=== loop_tstate_ctrl ===
Figure 1. Local utilization (loop_tstate_ctrl).
8 x 6 tiles, from white (low) to dark blue (high), 0 to 100% covered.
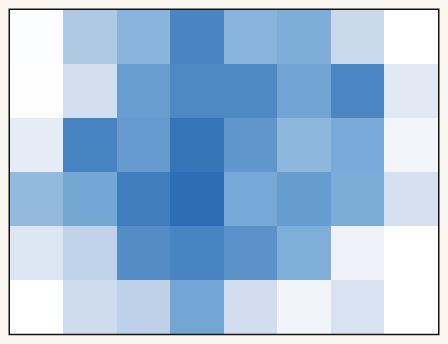

`config.mk`:
```
export PLATFORM = sky130hd
export DESIGN_NAME = loop_tstate_ctrl
export DESIGN_NICKNAME = d
export VERILOG_FILES = /design/src/rtl/loop_tstate_ctrl.sv
export SDC_FILE = /design/constraint.sdc
export NUM_CORES = 1
export LEC_CHECK = 0
export CAP_MARGIN = 10
export CELL_PAD_IN_SITES_DETAIL_PLACEMENT = 1
export CELL_PAD_IN_SITES_GLOBAL_PLACEMENT = 2
export CORE_ASPECT_RATIO = 0.75
export CORE_UTILIZATION = 31
export CTS_CLUSTER_SIZE = 25
export DETAILED_ROUTE_END_ITERATION = 10
export PLACE_DENSITY = 0.88
export SYNTH_ARGS = -nofsm -noshare
export SYNTH_HDL_FRONTEND = slang
export SYNTH_SLANG_ARGS = --single-unit
```
`constraint.sdc`:
```
create_clock -name clk -period 2.13 [get_ports clk]
set_input_delay 0.3195 -clock clk [delete_from_list [all_inputs] [get_ports clk]]
set_output_delay 0.3195 -clock clk [all_outputs]
set_load 0.05 [all_outputs]
```
`src/rtl/loop_tstate_ctrl.sv`:
```
// ---------------------------------------------------------------------------
// loop_tstate_ctrl
// Drives the Tstate gating enable of a loop-control gate for a requested
// number of iterations. Each iteration raises Tstate and waits for the gated
// data path (Tstate AND loop data) to come back high. A timer bounds the wait,
// and a fixed low gap separates the iterations. A run ends with a one-cycle
// done pulse and a held status code.
//
// Ports:
//   clk        rising-edge clock
//   rst        asynchronous active-high reset
//   start      run request, honoured only while idle
//   iter_cnt   iteration count, captured with start
//   gated_in   returned Tstate-gated data, observed only while Tstate is high
//   abort      terminates a run in progress
//   CELV, CELG, SUB  supply and substrate pins, no logic function
//   Tstate     gating enable to the loop-control gate
//   busy       high while a run is asserting or in a gap
//   done       one-cycle completion pulse
//   status     00 ok, 01 timeout, 10 aborted; held until the next run
//   iter_left  iterations still outstanding
// ---------------------------------------------------------------------------
module loop_tstate_ctrl #(
   parameter int CNT_W   = 8,
   parameter int TO_CYC  = 15,
   parameter int GAP_CYC = 1
) (
   input  logic             clk,
   input  logic             rst,
   input  logic             start,
   input  logic [CNT_W-1:0] iter_cnt,
   input  logic             gated_in,
   input  logic             abort,
   input  logic             CELV,
   input  logic             CELG,
   input  logic             SUB,
   output logic             Tstate,
   output logic             busy,
   output logic             done,
   output logic [1:0]       status,
   output logic [CNT_W-1:0] iter_left
);

   typedef enum logic [1:0] {
      S_IDLE   = 2'b00,
      S_ASSERT = 2'b01,
      S_GAP    = 2'b10,
      S_DONE   = 2'b11
   } state_e;

   localparam logic [1:0] ST_OK      = 2'b00;
   localparam logic [1:0] ST_TIMEOUT = 2'b01;
   localparam logic [1:0] ST_ABORT   = 2'b10;

   // Last timer value allowed in ASSERT and last gap-counter value in GAP.
   localparam logic [7:0] TO_LIM  = 8'(TO_CYC);
   localparam logic [3:0] GAP_LIM = 4'(GAP_CYC - 1);

   state_e           state_q, state_d;
   logic [7:0]       timer_q, timer_d;
   logic [3:0]       gap_q, gap_d;
   logic [CNT_W-1:0] iter_left_q, iter_left_d;
   logic [1:0]       status_q, status_d;
   logic             tstate_q, tstate_d;
   logic             busy_q, busy_d;
   logic             done_q, done_d;

   // Supply pins carry no logic; gathered here so they are visibly consumed.
   logic unused_supply_s;
   assign unused_supply_s = CELV ^ CELG ^ SUB;

   // Next-state, counter and output computation.
   always_comb begin
      state_d     = state_q;
      timer_d     = timer_q;
      gap_d       = gap_q;
      iter_left_d = iter_left_q;
      status_d    = status_q;
      case (state_q)
         S_IDLE: begin
            if (start) begin
               timer_d     = 8'd0;
               status_d    = ST_OK;
               iter_left_d = iter_cnt;
               if (iter_cnt != {CNT_W{1'b0}}) begin
                  state_d = S_ASSERT;
               end else begin
                  state_d = S_DONE;
               end
            end else begin
               state_d = S_IDLE;
            end
         end
         S_ASSERT: begin
            // Abort outranks a same-cycle return; a return outranks expiry.
            if (abort) begin
               state_d  = S_DONE;
               status_d = ST_ABORT;
            end else if (gated_in) begin
               if (iter_left_q != {CNT_W{1'b0}}) begin
                  iter_left_d = iter_left_q - {{(CNT_W-1){1'b0}}, 1'b1};
               end else begin
                  iter_left_d = iter_left_q;
               end
               if (iter_left_q > {{(CNT_W-1){1'b0}}, 1'b1}) begin
                  state_d = S_GAP;
                  gap_d   = 4'd0;
               end else begin
                  state_d = S_DONE;
               end
            end else if (timer_q >= TO_LIM) begin
               state_d  = S_DONE;
               status_d = ST_TIMEOUT;
            end else begin
               timer_d = timer_q + 8'd1;
            end
         end
         S_GAP: begin
            if (abort) begin
               state_d  = S_DONE;
               status_d = ST_ABORT;
            end else if (gap_q >= GAP_LIM) begin
               state_d = S_ASSERT;
               timer_d = 8'd0;
            end else begin
               gap_d = gap_q + 4'd1;
            end
         end
         S_DONE: begin
            state_d = S_IDLE;
         end
         default: begin
            state_d = S_IDLE;
         end
      endcase

      // Outputs are decoded from the next state so they register with it.
      tstate_d = (state_d == S_ASSERT);
      busy_d   = (state_d == S_ASSERT) || (state_d == S_GAP);
      done_d   = (state_d == S_DONE);
   end

   // State, counter and registered-output flops.
   always_ff @(posedge clk or posedge rst) begin
      if (rst) begin
         state_q     <= S_IDLE;
         timer_q     <= 8'd0;
         gap_q       <= 4'd0;
         iter_left_q <= {CNT_W{1'b0}};
         status_q    <= ST_OK;
         tstate_q    <= 1'b0;
         busy_q      <= 1'b0;
         done_q      <= 1'b0;
      end else begin
         state_q     <= state_d;
         timer_q     <= timer_d;
         gap_q       <= gap_d;
         iter_left_q <= iter_left_d;
         status_q    <= status_d;
         tstate_q    <= tstate_d;
         busy_q      <= busy_d;
         done_q      <= done_d;
      end
   end

   assign Tstate    = tstate_q;
   assign busy      = busy_q;
   assign done      = done_q;
   assign status    = status_q;
   assign iter_left = iter_left_q;

endmodule

```
=== core_sequencer_flat ===
==> src/rtl/core_pkg.sv <==
// core_pkg: shared types and defaults for the signal-processing core control.
//   core_op_t   - command opcode (bits [1:0] of the command word)
//   seq_state_t - frame sequencer states
//   DEF_*       - default frame geometry and engine timeout
package core_pkg;

  localparam int DEF_FRAME_LEN   = 128;
  localparam int DEF_DATA_W      = 16;
  localparam int DEF_TIMEOUT_CYC = 4096;

  typedef enum logic [1:0] {
    OP_FFT = 2'b00,
    OP_FIR = 2'b01
  } core_op_t;

  typedef enum logic [2:0] {
    ST_IDLE    = 3'd0,
    ST_RECV    = 3'd1,
    ST_START   = 3'd2,
    ST_COMPUTE = 3'd3,
    ST_FETCH   = 3'd4,
    ST_LOAD    = 3'd5,
    ST_XMIT    = 3'd6
  } seq_state_t;

endpackage

==> src/rtl/core_sequencer_if.sv <==
// core_sequencer_if: receive, frame-buffer, engine, transmit and status signals
// of the frame sequencer.
//   master - the sequencer side (drives buffer, launches, tx, status)
//   slave  - the surrounding core (receiver, RAM, engines, transmitter)
interface core_sequencer_if #(
  parameter int DATA_W = 16,
  parameter int AW     = 7
);
  logic [DATA_W-1:0] rx_data;
  logic              rx_valid;
  logic              buf_we;
  logic [AW-1:0]     buf_addr;
  logic [DATA_W-1:0] buf_wdata;
  logic [DATA_W-1:0] buf_rdata;
  logic              fft_start;
  logic              fir_start;
  logic              eng_done;
  logic [DATA_W-1:0] tx_data;
  logic              tx_valid;
  logic              tx_done;
  logic              core_busy;
  logic              err_cmd;
  logic              err_timeout;
  logic              rx_drop;

  modport master (
    input  rx_data, rx_valid, buf_rdata, eng_done, tx_done,
    output buf_we, buf_addr, buf_wdata, fft_start, fir_start,
           tx_data, tx_valid, core_busy, err_cmd, err_timeout, rx_drop
  );

  modport slave (
    output rx_data, rx_valid, buf_rdata, eng_done, tx_done,
    input  buf_we, buf_addr, buf_wdata, fft_start, fir_start,
           tx_data, tx_valid, core_busy, err_cmd, err_timeout, rx_drop
  );
endinterface

==> src/rtl/seq_timeout_ctr.sv <==
// seq_timeout_ctr: cycle counter with clear, enable and terminal-count flag.
//   clk, rstb - clock, async active-low reset
//   i_clr     - return count to 0 (wins over i_en)
//   i_en      - count one cycle; holds at terminal count
//   o_tc      - count has reached MAX_CYC-1
module seq_timeout_ctr #(
  parameter int MAX_CYC = 4096
) (
  input  logic clk,
  input  logic rstb,
  input  logic i_clr,
  input  logic i_en,
  output logic o_tc
);
  localparam int W = (MAX_CYC > 1) ? $clog2(MAX_CYC) : 1;

  logic [W-1:0] r_cnt;

  assign o_tc = (r_cnt == W'(MAX_CYC - 1));

  always_ff @(posedge clk or negedge rstb) begin
    if (!rstb)               r_cnt <= '0;
    else if (i_clr)          r_cnt <= '0;
    else if (i_en && !o_tc)  r_cnt <= r_cnt + W'(1);
  end
endmodule

==> src/rtl/core_sequencer.sv <==
// core_sequencer: frame-level controller. Takes a command word and a frame of
// samples from rx, writes them to the shared buffer, launches FFT or FIR,
// waits for eng_done (engine rewrites the buffer in place) and streams the
// frame out on tx. All outputs are registered.
//   clk, rstb - clock, async active-low reset
//   bus       - core_sequencer_if.master (rx, buffer, engine, tx, status)
module core_sequencer
  import core_pkg::*;
#(
  parameter int FRAME_LEN   = DEF_FRAME_LEN,
  parameter int DATA_W      = DEF_DATA_W,
  parameter int TIMEOUT_CYC = DEF_TIMEOUT_CYC,
  parameter int AW          = $clog2(FRAME_LEN)
) (
  input logic clk,
  input logic rstb,
  core_sequencer_if.master bus
);
  localparam logic [2:0] S_IDLE    = ST_IDLE;
  localparam logic [2:0] S_RECV    = ST_RECV;
  localparam logic [2:0] S_START   = ST_START;
  localparam logic [2:0] S_COMPUTE = ST_COMPUTE;
  localparam logic [2:0] S_FETCH   = ST_FETCH;
  localparam logic [2:0] S_LOAD    = ST_LOAD;
  localparam logic [2:0] S_XMIT    = ST_XMIT;

  logic [2:0]        r_state;
  logic [AW-1:0]     r_cnt;
  logic              r_fir;
  logic              r_buf_we;
  logic [AW-1:0]     r_addr;
  logic [DATA_W-1:0] r_wdata;
  logic              r_fft_start;
  logic              r_fir_start;
  logic [DATA_W-1:0] r_tx_data;
  logic              r_tx_valid;
  logic              r_busy;
  logic              r_err_cmd;
  logic              r_err_to;
  logic              r_rx_drop;

  logic w_last;
  logic w_tc;
  logic w_drop_st;

  assign w_last    = (r_cnt == AW'(FRAME_LEN - 1));
  assign w_drop_st = (r_state != S_IDLE) && (r_state != S_RECV);

  seq_timeout_ctr #(.MAX_CYC(TIMEOUT_CYC)) u_tmo (
    .clk   (clk),
    .rstb  (rstb),
    .i_clr (r_state == S_START),
    .i_en  (r_state == S_COMPUTE),
    .o_tc  (w_tc)
  );

  always_ff @(posedge clk or negedge rstb) begin
    if (!rstb) begin
      r_state     <= S_IDLE;
      r_cnt       <= '0;
      r_fir       <= 1'b0;
      r_buf_we    <= 1'b0;
      r_addr      <= '0;
      r_wdata     <= '0;
      r_fft_start <= 1'b0;
      r_fir_start <= 1'b0;
      r_tx_data   <= '0;
      r_tx_valid  <= 1'b0;
      r_busy      <= 1'b0;
      r_err_cmd   <= 1'b0;
      r_err_to    <= 1'b0;
      r_rx_drop   <= 1'b0;
    end else begin
      r_buf_we    <= 1'b0;
      r_fft_start <= 1'b0;
      r_fir_start <= 1'b0;
      r_err_cmd   <= 1'b0;
      r_err_to    <= 1'b0;
      r_rx_drop   <= bus.rx_valid && w_drop_st;

      case (r_state)
        S_IDLE: begin
          if (bus.rx_valid) begin
            // opcodes 1x are invalid; only bit 1 separates them
            if (!bus.rx_data[1]) begin
              r_fir   <= (bus.rx_data[1:0] == OP_FIR);
              r_cnt   <= '0;
              r_state <= S_RECV;
              r_busy  <= 1'b1;
            end else begin
              r_err_cmd <= 1'b1;
            end
          end
        end
        S_RECV: begin
          if (bus.rx_valid) begin
            r_buf_we <= 1'b1;
            r_addr   <= r_cnt;
            r_wdata  <= bus.rx_data;
            if (w_last) r_state <= S_START;
            else        r_cnt   <= r_cnt + AW'(1);
          end
        end
        S_START: begin
          r_fft_start <= !r_fir;
          r_fir_start <= r_fir;
          r_state     <= S_COMPUTE;
        end
        S_COMPUTE: begin
          // eng_done on the terminal cycle still completes the frame
          if (bus.eng_done) begin
            r_cnt   <= '0;
            r_addr  <= '0;
            r_state <= S_FETCH;
          end else if (w_tc) begin
            r_err_to <= 1'b1;
            r_busy   <= 1'b0;
            r_state  <= S_IDLE;
          end
        end
        // address was loaded on entry, so the RAM read is already in flight
        S_FETCH: r_state <= S_LOAD;
        S_LOAD: begin
          r_tx_data  <= bus.buf_rdata;
          r_tx_valid <= 1'b1;
          r_state    <= S_XMIT;
        end
        S_XMIT: begin
          if (bus.tx_done) begin
            r_tx_valid <= 1'b0;
            if (w_last) begin
              r_busy  <= 1'b0;
              r_state <= S_IDLE;
            end else begin
              r_cnt   <= r_cnt + AW'(1);
              r_addr  <= r_cnt + AW'(1);
              r_state <= S_FETCH;
            end
          end
        end
        default: begin
          r_busy  <= 1'b0;
          r_state <= S_IDLE;
        end
      endcase
    end
  end

  assign bus.buf_we      = r_buf_we;
  assign bus.buf_addr    = r_addr;
  assign bus.buf_wdata   = r_wdata;
  assign bus.fft_start   = r_fft_start;
  assign bus.fir_start   = r_fir_start;
  assign bus.tx_data     = r_tx_data;
  assign bus.tx_valid    = r_tx_valid;
  assign bus.core_busy   = r_busy;
  assign bus.err_cmd     = r_err_cmd;
  assign bus.err_timeout = r_err_to;
  assign bus.rx_drop     = r_rx_drop;
endmodule

==> src/flat_wrapper.sv <==
// flat-port wrapper written by rule: the top's interface ports become plain ports
module core_sequencer_flat import core_pkg::*;
#(
  parameter int FRAME_LEN   = DEF_FRAME_LEN,
  parameter int DATA_W      = DEF_DATA_W,
  parameter int TIMEOUT_CYC = DEF_TIMEOUT_CYC,
  parameter int AW          = $clog2(FRAME_LEN)
)
  (clk, rstb, bus_rx_data, bus_rx_valid, bus_buf_rdata, bus_eng_done, bus_tx_done, bus_buf_we, bus_buf_addr, bus_buf_wdata, bus_fft_start, bus_fir_start, bus_tx_data, bus_tx_valid, bus_core_busy, bus_err_cmd, bus_err_timeout, bus_rx_drop);
  core_sequencer_if #(.DATA_W(DATA_W), .AW(AW)) bus_i ();
  input logic clk;
  input logic rstb;
  input wire logic [$bits(bus_i.rx_data)-1:0] bus_rx_data;
  input wire logic [$bits(bus_i.rx_valid)-1:0] bus_rx_valid;
  input wire logic [$bits(bus_i.buf_rdata)-1:0] bus_buf_rdata;
  input wire logic [$bits(bus_i.eng_done)-1:0] bus_eng_done;
  input wire logic [$bits(bus_i.tx_done)-1:0] bus_tx_done;
  output wire logic [$bits(bus_i.buf_we)-1:0] bus_buf_we;
  output wire logic [$bits(bus_i.buf_addr)-1:0] bus_buf_addr;
  output wire logic [$bits(bus_i.buf_wdata)-1:0] bus_buf_wdata;
  output wire logic [$bits(bus_i.fft_start)-1:0] bus_fft_start;
  output wire logic [$bits(bus_i.fir_start)-1:0] bus_fir_start;
  output wire logic [$bits(bus_i.tx_data)-1:0] bus_tx_data;
  output wire logic [$bits(bus_i.tx_valid)-1:0] bus_tx_valid;
  output wire logic [$bits(bus_i.core_busy)-1:0] bus_core_busy;
  output wire logic [$bits(bus_i.err_cmd)-1:0] bus_err_cmd;
  output wire logic [$bits(bus_i.err_timeout)-1:0] bus_err_timeout;
  output wire logic [$bits(bus_i.rx_drop)-1:0] bus_rx_drop;
  assign bus_i.rx_data = bus_rx_data;
  assign bus_i.rx_valid = bus_rx_valid;
  assign bus_i.buf_rdata = bus_buf_rdata;
  assign bus_i.eng_done = bus_eng_done;
  assign bus_i.tx_done = bus_tx_done;
  assign bus_buf_we = bus_i.buf_we;
  assign bus_buf_addr = bus_i.buf_addr;
  assign bus_buf_wdata = bus_i.buf_wdata;
  assign bus_fft_start = bus_i.fft_start;
  assign bus_fir_start = bus_i.fir_start;
  assign bus_tx_data = bus_i.tx_data;
  assign bus_tx_valid = bus_i.tx_valid;
  assign bus_core_busy = bus_i.core_busy;
  assign bus_err_cmd = bus_i.err_cmd;
  assign bus_err_timeout = bus_i.err_timeout;
  assign bus_rx_drop = bus_i.rx_drop;
  core_sequencer #(.FRAME_LEN(FRAME_LEN), .DATA_W(DATA_W), .TIMEOUT_CYC(TIMEOUT_CYC), .AW(AW)) u_core (.clk(clk), .rstb(rstb), .bus(bus_i));
endmodule
==> config.mk <==
export PLATFORM = sky130hd
export DESIGN_NAME = core_sequencer_flat
export DESIGN_NICKNAME = d
export VERILOG_FILES = /design/src/rtl/core_pkg.sv /design/src/rtl/core_sequencer_if.sv /design/src/rtl/seq_timeout_ctr.sv /design/src/rtl/core_sequencer.sv /design/src/flat_wrapper.sv
export SDC_FILE = /design/constraint.sdc
export NUM_CORES = 1
export LEC_CHECK = 0
export CORE_MARGIN = 2
export CORE_UTILIZATION = 53
export DETAILED_ROUTE_END_ITERATION = 7
export GPL_TIMING_DRIVEN = 0
export HOLD_SLACK_MARGIN = 0.15
export PLACE_DENSITY = 0.86
export SLEW_MARGIN = 20
export SYNTH_ARGS = -nofsm -noshare
export SYNTH_HDL_FRONTEND = slang
export SYNTH_SLANG_ARGS = --single-unit
==> constraint.sdc <==
create_clock -name clk -period 3.2 [get_ports clk]
set_input_delay 0.48 -clock clk [delete_from_list [all_inputs] [get_ports clk]]
set_output_delay 0.48 -clock clk [all_outputs]
set_load 0.01 [all_outputs]
=== simon_host_serializer ===
$ cat config.mk
export PLATFORM = sky130hd
export DESIGN_NAME = simon_host_serializer
export DESIGN_NICKNAME = d
export VERILOG_FILES = /design/src/rtl/simon_host_serializer.sv
export SDC_FILE = /design/constraint.sdc
export NUM_CORES = 1
export LEC_CHECK = 0
export CORE_MARGIN = 4
export CORE_UTILIZATION = 40
export DETAILED_ROUTE_END_ITERATION = 7
export GPL_ROUTABILITY_DRIVEN = 0
export PLACE_DENSITY_LB_ADDON = 0.05
export SLEW_MARGIN = 25
export SYNTH_ARGS = -nofsm -noshare
export SYNTH_HDL_FRONTEND = slang
export SYNTH_SLANG_ARGS = --single-unit
$ cat constraint.sdc
create_clock -name clk -period 2.81 [get_ports clk]
set_input_delay 0.281 -clock clk [delete_from_list [all_inputs] [get_ports clk]]
set_output_delay 0.281 -clock clk [all_outputs]
set_load 0.05 [all_outputs]
$ cat src/rtl/simon_host_serializer.sv
// simon_host_serializer: host-side driver for the bit-serial SIMON core.
//   Captures a parallel plaintext (and optionally a key) on start, shifts the
//   key and then the plaintext LSB-first into the core, waits for the core to
//   raise valid, and assembles the serial ciphertext into ct_out.
// Ports:
//   clk, reset      system clock (rising edge), asynchronous active-low reset
//   start, load_key encryption request (IDLE only); 1 = send key phase first
//   pt_in, key_in   plaintext / key captured when start is accepted
//   busy            high from accept until the done/err cycle
//   done, err       one-cycle pulses: ct_out updated / RUN timed out
//   ct_out          last ciphertext, held until the next done
//   data_in         registered serial bit to the core
//   data_rdy        registered core phase: 00 idle, 10 key, 01 plaintext, 11 run
//   cipher_out      serial ciphertext bit from the core, qualified by valid
module simon_host_serializer #(
   parameter int BLOCK_BITS = 128,
   parameter int KEY_BITS   = 128,
   parameter int MAX_WAIT   = 4096
) (
   input  logic                  clk,
   input  logic                  reset,
   input  logic                  start,
   input  logic                  load_key,
   input  logic [BLOCK_BITS-1:0] pt_in,
   input  logic [KEY_BITS-1:0]   key_in,
   output logic                  busy,
   output logic                  done,
   output logic                  err,
   output logic [BLOCK_BITS-1:0] ct_out,
   output logic                  data_in,
   output logic [1:0]            data_rdy,
   input  logic                  cipher_out,
   input  logic                  valid
);
   localparam int MAXB = BLOCK_BITS > KEY_BITS ? BLOCK_BITS : KEY_BITS;
   localparam int CW   = $clog2(MAXB) + 1;
   localparam int WW   = $clog2(MAX_WAIT + 1);
   localparam logic [CW-1:0] KEY_LAST = CW'(KEY_BITS - 1);
   localparam logic [CW-1:0] PT_LAST  = CW'(BLOCK_BITS - 1);
   localparam logic [CW-1:0] CT_LAST  = CW'(BLOCK_BITS - 2);
   localparam logic [WW-1:0] WAIT_MAX = WW'(MAX_WAIT);

   typedef enum logic [2:0] {IDLE, LOAD_KEY, LOAD_PT, RUN, CAPTURE} state_t;

   state_t                state_q, state_d;
   logic [CW-1:0]         cnt_q, cnt_d;
   logic [WW-1:0]         wait_q, wait_d, wait_inc;
   logic [KEY_BITS-1:0]   key_sh_q, key_sh_d;
   logic [BLOCK_BITS-1:0] pt_sh_q, pt_sh_d;
   logic [BLOCK_BITS-2:0] ct_sh_q, ct_sh_d;
   logic [BLOCK_BITS-1:0] ct_out_q, ct_out_d;
   logic                  busy_q, busy_d, done_q, done_d, err_q, err_d;
   logic                  data_in_q, data_in_d;
   logic [1:0]            data_rdy_q, data_rdy_d;
   logic                  accept, key_end, pt_end, timeout, ct_end;

   // A start landing on the done/err cycle is dropped so the pulse is seen first.
   assign accept   = state_q == IDLE && start && !done_q && !err_q;
   assign key_end  = cnt_q == KEY_LAST;
   assign pt_end   = cnt_q == PT_LAST;
   assign wait_inc = wait_q == WAIT_MAX ? wait_q : wait_q + 1'b1;
   assign timeout  = !valid && wait_inc == WAIT_MAX;
   assign ct_end   = valid && cnt_q == CT_LAST;

   always_ff @(posedge clk or negedge reset) begin
      if (!reset) begin
         state_q    <= IDLE;
         cnt_q      <= '0;
         wait_q     <= '0;
         key_sh_q   <= '0;
         pt_sh_q    <= '0;
         ct_sh_q    <= '0;
         ct_out_q   <= '0;
         busy_q     <= 1'b0;
         done_q     <= 1'b0;
         err_q      <= 1'b0;
         data_in_q  <= 1'b0;
         data_rdy_q <= 2'b00;
      end else begin
         state_q    <= state_d;
         cnt_q      <= cnt_d;
         wait_q     <= wait_d;
         key_sh_q   <= key_sh_d;
         pt_sh_q    <= pt_sh_d;
         ct_sh_q    <= ct_sh_d;
         ct_out_q   <= ct_out_d;
         busy_q     <= busy_d;
         done_q     <= done_d;
         err_q      <= err_d;
         data_in_q  <= data_in_d;
         data_rdy_q <= data_rdy_d;
      end
   end

   always_comb begin
      state_d = state_q;
      case (state_q)
         IDLE:     if (accept) state_d = load_key ? LOAD_KEY : LOAD_PT;
         LOAD_KEY: if (key_end) state_d = LOAD_PT;
         LOAD_PT:  if (pt_end) state_d = RUN;
         RUN:      if (valid) state_d = CAPTURE; else if (timeout) state_d = IDLE;
         CAPTURE:  if (ct_end) state_d = IDLE;
         default:  state_d = IDLE;
      endcase
   end

   // data_in/data_rdy are computed one cycle ahead from state_d so the core sees
   // flop outputs. Shadows shift right; the bit sent on accept is taken straight
   // from the input, so the shadow is stored already shifted by one.
   always_comb begin
      cnt_d      = state_q == IDLE || state_d != state_q ? '0 :
                   state_q == CAPTURE && !valid ? cnt_q : cnt_q + 1'b1;
      wait_d     = state_q == RUN ? wait_inc : '0;
      key_sh_d   = accept ? key_in >> 1 : state_q == LOAD_KEY ? key_sh_q >> 1 : key_sh_q;
      pt_sh_d    = accept ? (load_key ? pt_in : pt_in >> 1) :
                   state_q == LOAD_PT || (state_q == LOAD_KEY && key_end) ? pt_sh_q >> 1 : pt_sh_q;
      data_in_d  = accept ? (load_key ? key_in[0] : pt_in[0]) :
                   state_d == LOAD_KEY ? key_sh_q[0] :
                   state_d == LOAD_PT ? pt_sh_q[0] : 1'b0;
      data_rdy_d = state_d == LOAD_KEY ? 2'b10 :
                   state_d == LOAD_PT ? 2'b01 :
                   state_d == RUN || state_d == CAPTURE ? 2'b11 : 2'b00;
      ct_sh_d    = (state_q == RUN || state_q == CAPTURE) && valid ?
                   {cipher_out, ct_sh_q[BLOCK_BITS-2:1]} : ct_sh_q;
      done_d     = state_q == CAPTURE && ct_end;
      err_d      = state_q == RUN && timeout;
      ct_out_d   = done_d ? {cipher_out, ct_sh_q} : ct_out_q;
      busy_d     = state_d != IDLE;
   end

   assign busy     = busy_q;
   assign done     = done_q;
   assign err      = err_q;
   assign ct_out   = ct_out_q;
   assign data_in  = data_in_q;
   assign data_rdy = data_rdy_q;
endmodule
Figure 2. Cell outlines without signal wires (core_sequencer_flat).
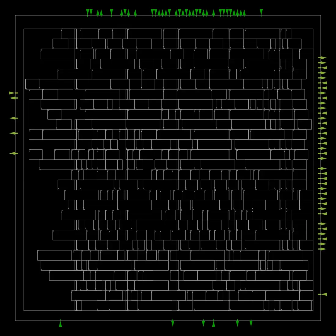
Placement Rows: 28
core area: 5960 µm²
fin util: 74.6%
fill cell count: 387

Figure 3. Local utilization (core_sequencer_flat).
8 x 8 tiles, from white (low) to dark blue (high), 0 to 100% covered.
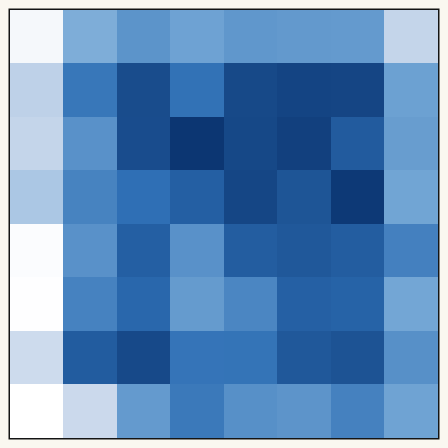
emptiest ninth of the die	bottom left
tiles over 75% full	38%
fullest tile	98%
Floorplan Utilization: 54.9%

==> impl_metrics.csv, core_sequencer_flat <==
group,metric,value,unit
outcome,status,"finished clean",
worst_setup_path,cpPeakStageDelay,0.56,ns
worst_setup_path,cp-start-kind,"input pin",
synthesis,ys_cells,313,
pwr,leakage,1.96,nW
final_timing,maxSlewHeadroom,56.1,%
routing,top_layer,"met4",
synthesis,async_flop_share,100,%
synthesis,common_cells,"dfrtp_1, nand2_1, mux2_2",
synthesis,edf_count,0,
worst_hold_path,worstHoldStart,"u_core.r_fir$_DFFE_PN0P_",
placement,hpwl,5380,µm
synthesis,synth_top_cell_by_count,"dfrtp_1",
floorplanning,dieArea,6810,µm²
worst_setup_path,crit_type,"input pin to flop",
layout,comb_cells,216,
final_timing,worst_pin_slew,0.654,ns
layout,seq_share,39.4,%
layout,final_nets,448,
layout,largestClassByArea,"registers",
routing,num_vias,2750,
routing,vias_per_cell,5.62,
layout,seq_cells,70,
worst_setup_path,ff2ff_setup_slack,1.14,ns
layout,nNonClkInverters,10,
worst_setup_path,end_kind,"flop",
grt,antenna_found_initial,0,
clock_tree,post_cts_buffers,0,
placement,io_buffers,83,
==> core_sequencer_flat: cell families (layout without fill, tap and decap cells) <==
| group | Yosys count | count (layout) | synth area share [%] |
|---|---|---|---|
| AND-OR/OR-AND | 58 | 58 | 12.7 |
| XOR/XNOR | 3 | 3 | 0.804 |
| adder cells (fa/ha/maj) | 2 | 2 | 0.765 |
| buffers and inverters | 27 | 128 | 3.64 |
| flip-flops | 70 | 70 | 53.6 |
| multiplexers | 27 | 27 | 9.03 |
| AND/OR/NAND/NOR | 126 | 126 | 19.4 |
Figure 4. Cell outlines without signal wires (loop_tstate_ctrl).
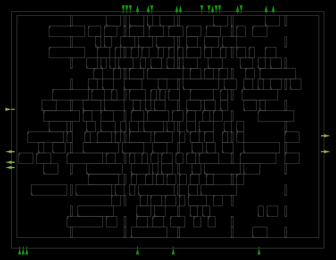
Placement Rows: 21
registers: 23
core area: 4440 µm²
tapcell count: 57

Notes on Figure 1 above:
tiles over 75% full	2.1%
emptiest ninth of the die	bottom right
fullest tile	75%
densest ninth of the die	middle
nearly empty tiles	13%
mean over tiles	38%
Floorplan Utilization: 32.2%
fin util: 43.0%

==> impl_metrics.csv, loop_tstate_ctrl <==
group,metric,value,unit
routing,wl_met2,1940,µm
pwr,power_leader,"combinational logic",
outcome,status,"finished clean",
final_timing,drv_slew,0,
synthesis,synth_nets,178,
synthesis,edf_count,0,
clock_tree,clock_latency,0.27,ns
worst_setup_path,path_buffers,2,
routing,wire_per_inst,16.9,µm
floorplanning,io_pins,29,
clock_tree,hold_buffers,0,
worst_setup_path,cp-startpoint,"state_q[0]$_DFF_PP0_",
grt,top_usage_layer,"met2",
final_timing,fin_ws,0.101,ns
clock_tree,cts_tree,"built",
clock_tree,clk_pin_slew,0.09,ns
layout,comb-cell-share,42.8,%
worst_setup_path,cp.depth,7,
worst_setup_path,crit_end,"busy$_DFF_PP0_",
final_timing,fin_skew,0.0114,ns
layout,lay_top_count,"clkdlybuf4s50_1",
layout,largestClassByArea,"logic gates",
final_timing,min_period,2.03,ns
worst_hold_path,min_path_type,"input pin to asynchronous set/reset pin",
worst_setup_path,ff2ff_setup_slack,0.10,ns
layout,logic_area,817,µm²
routing,drt-met1-wl,2120,µm
final_timing,setup_viol,0,
synthesis,synth_cell_types,44,
synthesis,synth_flop_count,23,
final_timing,maxSlewHeadroom,66.2,%
synthesis,ys_cells,154,
worst_setup_path,end_kind,"flop",
synthesis,yosysTopAreaCellShare,40.2,%
layout,nNonClkInverters,13,
final_timing,worst_pin_slew,0.506,ns
pwr,p_clk_share,9.7,%
pwr,leakage,0.814,nW
placement,hpwl,3320,µm
worst_setup_path,r2r-end,"busy$_DFF_PP0_",
synthesis,common_cells,"dfrtp_1, inv_1, nor2_1",
grt,track_usage,18.6,%
layout,n_clock_buffer,3,
synthesis,synth_area_per_cell,9.29,µm²
placement,dpl.cell_count,246,
final_timing,clock.fmax,0.493,GHz
synthesis,synthTopCellsByArea,"dfrtp_1, ha_1, inv_1, nor2_1, a21oi_1",
layout,num-nonclk-buffers,38,
layout,syn2layout_area_growth,33.4,%
clock_tree,numCtsBuffers,3,
floorplanning,dieHeight,60.8,µm
grt,first_global_vias,1306,
layout,clkCellAreaFrac,2.56,%
floorplanning,die_width,80.5,µm
clock_tree,post_cts_buffers,0,
clock_tree,clkSinkCount,23,
worst_setup_path,cpPeakStageDelay,0.39,ns
routing,vias_per_cell,5.50,
synthesis,adder_share,6.99,%
grt,grt_use_met3,3.61,%
==> loop_tstate_ctrl: worst reg2reg max path: stages (launching register included) <==
cell      delay [ns]
dfrtp_1         0.39
inv_1           0.08
ha_1            0.30
nor3_1          0.36
o311ai_0        0.22
and4_2          0.28
ha_1            0.27
inv_1           0.03
==> loop_tstate_ctrl: state kept, by name (all words and copies together) (netlist names) <==
signal     cells
timer_q        8
iter_left      8
Tstate         1
busy           1
done           1
state_q        2
status         2
Figure 5. Cells by drive strength (simon_host_serializer).
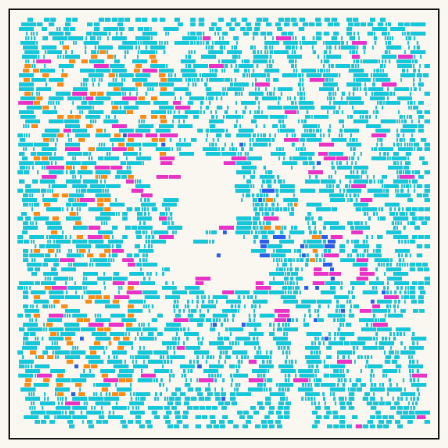
color	size	cells	most used
orange	x2	137	mux2_2
magenta	x6 and larger	105	clkbuf_16
blue	x3 and x4	35	buf_4
cyan	x1 and smaller	2630	nand2_1
design area: 30700 µm²
Non-CTS buffers: 447
Area Growth Syn to Fin: 29.1%

==> impl_metrics.csv, simon_host_serializer <==
group,metric,value,unit
floorplanning,io_pins,396,
routing,wire_per_inst,16.4,µm
final_timing,min_period,2.54,ns
floorplanning,dieHeight,252,µm
synthesis,synth-xor-area-share,0.699,%
routing,antenna_left,0,
synthesis,yosysTopAreaCellShare,56.8,%
synthesis,adder_share,0.210,%
worst_setup_path,crit_type,"flop to flop",
outcome,status,"finished clean",
synthesis,async_flop_share,100,%
flow_run,drv_cap,0,
layout,n_clock_buffer,95,
clock_tree,root_buffer,"clkbuf_16",
grt,grt_max_degree,140,
final_timing,fin_ws,0.272,ns
clock_tree,numCtsBuffers,57,
routing,drt_first_pass_iters,5,
synthesis,synth_cell_types,46,
final_timing,clock.fmax,0.394,GHz
clock_tree,clock_latency,0.61,ns
synthesis,synthesis.area,23800,µm²
worst_setup_path,r2r-end,"cnt_q[1]$_DFFE_PN0P_",
worst_setup_path,rr_startpoint,"wait_q[0]$_DFF_PN0_",
synthesis,ys_sh_simple,18.5,%
routing,vias_per_cell,4.98,
clock_tree,cts_tree,"built",
layout,comb_cells,1810,
pwr,seq_cell_power,0.00778,W
final_timing,setup_viol,0,
grt,overflow,0,
layout,final_cell_mix,"nand2_1, dfrtp_1, clkdlybuf4s50_1",
synthesis,common_cells,"nand2_1, dfrtp_1, nor2_1",
pwr,p_sw_share,21.4,%
synthesis,synthTopCellsByArea,"dfrtp_1, nand2_1, mux2_2, mux2i_1, nor2_1",
synthesis,synth_nets,2798,
clock_tree,ctsResizeCount,0,
routing,top_layer,"met5",
synthesis,ys_warn_count,0,
pwr,power,0.0160,W
## simon_host_serializer: sequential cells by signal (all words and copies together), names as in the netlist
signal and flops:
data_rdy 2, data_in 1, busy 1, state_q 3
ct_sh_q 127, pt_sh_q 128, key_sh_q 127, ct_out 128
wait_q 13, err 1, done 1, cnt_q 8
## simon_host_serializer: stage by stage
step | std cells | cell area, µm² | util (%)
3_5_place_dp | 3576 | 28800 | 49.0
6_report | 3687 | 30700 | 52.2
2_1_floorplan | 2532 | 23800 | -
4_1_cts | 3680 | 30700 | 52.1
3_3_place_gp | 3576 | 28800 | 49.0
5_1_grt | 3685 | 30700 | 52.2

## Gallery

Ports around the boundary.
picture 1
The bar under the picture is 20 µm long. Pins as bars across the die edge, other pins in gray.
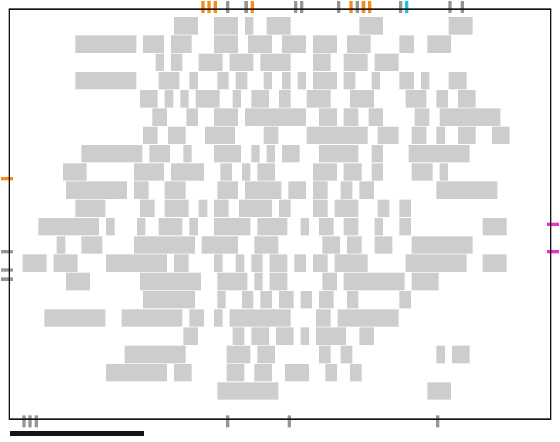
picture 2
The bar under the picture is 20 µm long. Pins as bars across the die edge, other pins in gray.
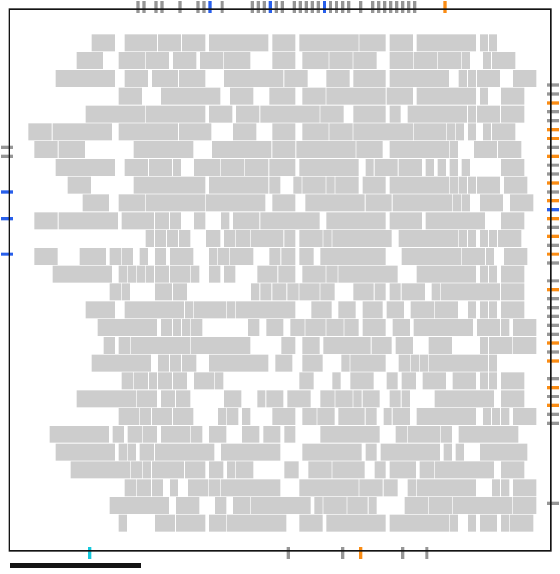
picture 3
The bar under the picture is 100 µm long. Pins as bars across the die edge, other pins in gray.
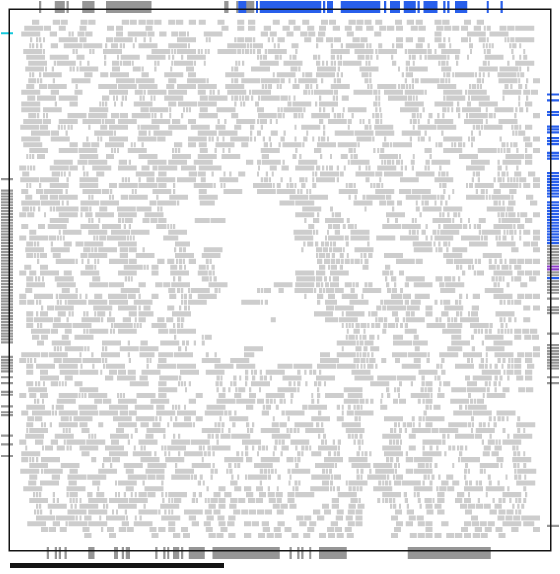
- smallest die: picture 1
- largest die: picture 3
For loop_tstate_ctrl, see picture 1.
For simon_host_serializer, see picture 3.
For core_sequencer_flat, see picture 2.

Key to picture 3:
color	port	pins	direction	edge
purple	data_rdy	2	output	right
cyan	clk	1	input	left
blue	key_in	128	input	90 top, 38 right


=== pipelined_addsub ===
`src/rtl/pipelined_addsub.sv`:
```
`default_nettype none
`timescale 1ns/1ps
// ============================================================================
// Module      : pipelined_addsub
// Description : Segmented add/subtract pipeline, one SEG-bit slice per stage,
//               with ALU flags and valid/ready handshake on both sides.
// Revision    : 1.0
// ============================================================================
module pipelined_addsub #(
    parameter int WIDTH = 32,
    parameter int SEG   = 8
) (
    input  logic             clk,
    input  logic             rst_n,
    input  logic             in_valid,
    output logic             in_ready,
    input  logic [WIDTH-1:0] a,
    input  logic [WIDTH-1:0] b,
    input  logic             cin,
    input  logic             sub,
    output logic             out_valid,
    input  logic             out_ready,
    output logic [WIDTH-1:0] sum,
    output logic             cout,
    output logic             ovf,
    output logic             zero,
    output logic             neg
);

    localparam int c_seg    = (SEG < 1) ? 1 : SEG;
    localparam int c_stages = ((WIDTH / c_seg) < 1) ? 1 : (WIDTH / c_seg);
    localparam int c_last   = c_stages - 1;

    if ((SEG < 1) || ((WIDTH % c_seg) != 0)) begin : g_bad_params
        $error("pipelined_addsub: WIDTH must be a positive integer multiple of SEG");
    end

    // Operands shift right by one segment per stage so the live slice is always
    // at [c_seg-1:0]; result slices shift in from the top and land in order.
    logic             r_v   [c_stages];
    logic             r_c   [c_stages];
    logic [WIDTH-1:0] r_a   [c_stages];
    logic [WIDTH-1:0] r_b   [c_stages];
    logic [WIDTH-1:0] r_s   [c_stages];
    logic             r_ovf;
    logic             r_zero;

    logic             w_vi    [c_stages];
    logic             w_ci    [c_stages];
    logic [WIDTH-1:0] w_ain   [c_stages];
    logic [WIDTH-1:0] w_bin   [c_stages];
    logic [WIDTH-1:0] w_sin   [c_stages];
    logic [WIDTH-1:0] w_snext [c_stages];
    logic [c_seg:0]   w_seg   [c_stages];

    logic [WIDTH-1:0] w_bp;
    logic             w_c0;
    logic             w_stall;
    logic             w_msb_cin;
    logic             w_ovf;
    logic             w_zero;

    assign w_bp    = sub ? ~b : b;
    assign w_c0    = sub | cin;
    assign w_stall = r_v[c_last] & ~out_ready;

    always_comb begin
        w_vi[0]  = in_valid;
        w_ci[0]  = w_c0;
        w_ain[0] = a;
        w_bin[0] = w_bp;
        w_sin[0] = '0;
        for (int k = 1; k < c_stages; k++) begin
            w_vi[k]  = r_v[k-1];
            w_ci[k]  = r_c[k-1];
            w_ain[k] = r_a[k-1];
            w_bin[k] = r_b[k-1];
            w_sin[k] = r_s[k-1];
        end
        for (int k = 0; k < c_stages; k++) begin
            w_seg[k]   = {1'b0, w_ain[k][c_seg-1:0]} + {1'b0, w_bin[k][c_seg-1:0]}
                       + {{c_seg{1'b0}}, w_ci[k]};
            w_snext[k] = (w_sin[k] >> c_seg)
                       | (WIDTH'(w_seg[k][c_seg-1:0]) << (WIDTH - c_seg));
        end
    end

    // Carry into the MSB is recovered from the MSB sum bit and its operands.
    assign w_msb_cin = w_ain[c_last][c_seg-1] ^ w_bin[c_last][c_seg-1] ^ w_seg[c_last][c_seg-1];
    assign w_ovf     = w_msb_cin ^ w_seg[c_last][c_seg];
    assign w_zero    = (w_snext[c_last] == '0);

    always_ff @(posedge clk or negedge rst_n) begin
        if (!rst_n) begin
            for (int k = 0; k < c_stages; k++) begin
                r_v[k] <= 1'b0;
                r_c[k] <= 1'b0;
                r_a[k] <= '0;
                r_b[k] <= '0;
                r_s[k] <= '0;
            end
            r_ovf  <= 1'b0;
            r_zero <= 1'b0;
        end else if (!w_stall) begin
            for (int k = 0; k < c_stages; k++) begin
                r_v[k] <= w_vi[k];
                r_c[k] <= w_seg[k][c_seg];
                r_a[k] <= w_ain[k] >> c_seg;
                r_b[k] <= w_bin[k] >> c_seg;
                r_s[k] <= w_snext[k];
            end
            r_ovf  <= w_ovf;
            r_zero <= w_zero;
        end
    end

    assign in_ready  = ~w_stall;
    assign out_valid = r_v[c_last];
    assign sum       = r_s[c_last];
    assign cout      = r_c[c_last];
    assign ovf       = r_ovf;
    assign zero      = r_zero;
    assign neg       = r_s[c_last][WIDTH-1];

endmodule
`default_nettype wire
```
`config.mk`:
```
export PLATFORM = sky130hd
export DESIGN_NAME = pipelined_addsub
export DESIGN_NICKNAME = d
export VERILOG_FILES = /design/src/rtl/pipelined_addsub.sv
export SDC_FILE = /design/constraint.sdc
export NUM_CORES = 1
export LEC_CHECK = 0
export ABC_AREA = 1
export CAP_MARGIN = 20
export CELL_PAD_IN_SITES_DETAIL_PLACEMENT = 1
export CELL_PAD_IN_SITES_GLOBAL_PLACEMENT = 2
export CORE_MARGIN = 3
export CORE_UTILIZATION = 34
export CTS_CLUSTER_SIZE = 10
export DETAILED_ROUTE_END_ITERATION = 10
export PLACE_DENSITY_LB_ADDON = 0.1
export SKIP_CTS_REPAIR_TIMING = 1
export SLEW_MARGIN = 20
export SYNTH_ARGS = -nofsm -noshare
export SYNTH_HDL_FRONTEND = slang
export SYNTH_SLANG_ARGS = --single-unit
export TNS_END_PERCENT = 30
```
`constraint.sdc`:
```
create_clock -name clk -period 2 [get_ports clk]
set_input_delay 0.2 -clock clk [delete_from_list [all_inputs] [get_ports clk]]
set_output_delay 0.2 -clock clk [all_outputs]
set_load 0.005 [all_outputs]
```
=== guffin_vend_ctrl_flat ===
==> config.mk <==
export PLATFORM = sky130hd
export DESIGN_NAME = guffin_vend_ctrl_flat
export DESIGN_NICKNAME = d
export VERILOG_FILES = /design/src/rtl/guffin_pkg.sv /design/src/rtl/guffin_vend_ctrl_if.sv /design/src/rtl/guffin_timeout_ctr.sv /design/src/rtl/guffin_vend_ctrl.sv /design/src/flat_wrapper.sv
export SDC_FILE = /design/constraint.sdc
export NUM_CORES = 1
export LEC_CHECK = 0
export CAP_MARGIN = 15
export CORE_AREA = 2 2 64 51
export CTS_CLUSTER_DIAMETER = 150
export DETAILED_ROUTE_END_ITERATION = 7
export DIE_AREA = 0 0 66 53
export DONT_BUFFER_PORTS = 1
export HOLD_SLACK_MARGIN = 0.05
export PLACE_DENSITY = 0.63
export SYNTH_ARGS = -nofsm -noshare
export SYNTH_HDL_FRONTEND = slang
export SYNTH_SLANG_ARGS = --single-unit
==> constraint.sdc <==
create_clock -name clk -period 2.65 [get_ports clk]
set_clock_uncertainty 0.15 [all_clocks]
set_input_delay 0.795 -clock clk [delete_from_list [all_inputs] [get_ports clk]]
set_output_delay 0.795 -clock clk [all_outputs]
set_load 0.03 [all_outputs]
==> src/rtl/guffin_pkg.sv <==
// Shared types and constants for the guffin vending controller.
// Holds the FSM state enum, coin codes and coin values in quarters.
package guffin_pkg;

  typedef enum logic [1:0] {
    StIdle    = 2'd0,
    StCollect = 2'd1,
    StVend    = 2'd2,
    StChange  = 2'd3
  } state_e;

  typedef enum logic [1:0] {
    COIN_NONE = 2'b00,
    COIN_Q    = 2'b01,
    COIN_H    = 2'b10,
    COIN_D    = 2'b11
  } coin_e;

  localparam logic [3:0] CoinValQ = 4'd1;
  localparam logic [3:0] CoinValH = 4'd2;
  localparam logic [3:0] CoinValD = 4'd4;

  function automatic logic [3:0] coin_value(coin_e c);
    case (c)
      COIN_Q:  return CoinValQ;
      COIN_H:  return CoinValH;
      COIN_D:  return CoinValD;
      default: return 4'd0;
    endcase
  endfunction

endpackage

==> src/rtl/guffin_vend_ctrl_if.sv <==
// Coin acceptor / dispenser bus of the guffin vending controller.
// master drives coins and handshakes; slave is the controller.
interface guffin_vend_ctrl_if;
  logic       coinValid;
  logic [1:0] coinType;
  logic       cancel;
  logic       changeAck;
  logic       guffin;
  logic       changeReq;
  logic [1:0] changeCoin;
  logic       coinReject;
  logic [3:0] credit;
  logic       busy;

  modport master (
    output coinValid, coinType, cancel, changeAck,
    input  guffin, changeReq, changeCoin, coinReject, credit, busy
  );

  modport slave (
    input  coinValid, coinType, cancel, changeAck,
    output guffin, changeReq, changeCoin, coinReject, credit, busy
  );
endinterface

==> src/rtl/guffin_timeout_ctr.sv <==
// Idle-cycle counter for the collect-state auto-refund (GUFFIN_TIMEOUT_EN builds only).
// Counts consecutive enabled cycles; any disabled cycle clears it.
module guffin_timeout_ctr #(
  parameter int unsigned TimeoutCyc = 1000
) (
  input  logic clk,
  input  logic rst,
  input  logic count_en_i,
  output logic expired_o
);
  localparam int unsigned CntW = (TimeoutCyc < 2) ? 1 : $clog2(TimeoutCyc);

  logic [CntW-1:0] cnt_q, cnt_d;

  // Fires on the TimeoutCyc-th consecutive enabled cycle.
  assign expired_o = count_en_i && (cnt_q == CntW'(TimeoutCyc - 1));

  always_comb begin
    cnt_d = '0;
    if (count_en_i && !expired_o) cnt_d = cnt_q + 1'b1;
  end

  always_ff @(posedge clk or posedge rst) begin
    if (rst) cnt_q <= '0;
    else     cnt_q <= cnt_d;
  end
endmodule

==> src/rtl/guffin_vend_ctrl.sv <==
// Guffin vending controller: credits coins, vends at PRICE_Q, returns change/refunds.
// Define GUFFIN_TIMEOUT_EN to auto-refund after TIMEOUT_CYC idle collect cycles.
module guffin_vend_ctrl
  import guffin_pkg::*;
#(
  parameter int unsigned PRICE_Q     = 3,
  parameter int unsigned TIMEOUT_CYC = 1000
) (
  input logic               clk,
  input logic               rst,
  guffin_vend_ctrl_if.slave bus
);
  localparam logic [3:0] Price     = 4'(PRICE_Q);
  localparam logic [4:0] MaxCredit = 5'(PRICE_Q + 3);

  state_e     state_q, state_d;
  logic [3:0] credit_q, credit_d;
  logic       guffin_q, guffin_d;
  logic       change_req_q, change_req_d;
  coin_e      change_coin_q, change_coin_d;
  logic       coin_reject_q, coin_reject_d;
  logic       busy_q, busy_d;

  logic       coin_ok;
  logic [4:0] sum_wide;
  logic [3:0] coin_credit;
  logic       timeout_hit;

  assign coin_ok  = bus.coinValid && (coin_e'(bus.coinType) != COIN_NONE);
  assign sum_wide = {1'b0, credit_q} + {1'b0, coin_value(coin_e'(bus.coinType))};
  // Credit can only reach PRICE_Q+3 from below price; clamp keeps that explicit.
  assign coin_credit = (sum_wide > MaxCredit) ? MaxCredit[3:0] : sum_wide[3:0];

`ifdef GUFFIN_TIMEOUT_EN
  guffin_timeout_ctr #(
    .TimeoutCyc (TIMEOUT_CYC)
  ) u_timeout (
    .clk        (clk),
    .rst        (rst),
    .count_en_i (state_q == StCollect && !bus.coinValid),
    .expired_o  (timeout_hit)
  );
`else
  logic unused_timeout_cyc;
  assign unused_timeout_cyc = ^TIMEOUT_CYC;
  assign timeout_hit        = 1'b0;
`endif

  always_comb begin
    state_d  = state_q;
    credit_d = credit_q;
    unique case (state_q)
      StIdle, StCollect: begin
        if (coin_ok) credit_d = coin_credit;
        // A cancel with nothing credited (idle, no good coin) is ignored.
        if ((bus.cancel || timeout_hit) && credit_d != 4'd0) state_d = StChange;
        else if (credit_d >= Price)                          state_d = StVend;
        else if (credit_d != 4'd0)                           state_d = StCollect;
      end
      StVend: begin
        credit_d = credit_q - Price;
        state_d  = (credit_d != 4'd0) ? StChange : StIdle;
      end
      StChange: begin
        if (bus.changeAck) begin
          credit_d = credit_q - coin_value(change_coin_q);
          if (credit_d == 4'd0) state_d = StIdle;
        end
      end
      default: state_d = StIdle;
    endcase

    guffin_d      = (state_d == StVend);
    change_req_d  = (state_d == StChange);
    change_coin_d = COIN_NONE;
    if (change_req_d) change_coin_d = (credit_d >= 4'd2) ? COIN_H : COIN_Q;
    coin_reject_d = bus.coinValid &&
                    ((coin_e'(bus.coinType) == COIN_NONE) || (state_q inside {StVend, StChange}));
    busy_d        = (state_d inside {StVend, StChange});
  end

  always_ff @(posedge clk or posedge rst) begin
    if (rst) begin
      state_q       <= StIdle;
      credit_q      <= 4'd0;
      guffin_q      <= 1'b0;
      change_req_q  <= 1'b0;
      change_coin_q <= COIN_NONE;
      coin_reject_q <= 1'b0;
      busy_q        <= 1'b0;
    end else begin
      state_q       <= state_d;
      credit_q      <= credit_d;
      guffin_q      <= guffin_d;
      change_req_q  <= change_req_d;
      change_coin_q <= change_coin_d;
      coin_reject_q <= coin_reject_d;
      busy_q        <= busy_d;
    end
  end

  assign bus.guffin     = guffin_q;
  assign bus.changeReq  = change_req_q;
  assign bus.changeCoin = change_coin_q;
  assign bus.coinReject = coin_reject_q;
  assign bus.credit     = credit_q;
  assign bus.busy       = busy_q;
endmodule

==> src/flat_wrapper.sv <==
// flat-port wrapper written by rule: the top's interface ports become plain ports
module guffin_vend_ctrl_flat import guffin_pkg::*;
#(
  parameter int unsigned PRICE_Q     = 3,
  parameter int unsigned TIMEOUT_CYC = 1000
)
  (clk, rst, bus_coinValid, bus_coinType, bus_cancel, bus_changeAck, bus_guffin, bus_changeReq, bus_changeCoin, bus_coinReject, bus_credit, bus_busy);
  guffin_vend_ctrl_if bus_i ();
  input logic clk;
  input logic rst;
  input wire logic [$bits(bus_i.coinValid)-1:0] bus_coinValid;
  input wire logic [$bits(bus_i.coinType)-1:0] bus_coinType;
  input wire logic [$bits(bus_i.cancel)-1:0] bus_cancel;
  input wire logic [$bits(bus_i.changeAck)-1:0] bus_changeAck;
  output wire logic [$bits(bus_i.guffin)-1:0] bus_guffin;
  output wire logic [$bits(bus_i.changeReq)-1:0] bus_changeReq;
  output wire logic [$bits(bus_i.changeCoin)-1:0] bus_changeCoin;
  output wire logic [$bits(bus_i.coinReject)-1:0] bus_coinReject;
  output wire logic [$bits(bus_i.credit)-1:0] bus_credit;
  output wire logic [$bits(bus_i.busy)-1:0] bus_busy;
  assign bus_i.coinValid = bus_coinValid;
  assign bus_i.coinType = bus_coinType;
  assign bus_i.cancel = bus_cancel;
  assign bus_i.changeAck = bus_changeAck;
  assign bus_guffin = bus_i.guffin;
  assign bus_changeReq = bus_i.changeReq;
  assign bus_changeCoin = bus_i.changeCoin;
  assign bus_coinReject = bus_i.coinReject;
  assign bus_credit = bus_i.credit;
  assign bus_busy = bus_i.busy;
  guffin_vend_ctrl #(.PRICE_Q(PRICE_Q), .TIMEOUT_CYC(TIMEOUT_CYC)) u_core (.clk(clk), .rst(rst), .bus(bus_i));
endmodule
=== math_display_scan ===
File: config.mk
export PLATFORM = sky130hd
export DESIGN_NAME = math_display_scan
export DESIGN_NICKNAME = d
export VERILOG_FILES = /design/src/rtl/math_display_scan.sv
export SDC_FILE = /design/constraint.sdc
export NUM_CORES = 1
export LEC_CHECK = 0
export CORE_AREA = 2 2 94 69
export DETAILED_ROUTE_END_ITERATION = 8
export DIE_AREA = 0 0 96 71
export GPL_TIMING_DRIVEN = 0
export SYNTH_ARGS = -nofsm -noshare
export SYNTH_HDL_FRONTEND = slang
export SYNTH_SLANG_ARGS = --single-unit
File: constraint.sdc
create_clock -name clk -period 2.8 [get_ports clk]
set_input_delay 0.42 -clock clk [delete_from_list [all_inputs] [get_ports clk]]
set_output_delay 0.42 -clock clk [all_outputs]
set_load 0.03 [all_outputs]
File: src/rtl/math_display_scan.sv
// Four-digit common-anode hex display scanner for the math block outputs (A, B, A+B, A-B).
// Optional macro SEVSEG_DIM_EN adds a dim input that cuts the anode duty to 25%.
module math_display_scan #(
  parameter int REFRESH_DIV = 100000
) (
  input  logic       clk,
  input  logic       rst,
  input  logic [3:0] A,
  input  logic [3:0] B,
  input  logic [3:0] AplusB,
  input  logic [3:0] AminusB,
`ifdef SEVSEG_DIM_EN
  input  logic       dim,
`endif
  output logic [3:0] an,
  output logic [6:0] seg,
  output logic       dp
);

  localparam int CW = (REFRESH_DIV > 1) ? $clog2(REFRESH_DIV) : 1;
  localparam logic [CW-1:0] LAST_COUNT = CW'(REFRESH_DIV - 1);
`ifdef SEVSEG_DIM_EN
  localparam logic [CW-1:0] DIM_THRESHOLD = CW'(REFRESH_DIV / 4);
`endif

  logic [CW-1:0] count;
  logic [1:0]    idx;
  logic [3:0]    snap [4];
  logic          load_pending;
  logic          tick;
  logic          snap_load;
  logic [3:0]    an_next;

  function automatic logic [6:0] hex_to_seg(input logic [3:0] v);
    logic [6:0] s;
    case (v)
      4'h0: s = 7'h40;
      4'h1: s = 7'h79;
      4'h2: s = 7'h24;
      4'h3: s = 7'h30;
      4'h4: s = 7'h19;
      4'h5: s = 7'h12;
      4'h6: s = 7'h02;
      4'h7: s = 7'h78;
      4'h8: s = 7'h00;
      4'h9: s = 7'h10;
      4'hA: s = 7'h08;
      4'hB: s = 7'h03;
      4'hC: s = 7'h46;
      4'hD: s = 7'h21;
      4'hE: s = 7'h06;
      default: s = 7'h0E;
    endcase
    return s;
  endfunction

  // Snapshot only at scan boundaries (or right after reset) so a scan never mixes old and new inputs.
  always_comb begin
    tick      = (count == LAST_COUNT);
    snap_load = load_pending || (tick && (idx == 2'd3));
    an_next   = ~(4'b0001 << idx);
`ifdef SEVSEG_DIM_EN
    if (dim && (count >= DIM_THRESHOLD)) an_next = 4'b1111;
`endif
  end

  always_ff @(posedge clk) begin
    if (rst) begin
      count        <= '0;
      idx          <= 2'd0;
      for (int i = 0; i < 4; i++) snap[i] <= 4'h0;
      load_pending <= 1'b1;
      an           <= 4'b1111;
      seg          <= 7'h7F;
    end else begin
      count <= tick ? '0 : count + 1'b1;
      if (tick) idx <= idx + 2'd1;
      if (snap_load) begin
        snap[3] <= A;
        snap[2] <= B;
        snap[1] <= AplusB;
        snap[0] <= AminusB;
      end
      load_pending <= 1'b0;
      an           <= an_next;
      seg          <= hex_to_seg(snap[idx]);
    end
  end

  assign dp = 1'b1;

endmodule
Figure 6. Cell outlines without signal wires (pipelined_addsub).
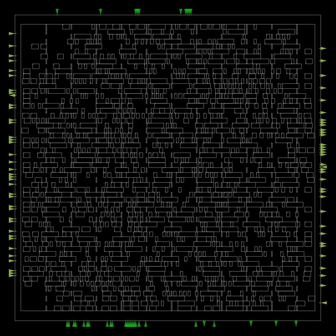
Placement Rows: 58
fin util: 42.6%
core area: 25500 µm²
registers: 186
Seq/total area: 42.7%

==> impl_metrics.csv, pipelined_addsub <==
group,metric,value,unit
clock_tree,clock_latency,0.43,ns
layout,design_area,10900,µm²
layout,lay_top_count,"nand2_1",
clock_tree,clkSinkCount,186,
worst_setup_path,cp.depth,11,
pwr,p_clk,0.00339,W
layout,fill_cells,3010,
final_timing,worst_pin_slew,0.403,ns
pwr,comb_power_share,41.3,%
layout,largestClassByArea,"registers",
final_timing,hold_ws,0.274,ns
worst_setup_path,worstPathRequired,2.33,ns
pwr,leakage,5.29,nW
worst_setup_path,r2r-end,"ovf$_DFFE_PN0N_",
floorplanning,initial_core_util,35.1,%
pwr,switchingPower,0.00651,W
worst_setup_path,path_delay_family,"adder cells",
placement,hpwl,15000,µm
layout,nNonClkInverters,69,
synthesis,ys_chip_area,8960,µm²
final_timing,setup_viol,0,
worst_setup_path,path_buffers,2,
synthesis,synth_flop_count,186,
outcome,status,"finished clean",
-- pipelined_addsub: kinds of logic after synthesis --
kind of cell / after synthesis
AND/OR/NAND/NOR: 488
flip-flops: 186
buffers and inverters: 145
AND-OR/OR-AND: 140
XOR/XNOR: 40
adder cells (fa/ha/maj): 36
-- pipelined_addsub: per-layer routing --
layer	track usage (%)	share of wire, %	up-vias
met4	4.06	1.1	0
met2	21.7	40	96
met3	2.65	3.0	16
li1	-	-	3386
met5	0	0	-
met1	24.5	55	3060
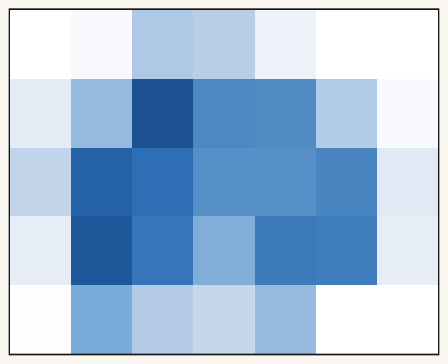
Figure 7: guffin_vend_ctrl_flat, local utilization.
7 x 5 tiles, from white (low) to dark blue (high), 0 to 100% covered.
tiles over 75% full	8.6%
mean over tiles	36%
emptiest ninth of the die	top right
Floorplan Utilization: 35.8%
core area: 2850 µm²
fin util: 46.2%

Figure 8. Ports around the boundary (guffin_vend_ctrl_flat).
The bar under the picture is 20 µm long. Pins as bars across the die edge, other pins in gray.
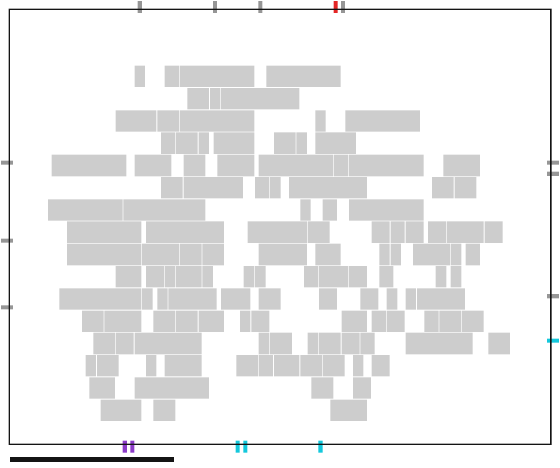
color	port	pins	direction	edge
purple	bus_coinType	2	input	bottom
red	clk	1	input	top
cyan	bus_credit	4	output	3 bottom, 1 right
die width: 66 µm
PortBufs: 0
die height: 53 µm

==> impl_metrics.csv, guffin_vend_ctrl_flat <==
group,metric,value,unit
routing,drtIter0Drc,38,
final_timing,clock.fmax,0.366,GHz
worst_setup_path,crit_type,"input pin to flop",
outcome,violations,"negative setup slack",
synthesis,yosysTopAreaCellShare,29.4,%
clock_tree,root_buffer,"clkbuf_8",
clock_tree,cts_tree,"built",
routing,wire_per_inst,16.0,µm
placement,placed_cell_area,1170,µm²
worst_setup_path,rr_startpoint,"u_core.bus.credit[0]$_DFF_PP0_",
final_timing,setup_viol,3,
synthesis,ys_warn_count,0,
synthesis,netlist_instances,110,
floorplanning,rows,17,
synthesis,edf_count,0,
final_timing,rsz0062_at_grt,"true",
synthesis,ys_chip_area,1020,µm²
grt,antenna_found_initial,0,
routing,num_vias,950,
synthesis,adder_share,12.5,%
pwr,p_clk_share,8.7,%
grt,first_global_vias,880,
final_timing,hold_ws,0.304,ns
layout,lay_top_count,"buf_4",
synthesis,synth_cell_types,39,
synthesis,aoi_share,34.1,%
clock_tree,clk_pin_slew,0.05,ns
synthesis,common_cells,"dfrtp_1, nor2_1, nand2_1",
layout,comb_cells,88,
final_timing,finalSetupTns,-0.116,ns
worst_setup_path,worstPathRequired,2.63,ns
synthesis,synth_flop_count,12,
clock_tree,numCtsBuffers,3,
pwr,p_sw_share,49.2,%
worst_setup_path,crit_chain,"nor2b_4 > ha_4 > fa_2 > xor2_4 > a211oi_2 > a31o_2 > buf_12 > a21o_1 > o311ai_2",
worst_setup_path,cp.depth,9,
final_timing,fin_ws,-0.0806,ns
layout,seq_share,22.9,%
outcome,status,"finished, violations left",
routing,wl_met3,218,µm
floorplanning,taps,38,
-- guffin_vend_ctrl_flat: worst register-to-register path, delay by kind of cell, from the launching register on --
kind,cells,cell delay (ns)
DFF,1,0.45
AOI/OAI and AO/OA,4,0.86
adders and majority gates,2,0.62
buffers and inverters,1,0.14
xor gates and xnor gates,1,0.22
-- guffin_vend_ctrl_flat: kinds of logic (layout without fill, tap and decap cells) --
kind of cell	count (synthesis)	in the layout
XOR/XNOR	2	2
flip-flops	12	12
buffers and inverters	10	26
AND-OR/OR-AND	40	40
AND/OR/NAND/NOR	37	37
adder cells (fa/ha/maj)	9	9
Figure 9. Ports around the boundary (math_display_scan).
The bar under the picture is 20 µm long. Pins as bars across the die edge, other pins in gray.
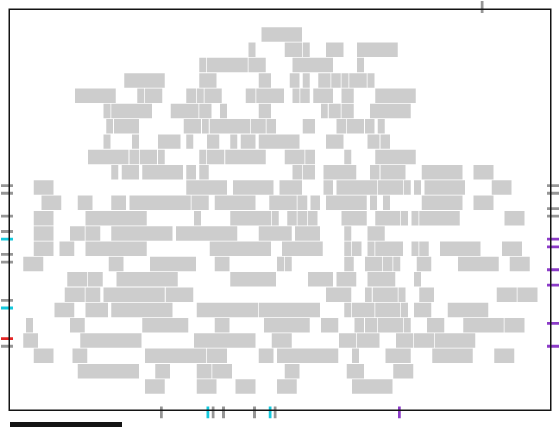
color	port	pins	direction	edge
purple	seg	7	output	6 right, 1 bottom
red	dp	1	output	left
cyan	AplusB	4	input	2 left, 2 bottom
die width: 96 µm
PortBufs: 28

==> impl_metrics.csv, math_display_scan <==
group,metric,value,unit
outcome,status,"finished clean",
clock_tree,ctsResizeCount,0,
grt,grt_pass1_wl,7170,µm
worst_setup_path,critPathArrivalTime,2.52,ns
synthesis,ys_sh_simple,20.8,%
routing,wire_per_inst,13.0,µm
worst_setup_path,worstPathRequired,2.75,ns
grt,grtUsageMet1,20.4,%
synthesis,netlist_logic_family_top,"simple AND/OR/NAND/NOR gates",
grt,first_global_vias,1514,
layout,lay_top_count,"dfxtp_1",
layout,seq_cells,49,
final_timing,min_period,2.57,ns
synthesis,synth-xor-area-share,5.48,%
synthesis,synth_area_per_cell,11.1,µm²
routing,wl_met3,191,µm
clock_tree,htree_levels,2,
layout,num-nonclk-buffers,36,
synthesis,aoi_share,6.71,%
layout,fill_cells,572,
flow_run,tool_warnings,34,
clock_tree,numCtsBuffers,5,
synthesis,synthTopCellsByArea,"dfxtp_1, edfxtp_1, ha_1, nor3b_1, mux4_2",
layout,logic_area,1010,µm²
floorplanning,initial_core_util,37.5,%
final_timing,rsz0062_at_grt,"false",
grt,grt_max_degree,17,
synthesis,synth_top_cell_by_count,"dfxtp_1",
placement,hpwl,2980,µm
pwr,power_leader,"registers",
pwr,p_clk,0.000413,W
worst_setup_path,cp.depth,6,
[math_display_scan: through the flow]
| stage | total power (W) | setup slack, ns | hold slack (ns) | cell area (µm²) |
|---|---|---|---|---|
| floorplan | 0.000890 | 0.626 | 0.430 | 2240 |
| global placement | 0.000955 | 0.199 | 0.446 | 2620 |
| detailed placement | 0.000957 | 0.200 | 0.461 | 2620 |
| CTS | 0.00137 | 0.186 | 0.483 | 2700 |
| global route | 0.00141 | 0.00250 | 0.520 | 2700 |
| finish | 0.00135 | 0.225 | 0.476 | 2700 |

=== key_toggle_sched ===
Figure 10. Cell outlines without signal wires (key_toggle_sched).
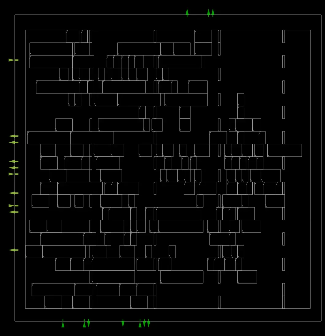

### src/rtl/key_toggle_sched_pkg.sv
// Shared definitions for the key-to-LED toggle scheduler:
// FSM state encodings and default channel count / guard time.
package key_toggle_sched_pkg;

  localparam int DEF_N    = 4;
  localparam int DEF_HOLD = 8;

  typedef enum logic [1:0] {
    ST_IDLE  = 2'd0,
    ST_GRANT = 2'd1,
    ST_HOLD  = 2'd2
  } state_t;

endpackage

### src/rtl/key_toggle_sched_rr_arbiter.sv
// Combinational round-robin pick: the first set request bit at or after
// the pointer, wrapping N-1 -> 0. Indices are wrapped mod N explicitly, so a
// non-power-of-two N never produces an index >= N.
module rr_arbiter #(
  parameter int N = 4
) (
  input  logic [N-1:0]         i_req,
  input  logic [$clog2(N)-1:0] i_ptr,
  output logic [$clog2(N)-1:0] o_idx,
  output logic                 o_any
);

  localparam int W = $clog2(N);

  logic [W:0] w_sum;

  // Scan the N candidates starting at the pointer and keep the first hit.
  always_comb begin
    o_idx = '0;
    o_any = 1'b0;
    w_sum = '0;
    for (int k = 0; k < N; k++) begin
      w_sum = {1'b0, i_ptr} + (W+1)'(k);
      if (w_sum >= (W+1)'(N)) begin
        w_sum = w_sum - (W+1)'(N);
      end
      if (!o_any && i_req[w_sum[W-1:0]]) begin
        o_any = 1'b1;
        o_idx = w_sum[W-1:0];
      end
    end
  end

endmodule

### src/rtl/key_toggle_sched.sv
// Key-to-LED toggle scheduler. Latches single-cycle key pulses, serves them
// one at a time in round-robin order, toggles the mirrored LED (key i drives
// led[N-1-i]) and then waits HOLD guard cycles before the next grant.
// All outputs come straight from registers; dbg_state exposes the FSM state.
module key_toggle_sched
  import key_toggle_sched_pkg::*;
#(
  parameter int N    = DEF_N,
  parameter int HOLD = DEF_HOLD
) (
  input  logic                 clk,
  input  logic                 rst,
  input  logic [N-1:0]         key_pulse,
  output logic [N-1:0]         led,
  output logic                 busy,
  output logic [$clog2(N)-1:0] grant_idx,
  output logic [N-1:0]         pending,
  output logic                 drop,
  output logic [1:0]           dbg_state
);

  localparam int W  = $clog2(N);
  localparam int CW = $clog2(HOLD + 1);

  state_t        r_state;
  state_t        w_state_next;
  logic [N-1:0]  r_pending;
  logic [N-1:0]  r_led;
  logic [N-1:0]  w_served;
  logic [N-1:0]  w_led_flip;
  logic [W-1:0]  r_ptr;
  logic [W-1:0]  r_grant_idx;
  logic [W-1:0]  w_pick_idx;
  logic          w_pick_any;
  logic [CW-1:0] r_cnt;
  logic          r_busy;
  logic          r_drop;

  rr_arbiter #(.N(N)) u_arb (
    .i_req (r_pending),
    .i_ptr (r_ptr),
    .o_idx (w_pick_idx),
    .o_any (w_pick_any)
  );

  // Channel being served this cycle (GRANT only) and its mirrored LED bit.
  always_comb begin
    w_served   = '0;
    w_led_flip = '0;
    for (int i = 0; i < N; i++) begin
      if (r_state == ST_GRANT && r_grant_idx == W'(i)) begin
        w_served[i]       = 1'b1;
        w_led_flip[N-1-i] = 1'b1;
      end
    end
  end

  // Next-state logic: IDLE -> GRANT on any pending, one GRANT cycle, then
  // HOLD until the guard counter reaches zero.
  always_comb begin
    w_state_next = r_state;
    unique case (r_state)
      ST_IDLE:  if (w_pick_any) w_state_next = ST_GRANT;
      ST_GRANT: w_state_next = ST_HOLD;
      ST_HOLD:  if (r_cnt == '0) w_state_next = ST_IDLE;
      default:  w_state_next = ST_IDLE;
    endcase
  end

  // FSM state register; busy is registered from the next state so it lines
  // up with the state it describes.
  always_ff @(posedge clk or negedge rst) begin
    if (!rst) begin
      r_state <= ST_IDLE;
      r_busy  <= 1'b0;
    end else begin
      r_state <= w_state_next;
      r_busy  <= (w_state_next != ST_IDLE);
    end
  end

  // Request capture: clear the served bit, OR in new pulses. A pulse on a
  // bit that is pending and not being served right now merges and flags drop;
  // a pulse on the bit being granted is a fresh request, not a drop.
  always_ff @(posedge clk or negedge rst) begin
    if (!rst) begin
      r_pending <= '0;
      r_drop    <= 1'b0;
    end else begin
      r_pending <= (r_pending & ~w_served) | key_pulse;
      r_drop    <= |(key_pulse & r_pending & ~w_served);
    end
  end

  // Grant index, round-robin pointer and guard counter.
  always_ff @(posedge clk or negedge rst) begin
    if (!rst) begin
      r_grant_idx <= '0;
      r_ptr       <= '0;
      r_cnt       <= '0;
    end else begin
      if (r_state == ST_IDLE && w_pick_any) begin
        r_grant_idx <= w_pick_idx;
      end
      if (r_state == ST_GRANT) begin
        r_ptr <= (r_grant_idx == W'(N - 1)) ? '0 : r_grant_idx + W'(1);
        r_cnt <= CW'(HOLD - 1);
      end else if (r_state == ST_HOLD && r_cnt != '0) begin
        r_cnt <= r_cnt - CW'(1);
      end
    end
  end

  // LED register: the served channel's LED flips at the closing edge of GRANT.
  always_ff @(posedge clk or negedge rst) begin
    if (!rst) begin
      r_led <= '0;
    end else begin
      r_led <= r_led ^ w_led_flip;
    end
  end

  assign led       = r_led;
  assign busy      = r_busy;
  assign grant_idx = r_grant_idx;
  assign pending   = r_pending;
  assign drop      = r_drop;
  assign dbg_state = r_state;

endmodule
### config.mk
export PLATFORM = sky130hd
export DESIGN_NAME = key_toggle_sched
export DESIGN_NICKNAME = d
export VERILOG_FILES = /design/src/rtl/key_toggle_sched_pkg.sv /design/src/rtl/key_toggle_sched_rr_arbiter.sv /design/src/rtl/key_toggle_sched.sv
export SDC_FILE = /design/constraint.sdc
export NUM_CORES = 1
export LEC_CHECK = 0
export ABC_AREA = 1
export CORE_MARGIN = 2
export CORE_UTILIZATION = 32
export DETAILED_ROUTE_END_ITERATION = 16
export GPL_ROUTABILITY_DRIVEN = 0
export GPL_TIMING_DRIVEN = 0
export PLACE_DENSITY_LB_ADDON = 0.12
export SYNTH_ARGS = -nofsm -noshare
export SYNTH_HDL_FRONTEND = slang
export SYNTH_SLANG_ARGS = --single-unit
### constraint.sdc
create_clock -name clk -period 1.6 [get_ports clk]
set_input_delay 0.32 -clock clk [delete_from_list [all_inputs] [get_ports clk]]
set_output_delay 0.32 -clock clk [all_outputs]
set_load 0.01 [all_outputs]
=== ir_prefetch_queue ===
**src/rtl/ir_prefetch_queue.sv**
```systemverilog
// Instruction register fronted by a small prefetch FIFO between fetch and decode.
// The head word is presented to decode split into opcode (MSBs) and operand (LSBs).
module ir_prefetch_queue #(
  parameter  int INSTR_W   = 8,
  parameter  int OPCODE_W  = 3,
  parameter  int DEPTH     = 4,
  localparam int OPERAND_W = INSTR_W - OPCODE_W,
  localparam int CNT_W     = $clog2(DEPTH + 1)
) (
  input  logic                 clk,
  input  logic                 rst,
  input  logic                 in_valid,
  input  logic [INSTR_W-1:0]   in_data,
  output logic                 in_ready,
  input  logic                 flush,
  input  logic                 out_ready,
  output logic                 out_valid,
  output logic [OPCODE_W-1:0]  out_opcode,
  output logic [OPERAND_W-1:0] out_operand,
  output logic [CNT_W-1:0]     count
);

  localparam int PTR_W = $clog2(DEPTH);

  if ((DEPTH < 2) || ((DEPTH & (DEPTH - 1)) != 0) || (OPCODE_W >= INSTR_W)) begin : g_bad_params
    $error("ir_prefetch_queue: DEPTH must be a power of 2 >= 2 and OPCODE_W < INSTR_W");
  end

  logic [INSTR_W-1:0] mem_q [DEPTH];
  logic [INSTR_W-1:0] mem_d [DEPTH];
  logic [PTR_W-1:0]   wr_ptr_q, wr_ptr_d;
  logic [PTR_W-1:0]   rd_ptr_q, rd_ptr_d;
  logic [CNT_W-1:0]   count_q, count_d;
  logic               push, pop;
  logic [INSTR_W-1:0] head;

  // Handshake flags derive only from count_q, so no input reaches an output combinationally.
  assign in_ready  = (count_q != CNT_W'(DEPTH));
  assign out_valid = (count_q != '0);
  assign count     = count_q;

  assign push = in_valid & in_ready;
  assign pop  = out_valid & out_ready;

  always_comb begin
    mem_d    = mem_q;
    wr_ptr_d = wr_ptr_q;
    rd_ptr_d = rd_ptr_q;
    count_d  = count_q;
    if (flush) begin
      wr_ptr_d = '0;
      rd_ptr_d = '0;
      count_d  = '0;
    end else begin
      if (push) begin
        mem_d[wr_ptr_q] = in_data;
        wr_ptr_d        = wr_ptr_q + PTR_W'(1);
      end
      if (pop) begin
        rd_ptr_d = rd_ptr_q + PTR_W'(1);
      end
      if (push && !pop) begin
        count_d = count_q + CNT_W'(1);
      end else if (pop && !push) begin
        count_d = count_q - CNT_W'(1);
      end
    end
  end

  always_ff @(posedge clk or posedge rst) begin
    if (rst) begin
      for (int unsigned i = 0; i < DEPTH; i++) begin
        mem_q[i] <= '0;
      end
      wr_ptr_q <= '0;
      rd_ptr_q <= '0;
      count_q  <= '0;
    end else begin
      mem_q    <= mem_d;
      wr_ptr_q <= wr_ptr_d;
      rd_ptr_q <= rd_ptr_d;
      count_q  <= count_d;
    end
  end

  // Stale storage is masked whenever the queue is empty.
  assign head        = mem_q[rd_ptr_q];
  assign out_opcode  = out_valid ? head[INSTR_W-1 -: OPCODE_W] : '0;
  assign out_operand = out_valid ? head[OPERAND_W-1:0] : '0;

endmodule
```
**config.mk**
```make
export PLATFORM = sky130hd
export DESIGN_NAME = ir_prefetch_queue
export DESIGN_NICKNAME = d
export VERILOG_FILES = /design/src/rtl/ir_prefetch_queue.sv
export SDC_FILE = /design/constraint.sdc
export NUM_CORES = 1
export LEC_CHECK = 0
export CAP_MARGIN = 20
export CORE_MARGIN = 10
export CORE_UTILIZATION = 59
export CTS_CLUSTER_DIAMETER = 200
export CTS_CLUSTER_SIZE = 24
export DETAILED_ROUTE_END_ITERATION = 10
export PLACE_DENSITY_LB_ADDON = 0.12
export SYNTH_ARGS = -nofsm -noshare
export SYNTH_HDL_FRONTEND = slang
export SYNTH_SLANG_ARGS = --single-unit
```
**constraint.sdc**
```tcl
create_clock -name clk -period 4.7 [get_ports clk]
set_input_delay 1.41 -clock clk [delete_from_list [all_inputs] [get_ports clk]]
set_output_delay 1.41 -clock clk [all_outputs]
set_load 0.02 [all_outputs]
```
Figure 11. Ports around the boundary (key_toggle_sched).
The bar under the picture is 20 µm long. Pins as bars across the die edge, other pins in gray.
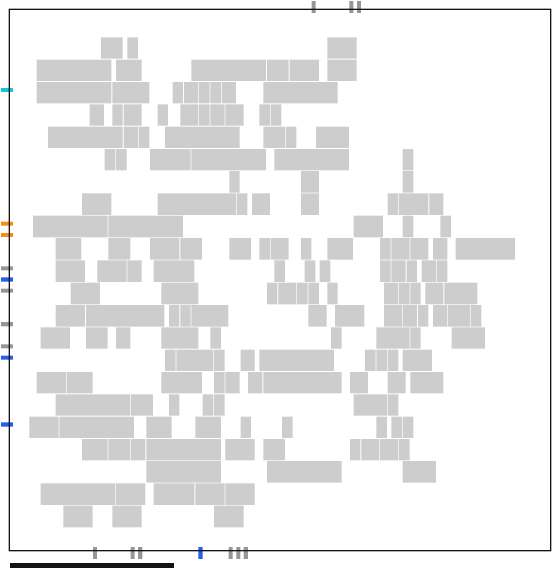
color	port	pins	direction	edge
blue	led	4	output	3 left, 1 bottom
orange	grant_idx	2	output	left
cyan	clk	1	input	left
PortBufs: 19
die width: 65.8 µm
die height: 65.8 µm

Figure 12. Cells by drive strength (key_toggle_sched).
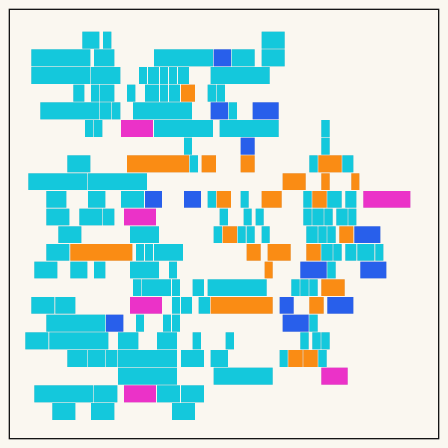
color	size	cells	most used
cyan	x1 and smaller	130	nand2_1
magenta	x6 and larger	6	clkbuf_8
orange	x2	23	nand2_2
blue	x3 and x4	13	nand2_4
design area: 1570 µm²
Non-CTS buffers: 25
PnR worst setup slack: 0.0625 ns
Area Growth Syn to Fin: 28.5%

About Figure 10:
fin util: 43.0%
core area: 3660 µm²
registers: 20

==> impl_metrics.csv, key_toggle_sched <==
group,metric,value,unit
clock_tree,htree_levels,1,
grt,track_usage,13.9,%
routing,drc,0,
layout,comb_cells,102,
grt,grt_max_degree,21,
clock_tree,clock_path_buffers,2,
worst_setup_path,r2r-end,"grant_idx[0]$_DFFE_PN0P_",
synthesis,synth_cell_types,27,
clock_tree,numCtsBuffers,3,
synthesis,netlist_instances,144,
synthesis,ys_seq_share,40.9,%
clock_tree,cts_tree,"built",
layout,logic_area,631,µm²
synthesis,synth-xor-area-share,3.58,%
synthesis,yosysTopAreaCellShare,40.9,%
worst_setup_path,rr_startpoint,"r_ptr[0]$_DFFE_PN0P_",
synthesis,synthesis.area,1220,µm²
outcome,status,"finished clean",
grt,grtUsageMet1,17.9,%
worst_setup_path,cp-startpoint,"pending[0]$_DFF_PN0_",
synthesis,synth_flop_count,20,
worst_hold_path,min_delay_path_depth,1,
routing,wl_met2,1190,µm
worst_setup_path,path_delay_family,"buffers and inverters",
worst_setup_path,crit_end,"pending[0]",
layout,drive_gt1_share,24.4,%
final_timing,rsz0062_at_grt,"false",
grt,overflow,0,
final_timing,min_period,1.54,ns
final_timing,drv_slew,0,
routing,wl_met3,110,µm
floorplanning,dieArea,4330,µm²
routing,top_layer,"met4",
key_toggle_sched: power by group through the flow:
stage                     sequential (W)  clock, W  combinational (W)
after floorplan                 0.000951         0            0.00123
after global placement          0.000914         0            0.00179
after detailed placement        0.000918         0            0.00182
after CTS                       0.000891  0.000401            0.00189
after global routing            0.000928  0.000420            0.00216
final                           0.000891  0.000385            0.00192
key_toggle_sched: sequential cells by signal, summed over array words and instances, names as in the netlist:
signal and cells:
r_cnt 4, drop 1, r_ptr 2, dbg_state 2, busy 1, grant_idx 2, led 4, pending 4
Figure 13. Cell outlines without signal wires (ir_prefetch_queue).
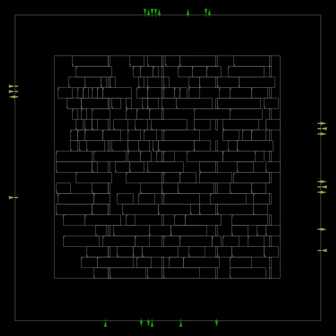
Seq/total area: 41.2%
final std cells w/o fill: 219
fin util: 71.6%
registers: 39
fill cell count: 248

Figure 14. Ports around the boundary (ir_prefetch_queue).
The bar under the picture is 20 µm long. Pins as bars across the die edge, other pins in gray.
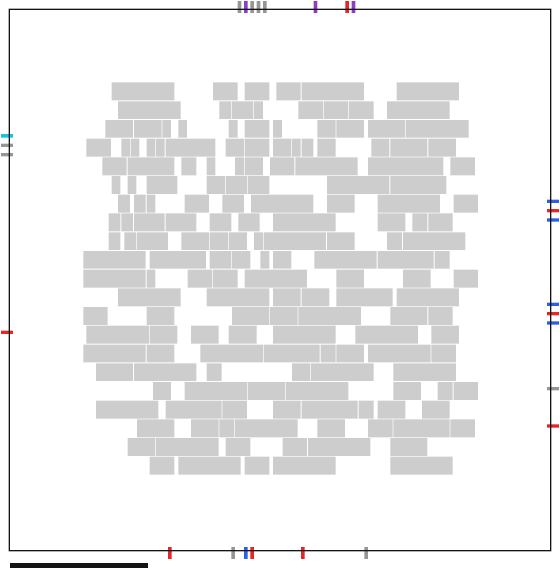
color	port	pins	direction	edge
red	in_data	8	input	3 right, 3 bottom, 1 top, 1 left
blue	out_operand	5	output	4 right, 1 bottom
cyan	clk	1	input	left
purple	count	3	output	top
PortBufs: 25
die width: 78.5 µm
die height: 78.5 µm

==> impl_metrics.csv, ir_prefetch_queue <==
group,metric,value,unit
outcome,status,"finished clean",
final_timing,min_period,3.75,ns
placement,pre_cts_ws,1.16,ns
pwr,switchingPower,0.000478,W
worst_hold_path,min_path_type,"flop to flop",
final_timing,maxSlewHeadroom,61.0,%
worst_setup_path,cpPeakStageDelay,0.73,ns
synthesis,ys_cells,147,
floorplanning,io_pins,26,
grt,grt_max_degree,40,
placement,dpl.cell_count,212,
placement,placed_cell_area,2290,µm²
final_timing,hold_ws,0.519,ns
worst_setup_path,critPathArrivalTime,2.34,ns
routing,top_layer,"met4",
final_timing,hold_violations,0,
synthesis,adder_share,3.47,%
final_timing,finalCritPeriodShare,79.7,%
grt,top_usage_layer,"met2",
synthesis,synth_area_per_cell,13.7,µm²
clock_tree,post_cts_buffers,0,
worst_setup_path,r2r-end,"count[2]$_DFFE_PP0P_",
routing,drtIter0Drc,37,
synthesis,ys_sh_mux,29.9,%
flow_run,drv_cap,0,
synthesis,synth_cell_types,33,
clock_tree,htree_levels,2,
floorplanning,rows,21,
routing,drc,0,
synthesis,async_flop_share,100,%
worst_hold_path,min_delay_path_depth,1,
worst_setup_path,cp-startpoint,"rd_ptr_q[0]$_DFFE_PP0P_",
grt,grt_pass1_wl,6790,µm
worst_setup_path,crit_end,"out_opcode[0]",
worst_setup_path,r2r_cells,7,
synthesis,common_cells,"dfrtp_1, mux2_2, nor2_1",
==> ir_prefetch_queue: worst max-delay path: cells and delay by family (launching register included) <==
kind / cells / cell delay (ns)
buffers and inverters: 1 / 0.54
DFF: 1 / 0.73
and+or+nand+nor: 1 / 0.14
muxes: 1 / 0.58
==> ir_prefetch_queue: area by class of cell <==
| cell class | count | area, µm² |
|---|---|---|
| clock buffers | 5 | 37.5 |
| clock inverters | 2 | 37.5 |
| fillers | 248 | 941 |
| inverters | 9 | 33.8 |
| multi-input cells | 91 | 962 |
| flip-flops and latches | 39 | 976 |
| well taps | 46 | 57.6 |
| repair buffers | 27 | 265 |

=== morse_entry_ctrl ===
Figure 15. Cell outlines without signal wires (morse_entry_ctrl).
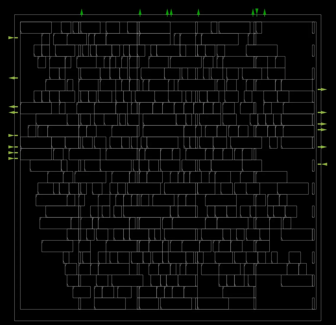

## src/rtl/morse_entry_ctrl.sv

```systemverilog
// morse_entry_ctrl
//   Sequencer in front of the character shift register. It edge-detects the
//   debounced dot/dash/commit/backspace levels and builds a symbol (element
//   bits plus length). It pulses flag to append the symbol, or backspace to
//   delete the last displayed character. It also tracks the display fill
//   level, auto-commits after an idle timeout and flags rejected input on err.
//
// Ports
//   clk        in   system clock
//   rst        in   synchronous active-high reset
//   en         in   1 = accept input and run the timeout, 0 = freeze
//   dot_btn    in   debounced level, 1 = pressed
//   dash_btn   in   debounced level, 1 = pressed
//   commit_btn in   debounced level, 1 = pressed
//   bksp_btn   in   debounced level, 1 = pressed
//   key_val    out  [3:0] element bits, 1 = dash, first element in bit 0
//   key_len    out  [2:0] element count 0..MAX_ELEM
//   flag       out  one-cycle pulse: append {key_val, key_len}
//   backspace  out  one-cycle pulse: delete the last displayed char
//   char_cnt   out  [3:0] characters on display, 0..MAX_CHARS
//   busy       out  1 while state != IDLE
//   err        out  one-cycle pulse on a rejected event
module morse_entry_ctrl #(
   parameter int TIMEOUT   = 50_000_000,
   parameter int MAX_CHARS = 8,
   parameter int MAX_ELEM  = 4
) (
   input  logic       clk,
   input  logic       rst,
   input  logic       en,
   input  logic       dot_btn,
   input  logic       dash_btn,
   input  logic       commit_btn,
   input  logic       bksp_btn,
   output logic [3:0] key_val,
   output logic [2:0] key_len,
   output logic       flag,
   output logic       backspace,
   output logic [3:0] char_cnt,
   output logic       busy,
   output logic       err
);

   localparam int CW = $clog2(TIMEOUT);

   typedef enum logic [1:0] {IDLE, BUILD, COMMIT, BKSP} state_t;

   state_t          state_reg, state_next;
   logic [3:0]      key_val_reg, key_val_next;
   logic [2:0]      key_len_reg, key_len_next;
   logic [3:0]      char_cnt_reg, char_cnt_next;
   logic [CW-1:0]   idle_reg, idle_next;
   logic            flag_reg, flag_next;
   logic            backspace_reg, backspace_next;
   logic            err_reg, err_next;
   logic            busy_reg;

   // Button vector order: {bksp, commit, dash, dot}
   logic [3:0] btn_now;
   logic [3:0] btn_q_reg;
   logic [3:0] rise;

   assign btn_now = {bksp_btn, commit_btn, dash_btn, dot_btn};

   genvar gi;
   generate
      for (gi = 0; gi < 4; gi++) begin : g_edge
         assign rise[gi] = btn_now[gi] & ~btn_q_reg[gi];
      end
   endgenerate

   // One event per cycle, priority bksp > commit > dash > dot.
   logic ev_bksp, ev_commit, ev_dash, ev_dot, ev_elem;
   assign ev_bksp   = en & rise[3];
   assign ev_commit = en & rise[2] & ~rise[3];
   assign ev_dash   = en & rise[1] & ~rise[3] & ~rise[2];
   assign ev_dot    = en & rise[0] & ~rise[3] & ~rise[2] & ~rise[1];
   assign ev_elem   = ev_dash | ev_dot;

   // Slot for the next element, and slot of the last element (wraps to 3 at len 4).
   logic [1:0] set_idx, top_idx;
   assign set_idx = key_len_reg[1:0];
   assign top_idx = key_len_reg[1:0] - 2'd1;

   logic [3:0] char_inc;
   assign char_inc = (char_cnt_reg == 4'(MAX_CHARS)) ? char_cnt_reg : char_cnt_reg + 4'd1;

   always_comb begin
      state_next     = state_reg;
      key_val_next   = key_val_reg;
      key_len_next   = key_len_reg;
      char_cnt_next  = char_cnt_reg;
      idle_next      = idle_reg;
      flag_next      = 1'b0;
      backspace_next = 1'b0;
      err_next       = 1'b0;

      case (state_reg)
         IDLE: begin
            if (ev_bksp) begin
               if (char_cnt_reg != 4'd0) begin
                  state_next     = BKSP;
                  backspace_next = 1'b1;
                  char_cnt_next  = char_cnt_reg - 4'd1;
               end else begin
                  err_next = 1'b1;
               end
            end else if (ev_commit) begin
               err_next = 1'b1;           // nothing to commit
            end else if (ev_elem) begin
               state_next   = BUILD;
               key_val_next = {3'b000, ev_dash};
               key_len_next = 3'd1;
               idle_next    = '0;
            end
         end

         BUILD: begin
            if (ev_bksp) begin
               key_val_next[top_idx] = 1'b0;
               key_len_next          = key_len_reg - 3'd1;
               idle_next             = '0;
               if (key_len_reg == 3'd1)
                  state_next = IDLE;
            end else if (ev_commit) begin
               state_next    = COMMIT;
               flag_next     = 1'b1;
               char_cnt_next = char_inc;
            end else if (ev_elem) begin
               if (key_len_reg < 3'(MAX_ELEM)) begin
                  key_val_next[set_idx] = ev_dash;
                  key_len_next          = key_len_reg + 3'd1;
                  idle_next             = '0;
               end else begin
                  // Rejected: counter held so a timeout due this cycle fires
                  // next cycle instead of colliding with err.
                  err_next = 1'b1;
               end
            end else if (en) begin
               if (idle_reg == CW'(TIMEOUT - 1)) begin
                  state_next    = COMMIT;
                  flag_next     = 1'b1;
                  char_cnt_next = char_inc;
               end else begin
                  idle_next = idle_reg + 1'b1;
               end
            end
         end

         // The pulse was issued on entry; these one-cycle states always
         // retire so a freeze can never stretch flag or backspace.
         COMMIT: begin
            state_next   = IDLE;
            key_val_next = 4'd0;
            key_len_next = 3'd0;
         end

         BKSP: begin
            state_next = IDLE;
         end

         default: state_next = IDLE;
      endcase
   end

   always_ff @(posedge clk) begin
      // History follows the level even in reset, so a button held through
      // reset is not seen as a new press afterwards.
      btn_q_reg <= btn_now;
      if (rst) begin
         state_reg     <= IDLE;
         key_val_reg   <= 4'd0;
         key_len_reg   <= 3'd0;
         char_cnt_reg  <= 4'd0;
         idle_reg      <= '0;
         flag_reg      <= 1'b0;
         backspace_reg <= 1'b0;
         err_reg       <= 1'b0;
         busy_reg      <= 1'b0;
      end else begin
         state_reg     <= state_next;
         key_val_reg   <= key_val_next;
         key_len_reg   <= key_len_next;
         char_cnt_reg  <= char_cnt_next;
         idle_reg      <= idle_next;
         flag_reg      <= flag_next;
         backspace_reg <= backspace_next;
         err_reg       <= err_next;
         busy_reg      <= (state_next != IDLE);
      end
   end

   assign key_val   = key_val_reg;
   assign key_len   = key_len_reg;
   assign flag      = flag_reg;
   assign backspace = backspace_reg;
   assign char_cnt  = char_cnt_reg;
   assign busy      = busy_reg;
   assign err       = err_reg;

endmodule

```

## config.mk

```make
export PLATFORM = sky130hd
export DESIGN_NAME = morse_entry_ctrl
export DESIGN_NICKNAME = d
export VERILOG_FILES = /design/src/rtl/morse_entry_ctrl.sv
export SDC_FILE = /design/constraint.sdc
export NUM_CORES = 1
export LEC_CHECK = 0
export CAP_MARGIN = 20
export CORE_UTILIZATION = 60
export CTS_BUF_LIST = sky130_fd_sc_hd__clkbuf_8 sky130_fd_sc_hd__clkbuf_16
export DETAILED_ROUTE_END_ITERATION = 8
export DONT_BUFFER_PORTS = 1
export GPL_TIMING_DRIVEN = 0
export PLACE_DENSITY = 0.85
export SLEW_MARGIN = 20
export SYNTH_ARGS = -nofsm -noshare
export SYNTH_HDL_FRONTEND = slang
export SYNTH_SLANG_ARGS = --single-unit
```

## constraint.sdc

```tcl
create_clock -name clk -period 2.3 [get_ports clk]
set_input_delay 0.46 -clock clk [delete_from_list [all_inputs] [get_ports clk]]
set_output_delay 0.46 -clock clk [all_outputs]
set_load 0.01 [all_outputs]
```

=== lenet_argmax_classifier ===
`config.mk`:
```
export PLATFORM = sky130hd
export DESIGN_NAME = lenet_argmax_classifier
export DESIGN_NICKNAME = d
export VERILOG_FILES = /design/src/rtl/lenet_cls_pkg.sv /design/src/rtl/lenet_score_cmp.sv /design/src/rtl/lenet_argmax_classifier.sv
export SDC_FILE = /design/constraint.sdc
export NUM_CORES = 1
export LEC_CHECK = 0
export CAP_MARGIN = 20
export CORE_ASPECT_RATIO = 1.25
export CORE_MARGIN = 2
export CORE_UTILIZATION = 40
export DETAILED_ROUTE_END_ITERATION = 16
export MAX_ROUTING_LAYER = met4
export PLACE_DENSITY = 0.64
export SYNTH_ARGS = -nofsm -noshare
export SYNTH_HDL_FRONTEND = slang
export SYNTH_SLANG_ARGS = --single-unit
export TNS_END_PERCENT = 50
```
`constraint.sdc`:
```
create_clock -name clk -period 5.4 [get_ports clk]
set_clock_uncertainty 0.2 [all_clocks]
set_input_delay 1.08 -clock clk [delete_from_list [all_inputs] [get_ports clk]]
set_output_delay 1.08 -clock clk [all_outputs]
set_load 0.1 [all_outputs]
```
`src/rtl/lenet_cls_pkg.sv`:
```
// Shared types and constants for the LeNet5 argmax classifier stage.
package lenet_cls_pkg;

    localparam int unsigned NUM_CLASSES = 10;
    localparam int unsigned CLASS_ID_W  = 4;

    localparam int ARITH_FIXED = 1;
    localparam int ARITH_FLOAT = 0;

    typedef enum logic [1:0] {
        ST_IDLE = 2'd0,
        ST_SCAN = 2'd1,
        ST_DONE = 2'd2
    } cls_state_e;

endpackage

```
`src/rtl/lenet_score_cmp.sv`:
```
// Strict "greater than" ordering of two scores, either signed fixed-point
// or IEEE-754 single precision mapped onto an unsigned sort key.
module lenet_score_cmp #(
    parameter int          ARITH_TYPE = 1,
    parameter int unsigned DATA_WIDTH = 32
) (
    input  logic [DATA_WIDTH-1:0] a,
    input  logic [DATA_WIDTH-1:0] b,
    output logic                  a_gt_b
);

    localparam logic [DATA_WIDTH-1:0] SIGN_MASK = {1'b1, {(DATA_WIDTH-1){1'b0}}};

    function automatic logic [DATA_WIDTH-1:0] float_key(input logic [DATA_WIDTH-1:0] x);
        return x[DATA_WIDTH-1] ? ~x : (x ^ SIGN_MASK);
    endfunction

    generate
        if (ARITH_TYPE == 1) begin : g_fixed
            assign a_gt_b = $signed(a) > $signed(b);
        end else begin : g_float
            // Negative floats invert so larger magnitude sorts lower; +0.0 lands above -0.0.
            assign a_gt_b = float_key(a) > float_key(b);
        end
    endgenerate

endmodule

```
`src/rtl/lenet_argmax_classifier.sv`:
```
// Captures the ten FC2 scores on start and scans them one per cycle,
// publishing the index and value of the maximum with a done pulse.
module lenet_argmax_classifier #(
    parameter int          ARITH_TYPE  = lenet_cls_pkg::ARITH_FIXED,
    parameter int unsigned DATA_WIDTH  = 32,
    parameter int unsigned NUM_CLASSES = lenet_cls_pkg::NUM_CLASSES,
    parameter int unsigned CLASS_ID_W  = lenet_cls_pkg::CLASS_ID_W
) (
    input  logic                              clk,
    input  logic                              reset,
    input  logic                              start,
    input  logic [NUM_CLASSES*DATA_WIDTH-1:0] scores_in,
    output logic                              busy,
    output logic                              done,
    output logic                              result_valid,
    output logic [CLASS_ID_W-1:0]             class_id,
    output logic [DATA_WIDTH-1:0]             max_score
);

    import lenet_cls_pkg::*;

    cls_state_e              state_q, state_d;
    logic [DATA_WIDTH-1:0]   score_buf_q [NUM_CLASSES];
    logic [DATA_WIDTH-1:0]   score_buf_d [NUM_CLASSES];
    logic [CLASS_ID_W-1:0]   scan_idx_q, scan_idx_d;
    logic [DATA_WIDTH-1:0]   best_val_q, best_val_d;
    logic [CLASS_ID_W-1:0]   best_idx_q, best_idx_d;
    logic [CLASS_ID_W-1:0]   class_id_q, class_id_d;
    logic [DATA_WIDTH-1:0]   max_score_q, max_score_d;
    logic                    busy_q, busy_d;
    logic                    done_q, done_d;
    logic                    valid_q, valid_d;

    logic [DATA_WIDTH-1:0]   cur_score_c;
    logic                    cur_gt_c;
    logic                    accept_c;

    assign cur_score_c = score_buf_q[scan_idx_q];

    lenet_score_cmp #(
        .ARITH_TYPE (ARITH_TYPE),
        .DATA_WIDTH (DATA_WIDTH)
    ) u_cmp (
        .a      (cur_score_c),
        .b      (best_val_q),
        .a_gt_b (cur_gt_c)
    );

    // DONE is the earliest re-arm point, giving one classification per 10 cycles.
    assign accept_c = start && (state_q == ST_IDLE || state_q == ST_DONE);

    always_comb begin
        state_d     = state_q;
        score_buf_d = score_buf_q;
        scan_idx_d  = scan_idx_q;
        best_val_d  = best_val_q;
        best_idx_d  = best_idx_q;
        class_id_d  = class_id_q;
        max_score_d = max_score_q;
        valid_d     = valid_q;
        done_d      = 1'b0;

        case (state_q)
            ST_SCAN: begin
                if (cur_gt_c) begin
                    best_val_d = cur_score_c;
                    best_idx_d = scan_idx_q;
                end
                scan_idx_d = scan_idx_q + CLASS_ID_W'(1);
                if (scan_idx_q == CLASS_ID_W'(NUM_CLASSES - 1)) begin
                    class_id_d  = cur_gt_c ? scan_idx_q : best_idx_q;
                    max_score_d = cur_gt_c ? cur_score_c : best_val_q;
                    done_d      = 1'b1;
                    valid_d     = 1'b1;
                    state_d     = ST_DONE;
                end
            end
            ST_DONE: state_d = ST_IDLE;
            default: state_d = ST_IDLE;
        endcase

        if (accept_c) begin
            for (int k = 0; k < int'(NUM_CLASSES); k++) begin
                score_buf_d[k] = scores_in[k*DATA_WIDTH +: DATA_WIDTH];
            end
            best_val_d = scores_in[DATA_WIDTH-1:0];
            best_idx_d = '0;
            scan_idx_d = CLASS_ID_W'(1);
            state_d    = ST_SCAN;
        end

        busy_d = (state_d != ST_IDLE);
    end

    always_ff @(posedge clk) begin
        if (reset) begin
            state_q     <= ST_IDLE;
            for (int k = 0; k < int'(NUM_CLASSES); k++) begin
                score_buf_q[k] <= '0;
            end
            scan_idx_q  <= '0;
            best_val_q  <= '0;
            best_idx_q  <= '0;
            class_id_q  <= '0;
            max_score_q <= '0;
            busy_q      <= 1'b0;
            done_q      <= 1'b0;
            valid_q     <= 1'b0;
        end else begin
            state_q     <= state_d;
            score_buf_q <= score_buf_d;
            scan_idx_q  <= scan_idx_d;
            best_val_q  <= best_val_d;
            best_idx_q  <= best_idx_d;
            class_id_q  <= class_id_d;
            max_score_q <= max_score_d;
            busy_q      <= busy_d;
            done_q      <= done_d;
            valid_q     <= valid_d;
        end
    end

    assign busy         = busy_q;
    assign done         = done_q;
    assign result_valid = valid_q;
    assign class_id     = class_id_q;
    assign max_score    = max_score_q;

endmodule

```
=== ahash_calc ===
===== config.mk =====
export PLATFORM = sky130hd
export DESIGN_NAME = ahash_calc
export DESIGN_NICKNAME = d
export VERILOG_FILES = /design/src/rtl/ahash_calc.sv
export SDC_FILE = /design/constraint.sdc
export NUM_CORES = 1
export LEC_CHECK = 0
export CORE_AREA = 3 3 196 122
export DETAILED_ROUTE_END_ITERATION = 7
export DIE_AREA = 0 0 199 125
export PLACE_DENSITY = 0.77
export SLEW_MARGIN = 20
export SYNTH_ARGS = -nofsm -noshare
export SYNTH_HDL_FRONTEND = slang
export SYNTH_SLANG_ARGS = --single-unit

===== constraint.sdc =====
create_clock -name clk -period 2.05 [get_ports clk]
set_input_delay 0.41 -clock clk [delete_from_list [all_inputs] [get_ports clk]]
set_output_delay 0.41 -clock clk [all_outputs]
set_load 0.02 [all_outputs]

===== src/rtl/ahash_calc.sv =====
// Average-hash engine: reads an 8x8 image twice (sum for the mean, then
// compare each pixel against it) and publishes a 64-bit hash with its image index.
module ahash_calc #(
    parameter int PIX_W   = 8,
    parameter int NUM_PIX = 64,
    parameter int IDX_W   = 16
) (
    input  logic                       clk,
    input  logic                       reset,
    input  logic                       hash_start,
    input  logic                       idx_clear,
    output logic                       pix_rd_en,
    output logic [$clog2(NUM_PIX)-1:0] pix_addr,
    input  logic [PIX_W-1:0]           pix_data,
    output logic                       busy,
    output logic                       hash_calc_done,
    output logic [NUM_PIX-1:0]         hash_value,
    output logic [IDX_W-1:0]           hash_img_idx
);

    localparam int LOG2  = $clog2(NUM_PIX);
    localparam int SUM_W = PIX_W + LOG2;
    localparam int CNT_W = LOG2 + 1;

    typedef enum logic [2:0] {
        IDLE,
        SUM,
        MEAN,
        CMP,
        DONE
    } state_t;

    state_t             state;
    state_t             state_nxt;
    logic [CNT_W-1:0]   cnt;
    logic [SUM_W-1:0]   sum;
    logic [PIX_W-1:0]   mean;
    logic [IDX_W-1:0]   idx;
    logic [NUM_PIX-1:0] shadow;
    logic [NUM_PIX-1:0] shadow_nxt;
    logic               vld_p1;
    logic [LOG2-1:0]    addr_p1;
    logic               last_cycle;

    // Truncating divide by the pixel count.
    function automatic logic [PIX_W-1:0] mean_of(input logic [SUM_W-1:0] s);
        return s[SUM_W-1:LOG2];
    endfunction

    assign busy       = (state != IDLE);
    assign last_cycle = (cnt == CNT_W'(NUM_PIX));

    always_ff @(posedge clk) begin
        if (reset) begin
            state <= IDLE;
        end else begin
            state <= state_nxt;
        end
    end

    always_comb begin
        state_nxt = state;
        case (state)
            IDLE:    if (hash_start) state_nxt = SUM;
            SUM:     if (last_cycle) state_nxt = MEAN;
            MEAN:    state_nxt = CMP;
            CMP:     if (last_cycle) state_nxt = DONE;
            DONE:    state_nxt = IDLE;
            default: state_nxt = IDLE;
        endcase
    end

    // Read data returns one cycle after the strobe; its address travels with it.
    always_comb begin
        shadow_nxt = shadow;
        if (vld_p1) begin
            shadow_nxt[addr_p1] = (pix_data > mean);
        end
    end

    always_ff @(posedge clk) begin
        if (reset) begin
            cnt            <= '0;
            sum            <= '0;
            mean           <= '0;
            idx            <= '0;
            shadow         <= '0;
            vld_p1         <= 1'b0;
            addr_p1        <= '0;
            pix_rd_en      <= 1'b0;
            pix_addr       <= '0;
            hash_calc_done <= 1'b0;
            hash_value     <= '0;
            hash_img_idx   <= '0;
        end else begin
            vld_p1         <= pix_rd_en;
            addr_p1        <= pix_addr;
            hash_calc_done <= 1'b0;
            case (state)
                IDLE: begin
                    if (idx_clear) begin
                        idx <= '0;
                    end
                    if (hash_start) begin
                        cnt       <= '0;
                        sum       <= '0;
                        pix_rd_en <= 1'b1;
                        pix_addr  <= '0;
                    end
                end
                SUM, CMP: begin
                    cnt <= cnt + CNT_W'(1);
                    if (cnt < CNT_W'(NUM_PIX - 1)) begin
                        pix_rd_en <= 1'b1;
                        pix_addr  <= pix_addr + LOG2'(1);
                    end else begin
                        pix_rd_en <= 1'b0;
                    end
                    if (state == SUM) begin
                        if (vld_p1) begin
                            sum <= sum + SUM_W'(pix_data);
                        end
                    end else begin
                        shadow <= shadow_nxt;
                        if (last_cycle) begin
                            hash_value     <= shadow_nxt;
                            hash_img_idx   <= idx;
                            idx            <= idx + IDX_W'(1);
                            hash_calc_done <= 1'b1;
                        end
                    end
                end
                MEAN: begin
                    mean      <= mean_of(sum);
                    cnt       <= '0;
                    pix_rd_en <= 1'b1;
                    pix_addr  <= '0;
                end
                default: ;
            endcase
        end
    end

endmodule


Figure 16. Local utilization (morse_entry_ctrl).
7 x 7 tiles, from white (low) to dark blue (high), 0 to 100% covered.
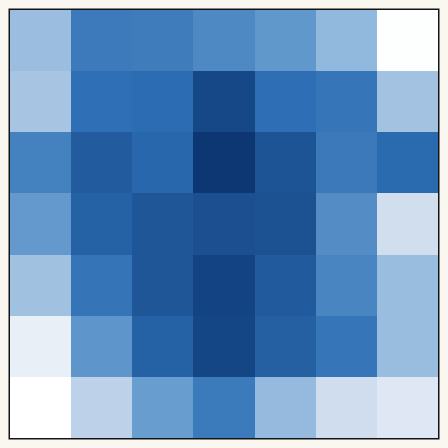
fullest tile	97%
densest ninth of the die	middle
nearly empty tiles	4.1%
emptiest ninth of the die	bottom left
tiles over 75% full	37%
core area: 4750 µm²
Floorplan Utilization: 62.6%
fin util: 68.8%

Figure 17. Ports around the boundary (morse_entry_ctrl).
The bar under the picture is 20 µm long. Pins as bars across the die edge, other pins in gray.
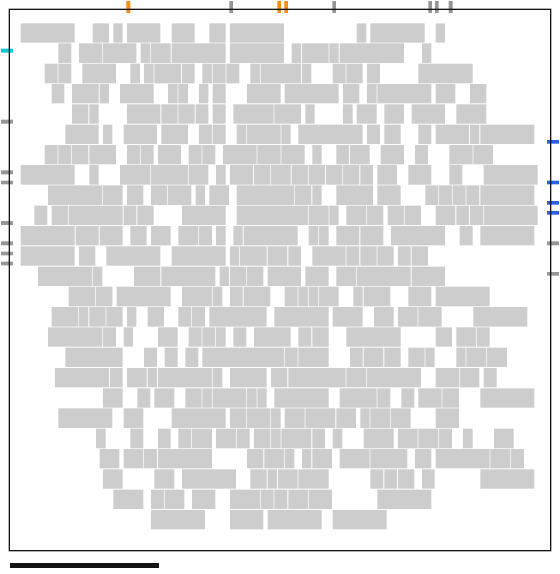
color	port	pins	direction	edge
blue	char_cnt	4	output	right
orange	key_len	3	output	top
cyan	clk	1	input	left
all pins by edge	8 top, 8 left, 6 right
die width: 72.4 µm
die height: 72.4 µm

About Figure 15:
registers: 47
tapcell count: 67

==> impl_metrics.csv, morse_entry_ctrl <==
group,metric,value,unit
layout,largestClassByArea,"logic gates",
worst_setup_path,cp.depth,8,
synthesis,adder_share,6.56,%
layout,num-nonclk-buffers,23,
pwr,switchingPower,0.000462,W
layout,largest_register_ffs,26,
layout,antennaDiodeCount,0,
layout,fin_cells,427,
clock_tree,clkSinkCount,47,
final_timing,min_period,2.27,ns
synthesis,ys_warn_count,0,
final_timing,hold_violations,0,
synthesis,netlist_logic_family_top,"simple AND/OR/NAND/NOR gates",
routing,drt-met1-wl,3340,µm
final_timing,maxSlewHeadroom,48.8,%
clock_tree,clk_pin_slew,0.09,ns
outcome,status,"finished clean",
pwr,seq_power_share,49.1,%
placement,place.gp.congestion,0.889,
final_timing,finalCritPeriodShare,98.7,%
final_timing,clock.fmax,0.440,GHz
pwr,pg_comb,0.000241,W
synthesis,aoi_share,22.8,%
worst_setup_path,worstPathRequired,2.53,ns
layout,seq_share,29.0,%
worst_hold_path,min_delay_path_depth,0,
layout,syn2layout_area_growth,9.92,%
final_timing,fin_ws,0.0296,ns
final_timing,fin_skew,0.00696,ns
pwr,seq_cell_power,0.000849,W
synthesis,ys_cells,348,
synthesis,ys_seq_share,31.6,%
layout,design_area,3270,µm²
pwr,leakage,1.08,nW
routing,top_layer,"met4",
clock_tree,hold_buffers,0,
worst_setup_path,crit_type,"flop to flop",
final_timing,finalSetupTns,0,ns
layout,nNonClkInverters,14,
final_timing,hold_ws,0.176,ns
clock_tree,clock_path_buffers,2,
placement,pre_cts_ws,-0.0912,ns
worst_hold_path,min_path_type,"input pin to flop",
[morse_entry_ctrl: cells in the mapped netlist, types with 10 or more instances]
cell       n  area share [%]
ha_1      14             5.9
nor2_1    14             1.8
dfxtp_1   47              32
nand2_1   27             3.4
o31ai_1   18             4.5
a21oi_1   35             5.9
nand4_1   10             2.1
inv_1     13             1.6
nand3_1   15             2.5
or4_1     19             4.8
nand2b_1  11             2.3
nor3_1    11             1.8
[morse_entry_ctrl: what timing repair did]
item / CTS / global route
cloned: 0 / 1
endpoints found under the setup margin: 19 / 25
setup buffers: 0 / 3
gates resized: 3 / 18
pin swaps: 0 / 9
Figure 18. Cells by drive strength (lenet_argmax_classifier).
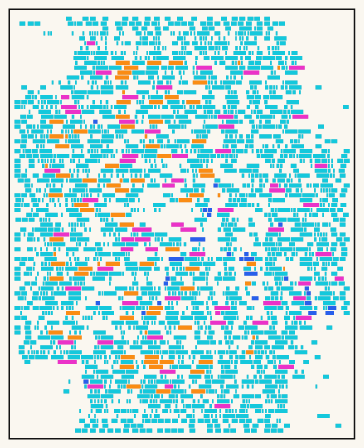
color	size	cells	most used
orange	x2	81	mux4_2
blue	x3 and x4	27	buf_4
cyan	x1 and smaller	2172	nand2_1
magenta	x6 and larger	61	clkbuf_16
Non-CTS buffers: 387
PnR worst setup slack: 0.552 ns
design area: 22700 µm²
Area Growth Syn to Fin: 30.3%

Figure 19. Close-up of the layout (lenet_argmax_classifier).
Window x 133 to 153, y 168 to 188 µm. Cells in gray, sequential cells in the stronger gray; small squares are vias.
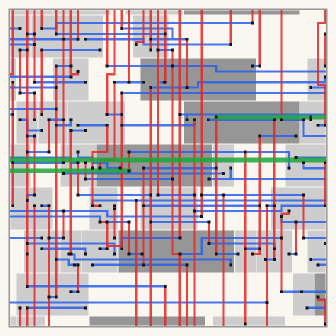
color	layer
blue	M1
red	M2
green	M3
most frequent	o22ai_1 (5), dfxtp_1 (4)
netlist names of flops here include	max_score (3), best_val_q (1)
sequential cells in the window	4
cells with their middle in the window	28

==> impl_metrics.csv, lenet_argmax_classifier <==
group,metric,value,unit
floorplanning,dieArea,45300,µm²
clock_tree,clkSinkCount,401,
floorplanning,initial_core_util,40.5,%
layout,seq_area,8040,µm²
grt,grtUsageMet1,34.4,%
synthesis,synth_cell_types,45,
final_timing,worst_pin_slew,1.07,ns
worst_setup_path,crit_type,"flop to flop",
final_timing,maxSlewHeadroom,28.8,%
clock_tree,htree_levels,2,
final_timing,finalCritPeriodShare,89.8,%
synthesis,synth_nets,2412,
routing,drt_first_pass_iters,6,
worst_setup_path,crit_end,"max_score[0]$_SDFFE_PP0P_",
outcome,status,"finished clean",
clock_tree,ctsResizeCount,0,
grt,grt_max_degree,218,
synthesis,netlist_instances,2055,
layout,lay_top_count,"nand2_1",
final_timing,finalSetupTns,0,ns
routing,antenna_left,0,
final_timing,hold_violations,0,
worst_hold_path,worstHoldStart,"score_buf_q[214]$_SDFFE_PP0P_",
synthesis,async_flop_share,0,%
worst_setup_path,crit_fanout,23,
worst_setup_path,path_delay_family,"AND-OR/OR-AND gates",
synthesis,synthesis.area,17400,µm²
synthesis,ys_chip_area,17400,µm²
synthesis,ys_sh_mux,14.2,%
layout,antennaDiodeCount,2,
synthesis,synthTopCellsByArea,"dfxtp_1, nand2_1, a21oi_1, mux4_2, mux2i_1",
synthesis,synthFlopType,"dfxtp_1",
floorplanning,rows,85,
grt,antenna_found_initial,2,
final_timing,hold_ws,0.251,ns
clock_tree,numCtsBuffers,41,
worst_setup_path,critPathArrivalTime,5.11,ns
clock_tree,root_buffer,"clkbuf_16",
layout,fill_cells,4032,
worst_hold_path,min_path_type,"flop to flop",
layout,drive_gt1_share,7.22,%
final_timing,setup_viol,0,
worst_setup_path,slowest_stage,"a221oi_1",
synthesis,ys_sh_simple,17.1,%
layout,n_clock_buffer,53,
routing,wire_per_inst,19.6,µm
layout,final_cell_mix,"nand2_1, dfxtp_1, clkdlybuf4s50_1",
flow_run,drv_cap,0,
synthesis,adder_share,2.44,%
worst_setup_path,r2r-end,"max_score[0]$_SDFFE_PP0P_",
final_timing,drv_slew,0,
layout,buf_share,17.4,%
worst_setup_path,cp-start-kind,"flop",
synthesis,synth_flop_count,401,
grt,track_usage,25.2,%
layout,nNonClkInverters,38,
synthesis,ys_cells,2055,
clock_tree,clk_pin_slew,0.06,ns
worst_setup_path,cp-startpoint,"scan_idx_q[1]$_SDFFE_PP0N_",
[lenet_argmax_classifier: report_power, final]
group | internal (W) | switching [W]
combinational | 0.000616 | 0.000716
clock | 0.00160 | 0.00119
sequential | 0.00313 | 0.000106
total | 0.00535 | 0.00202
[lenet_argmax_classifier: state kept, by name, indices dropped and copies added, names as in the netlist]
name and flops:
class_id 4, result_valid 1, done 1, best_idx_q 4, busy 1, score_buf_q 320, max_score 32, scan_idx_q 4
best_val_q 32, state_q 2
Figure 20. Ports around the boundary (ahash_calc).
The bar under the picture is 50 µm long. Pins as bars across the die edge, other pins in gray.
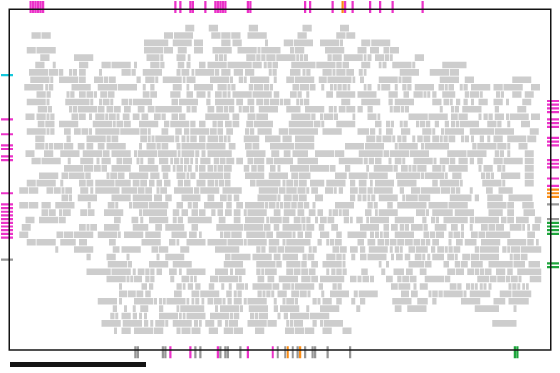
color	port	pins	direction	edge
orange	pix_addr	6	output	3 right, 2 bottom, 1 top
green	pix_data	8	input	6 right, 2 bottom
cyan	clk	1	input	left
magenta	hash_value	64	output	27 top, 17 left, 15 right, 5 bottom
PortBufs: 100
die height: 125 µm

==> impl_metrics.csv, ahash_calc <==
group,metric,value,unit
outcome,status,"finished, violations left",
outcome,violations,"negative setup slack",
layout,final_nets,1363,
worst_setup_path,end_kind,"flop",
worst_setup_path,cpPeakStageDelay,0.57,ns
final_timing,setup_viol,11,
layout,antennaDiodeCount,0,
clock_tree,clkSinkCount,207,
synthesis,netlist_instances,1191,
layout,buf_share,17.3,%
worst_setup_path,crit_type,"flop to flop",
pwr,switchingPower,0.00201,W
routing,drt-total-wl,29900,µm
worst_hold_path,worstHoldStart,"reset",
layout,num-nonclk-buffers,221,
pwr,p_sw_share,23.3,%
worst_setup_path,cp-startpoint,"cnt[2]$_SDFFE_PP0P_",
routing,drt_first_pass_iters,5,
worst_setup_path,crit_chain,"or4_4 > or3_4 > buf_12 > nand2_1 > a21oi_1 > a41o_1",
synthesis,synth_flop_count,207,
synthesis,edf_count,0,
routing,drt-met1-wl,14600,µm
synthesis,yosysTopAreaCell,"dfxtp_1",
layout,seq_share,31.5,%
grt,grt_use_met3,2.82,%
synthesis,async_flop_share,0,%
final_timing,fin_ws,-0.0581,ns
[ahash_calc: through the flow]
stage	utilization [%]	total power, W	hold WS [ns]
after floorplan	-	0.00444	0.436
after global placement	53.9	0.00467	0.443
after detailed placement	54.0	0.00468	0.446
after CTS	57.3	0.00858	0.194
after global routing	59.9	0.00893	0.216
final	59.9	0.00864	0.209
[ahash_calc: state kept, by name, summed over array words and instances (netlist names)]
register	flops
hash_value	64
idx	16
pix_rd_en	1
vld_p1	1
cnt	7
sum	14
state	3
hash_calc_done	1
shadow	64
mean	8
addr_p1	6
pix_addr	6
hash_img_idx	16

=== datapath_core ===
[src/rtl/datapath_pkg.sv]
// Shared definitions for the datapath core: widths, data types and the
// opcode encodings (instruction[15:12]) understood by the ALU.
package datapath_pkg;

    localparam int DATA_W = 16;
    localparam int ADDR_W = 3;

    typedef logic [DATA_W-1:0] data_t;
    typedef logic [ADDR_W-1:0] addr_t;
    typedef logic [3:0]        opcode_t;

    localparam opcode_t OP_LDI = 4'b0001;
    localparam opcode_t OP_ADD = 4'b0010;
    localparam opcode_t OP_SUB = 4'b0011;
    localparam opcode_t OP_AND = 4'b0100;
    localparam opcode_t OP_OR  = 4'b0101;
    localparam opcode_t OP_XOR = 4'b0110;
    localparam opcode_t OP_NOT = 4'b0111;
    localparam opcode_t OP_JMP = 4'b1000;
    localparam opcode_t OP_SHL = 4'b1001;
    localparam opcode_t OP_SHR = 4'b1010;
    localparam opcode_t OP_BR  = 4'b1100;
    localparam opcode_t OP_OUT = 4'b1111;

endpackage

[src/rtl/datapath_core_gpr_bank.sv]
// General-purpose register bank: 2**ADDR_W registers of DATA_W bits.
// Ports:
//   clk, rst          - rising-edge clock, async active-high clear
//   we_i, waddr_i,
//   wdata_i           - synchronous write port
//   raddr_a_i/_b_i    - read addresses
//   rdata_a_o/_b_o    - combinational read data (no write bypass)
module gpr_bank
    import datapath_pkg::*;
#(
    parameter int DW = DATA_W,
    parameter int AW = ADDR_W
) (
    input  logic          clk,
    input  logic          rst,
    input  logic          we_i,
    input  logic [AW-1:0] waddr_i,
    input  logic [DW-1:0] wdata_i,
    input  logic [AW-1:0] raddr_a_i,
    input  logic [AW-1:0] raddr_b_i,
    output logic [DW-1:0] rdata_a_o,
    output logic [DW-1:0] rdata_b_o
);

    localparam int NREG = 2 ** AW;

    logic [DW-1:0] regs_q [NREG];

    // Reset has priority, so a write attempted while rst is high is dropped.
    always_ff @(posedge clk or posedge rst) begin
        if (rst) begin
            for (int i = 0; i < NREG; i++) begin
                regs_q[i] <= '0;
            end
        end else if (we_i) begin
            regs_q[waddr_i] <= wdata_i;
        end
    end

    assign rdata_a_o = regs_q[raddr_a_i];
    assign rdata_b_o = regs_q[raddr_b_i];

endmodule

[src/rtl/datapath_core.sv]
// Register file plus ALU execution core.
// Ports:
//   clk, rst                  - clock and async active-high reset (registers only)
//   opcode                    - ALU operation select
//   address_a / address_b     - read addresses; address_a is also the write target
//   write_enable, write_data  - synchronous write into register[address_a]
//   data_a / data_b           - combinational register reads
//   alu_result, alu_zero,
//   alu_carry                 - combinational ALU outputs
module datapath_core
    import datapath_pkg::*;
#(
    parameter int DATA_W = datapath_pkg::DATA_W,
    parameter int ADDR_W = datapath_pkg::ADDR_W
) (
    input  logic              clk,
    input  logic              rst,
    input  logic [3:0]        opcode,
    input  logic [ADDR_W-1:0] address_a,
    input  logic [ADDR_W-1:0] address_b,
    input  logic              write_enable,
    input  logic [DATA_W-1:0] write_data,
    output logic [DATA_W-1:0] data_a,
    output logic [DATA_W-1:0] data_b,
    output logic [DATA_W-1:0] alu_result,
    output logic              alu_zero,
    output logic              alu_carry
);

    gpr_bank #(
        .DW (DATA_W),
        .AW (ADDR_W)
    ) u_gpr_bank (
        .clk       (clk),
        .rst       (rst),
        .we_i      (write_enable),
        .waddr_i   (address_a),
        .wdata_i   (write_data),
        .raddr_a_i (address_a),
        .raddr_b_i (address_b),
        .rdata_a_o (data_a),
        .rdata_b_o (data_b)
    );

    // One extra bit captures the add carry; for subtraction the top bit of
    // the wrapped difference is the borrow (set exactly when a < b).
    logic [DATA_W:0] sum_w;
    logic [DATA_W:0] diff_w;

    assign sum_w  = {1'b0, data_a} + {1'b0, data_b};
    assign diff_w = {1'b0, data_a} - {1'b0, data_b};

    always_comb begin
        alu_result = data_a;
        alu_carry  = 1'b0;
        unique case (opcode)
            OP_ADD: begin
                alu_result = sum_w[DATA_W-1:0];
                alu_carry  = sum_w[DATA_W];
            end
            OP_SUB: begin
                alu_result = diff_w[DATA_W-1:0];
                alu_carry  = diff_w[DATA_W];
            end
            OP_AND: alu_result = data_a & data_b;
            OP_OR:  alu_result = data_a | data_b;
            OP_XOR: alu_result = data_a ^ data_b;
            OP_NOT: alu_result = ~data_a;
            OP_SHL: begin
                alu_result = {data_a[DATA_W-2:0], 1'b0};
                alu_carry  = data_a[DATA_W-1];
            end
            OP_SHR: begin
                alu_result = {1'b0, data_a[DATA_W-1:1]};
                alu_carry  = data_a[0];
            end
            default: begin
                alu_result = data_a;
                alu_carry  = 1'b0;
            end
        endcase
    end

    assign alu_zero = (alu_result == '0);

endmodule

[config.mk]
export PLATFORM = sky130hd
export DESIGN_NAME = datapath_core
export DESIGN_NICKNAME = d
export VERILOG_FILES = /design/src/rtl/datapath_pkg.sv /design/src/rtl/datapath_core_gpr_bank.sv /design/src/rtl/datapath_core.sv
export SDC_FILE = /design/constraint.sdc
export NUM_CORES = 1
export LEC_CHECK = 0
export ABC_CLOCK_PERIOD_IN_PS = 10950
export CAP_MARGIN = 0
export CORE_MARGIN = 5
export CORE_UTILIZATION = 41
export CTS_CLUSTER_DIAMETER = 30
export CTS_CLUSTER_SIZE = 40
export DETAILED_ROUTE_END_ITERATION = 8
export HOLD_SLACK_MARGIN = 0.1
export PLACE_DENSITY = 0.67
export SLEW_MARGIN = 20
export SYNTH_ARGS = -nofsm -noshare
export SYNTH_HDL_FRONTEND = slang
export SYNTH_SLANG_ARGS = --single-unit
[constraint.sdc]
create_clock -name clk -period 10.95 [get_ports clk]
set_input_delay 1.095 -clock clk [delete_from_list [all_inputs] [get_ports clk]]
set_output_delay 1.095 -clock clk [all_outputs]
set_load 0.05 [all_outputs]
Figure 21. Cell outlines without signal wires (datapath_core).
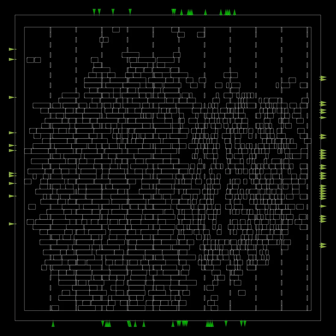
fin util: 48.9%
core area: 23500 µm²

==> impl_metrics.csv <==
group,metric,value,unit
clock_tree,htree_levels,4,
pwr,power.internal,0.00154,W
final_timing,rsz0062_at_grt,"false",
pwr,power,0.00259,W
final_timing,hold_ws,0.525,ns
outcome,status,"finished clean",
worst_setup_path,r2r_cells,1,
final_timing,finalCritPeriodShare,74.4,%
pwr,ir_drop,0.102,mV
routing,drt_first_pass_iters,8,
layout,largest_register_ffs,128,
grt,grtUsageMet1,29.1,%
synthesis,edf_count,0,
placement,io_buffers,78,
synthesis,synth_cell_types,73,
synthesis,ys_cells,894,
synthesis,synth_top_cell_by_count,"mux2_2",
floorplanning,dieArea,27000,µm²
pwr,seq_cell_power,0.000661,W
layout,seq_share,27.9,%
placement,pre_cts_ws,2.78,ns
synthesis,ys_warn_count,0,
synthesis,yosysTopAreaCellShare,32.8,%
layout,nNonClkInverters,45,
grt,first_global_vias,7842,
placement,hpwl,20100,µm
routing,wl_met3,2220,µm
flow_run,tool_warnings,58,
worst_setup_path,ff2ff_setup_slack,10.14,ns
clock_tree,clk_pin_slew,0.05,ns
clock_tree,ctsResizeCount,0,
worst_hold_path,min_path_type,"flop to flop",
layout,n_clock_buffer,18,
worst_setup_path,critPathArrivalTime,7.05,ns
floorplanning,rows,56,
synthesis,synthesis.area,9760,µm²
grt,overflow,0,
clock_tree,cts_tree,"built",
synthesis,netlist_instances,894,
layout,seq_area,3200,µm²
grt,grt_pass1_wl,45000,µm
layout,logic_area,6150,µm²
layout,comb-cell-share,53.6,%
final_timing,maxSlewHeadroom,23.0,%
worst_setup_path,cp-startpoint,"address_a[0]",
placement,place.gp.congestion,0.934,
grt,grt_use_met3,3.81,%
synthesis,synth_flop_count,128,
worst_setup_path,cp.depth,15,
routing,drtIter0Drc,653,
routing,num_vias,7907,
final_timing,finalSetupTns,0,ns
floorplanning,io_pins,79,
placement,placed_cell_area,10800,µm²
clock_tree,numCtsBuffers,17,
layout,seq_cells,128,
floorplanning,initial_core_util,41.6,%
Figure 22. Cells by drive strength (datapath_core).
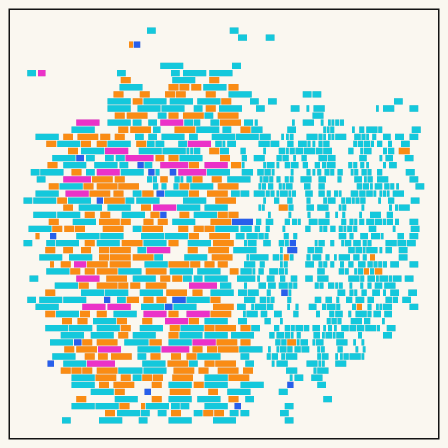
color	size	cells	most used
blue	x3 and x4	21	buf_4
magenta	x6 and larger	26	clkbuf_16
cyan	x1 and smaller	701	dfrtp_1
orange	x2	204	mux2_2
design area: 11500 µm²
Area Growth Syn to Fin: 17.6%
PnR worst setup slack: 2.80 ns

[logic make-up (layout without fill, tap and decap cells)]
logic type / count (synthesis) / in the layout / share of synthesized area [%]
AND-OR/OR-AND: 186 / 186 / 13.1
XOR/XNOR: 11 / 11 / 0.987
adder cells (fa/ha/maj): 50 / 50 / 6.56
buffers and inverters: 108 / 166 / 4.37
flip-flops: 128 / 128 / 32.8
multiplexers: 231 / 231 / 32.9
AND/OR/NAND/NOR: 180 / 180 / 9.27


==> notes/layouts.md <==
Pictures saved along the way, in no particular order.

Local utilization.
image #1
17 x 17 tiles, from white (low) to dark blue (high), 0 to 100% covered.
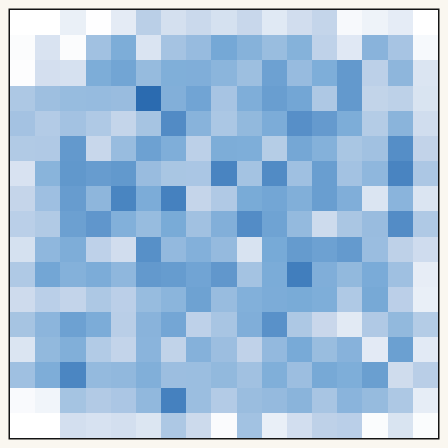
image #2
20 x 12 tiles, from white (low) to dark blue (high), 0 to 100% covered.
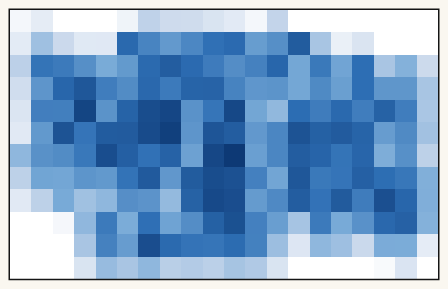
image #3
8 x 8 tiles, from white (low) to dark blue (high), 0 to 100% covered.
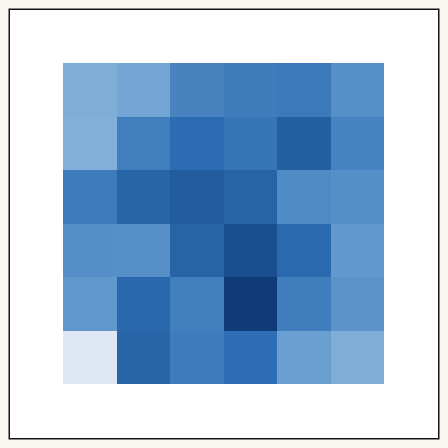
image #4
7 x 7 tiles, from white (low) to dark blue (high), 0 to 100% covered.
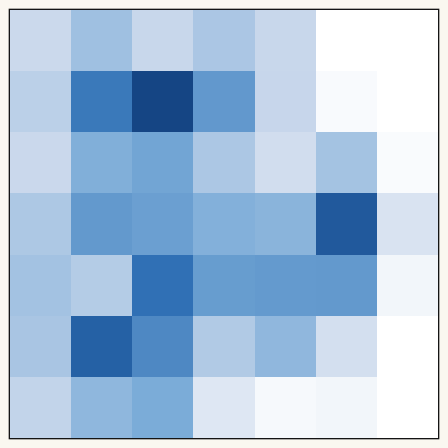
image #5
19 x 24 tiles, from white (low) to dark blue (high), 0 to 100% covered.
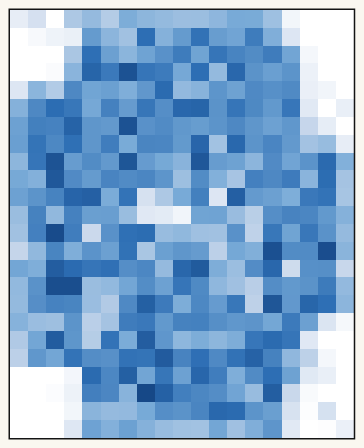
image #6
10 x 7 tiles, from white (low) to dark blue (high), 0 to 100% covered.
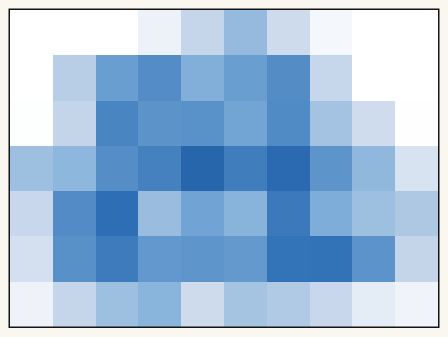
ahash_calc -> image #2
pipelined_addsub -> image #1
ir_prefetch_queue -> image #3
lenet_argmax_classifier -> image #5
key_toggle_sched -> image #4
math_display_scan -> image #6


==> layout pictures side by side <==
Ports around the boundary.
The bar under the picture is 50 µm long. Pins as bars across the die edge, other pins in gray.
panel A
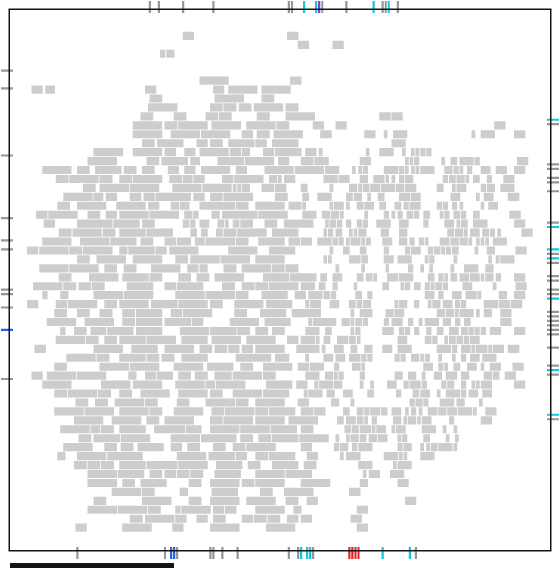
panel B
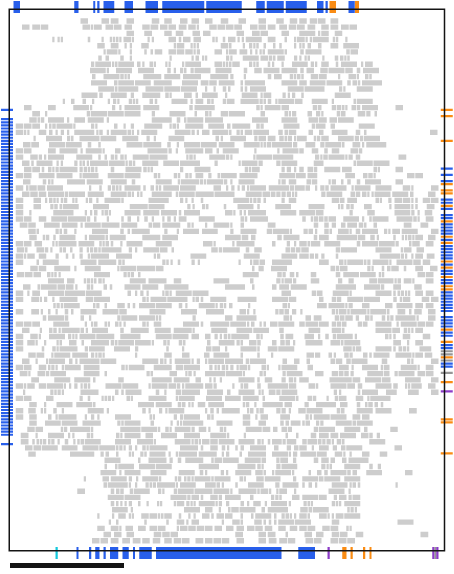
panel C
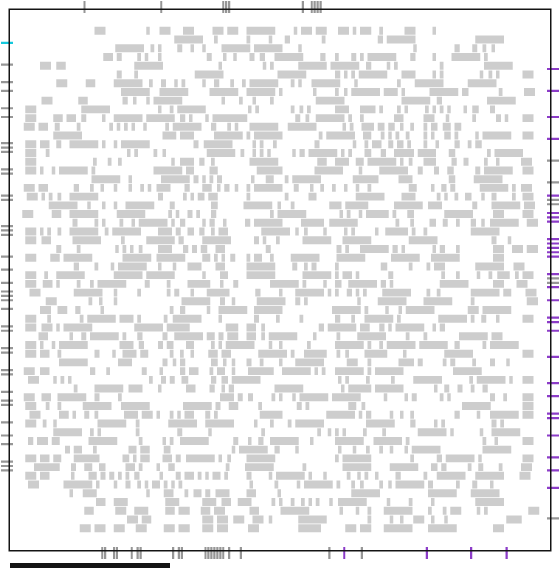
Of these, fewest pins: panel A
Of these, largest die: panel B
datapath_core: panel A
lenet_argmax_classifier: panel B
pipelined_addsub: panel C

Key to panel C:
color	port	pins	direction	edge
cyan	clk	1	input	left
purple	sum	32	output	28 right, 4 bottom
all pins by edge	38 left, 35 right, 25 bottom, 10 top

Power is estimated from default activity; no workload was simulated.
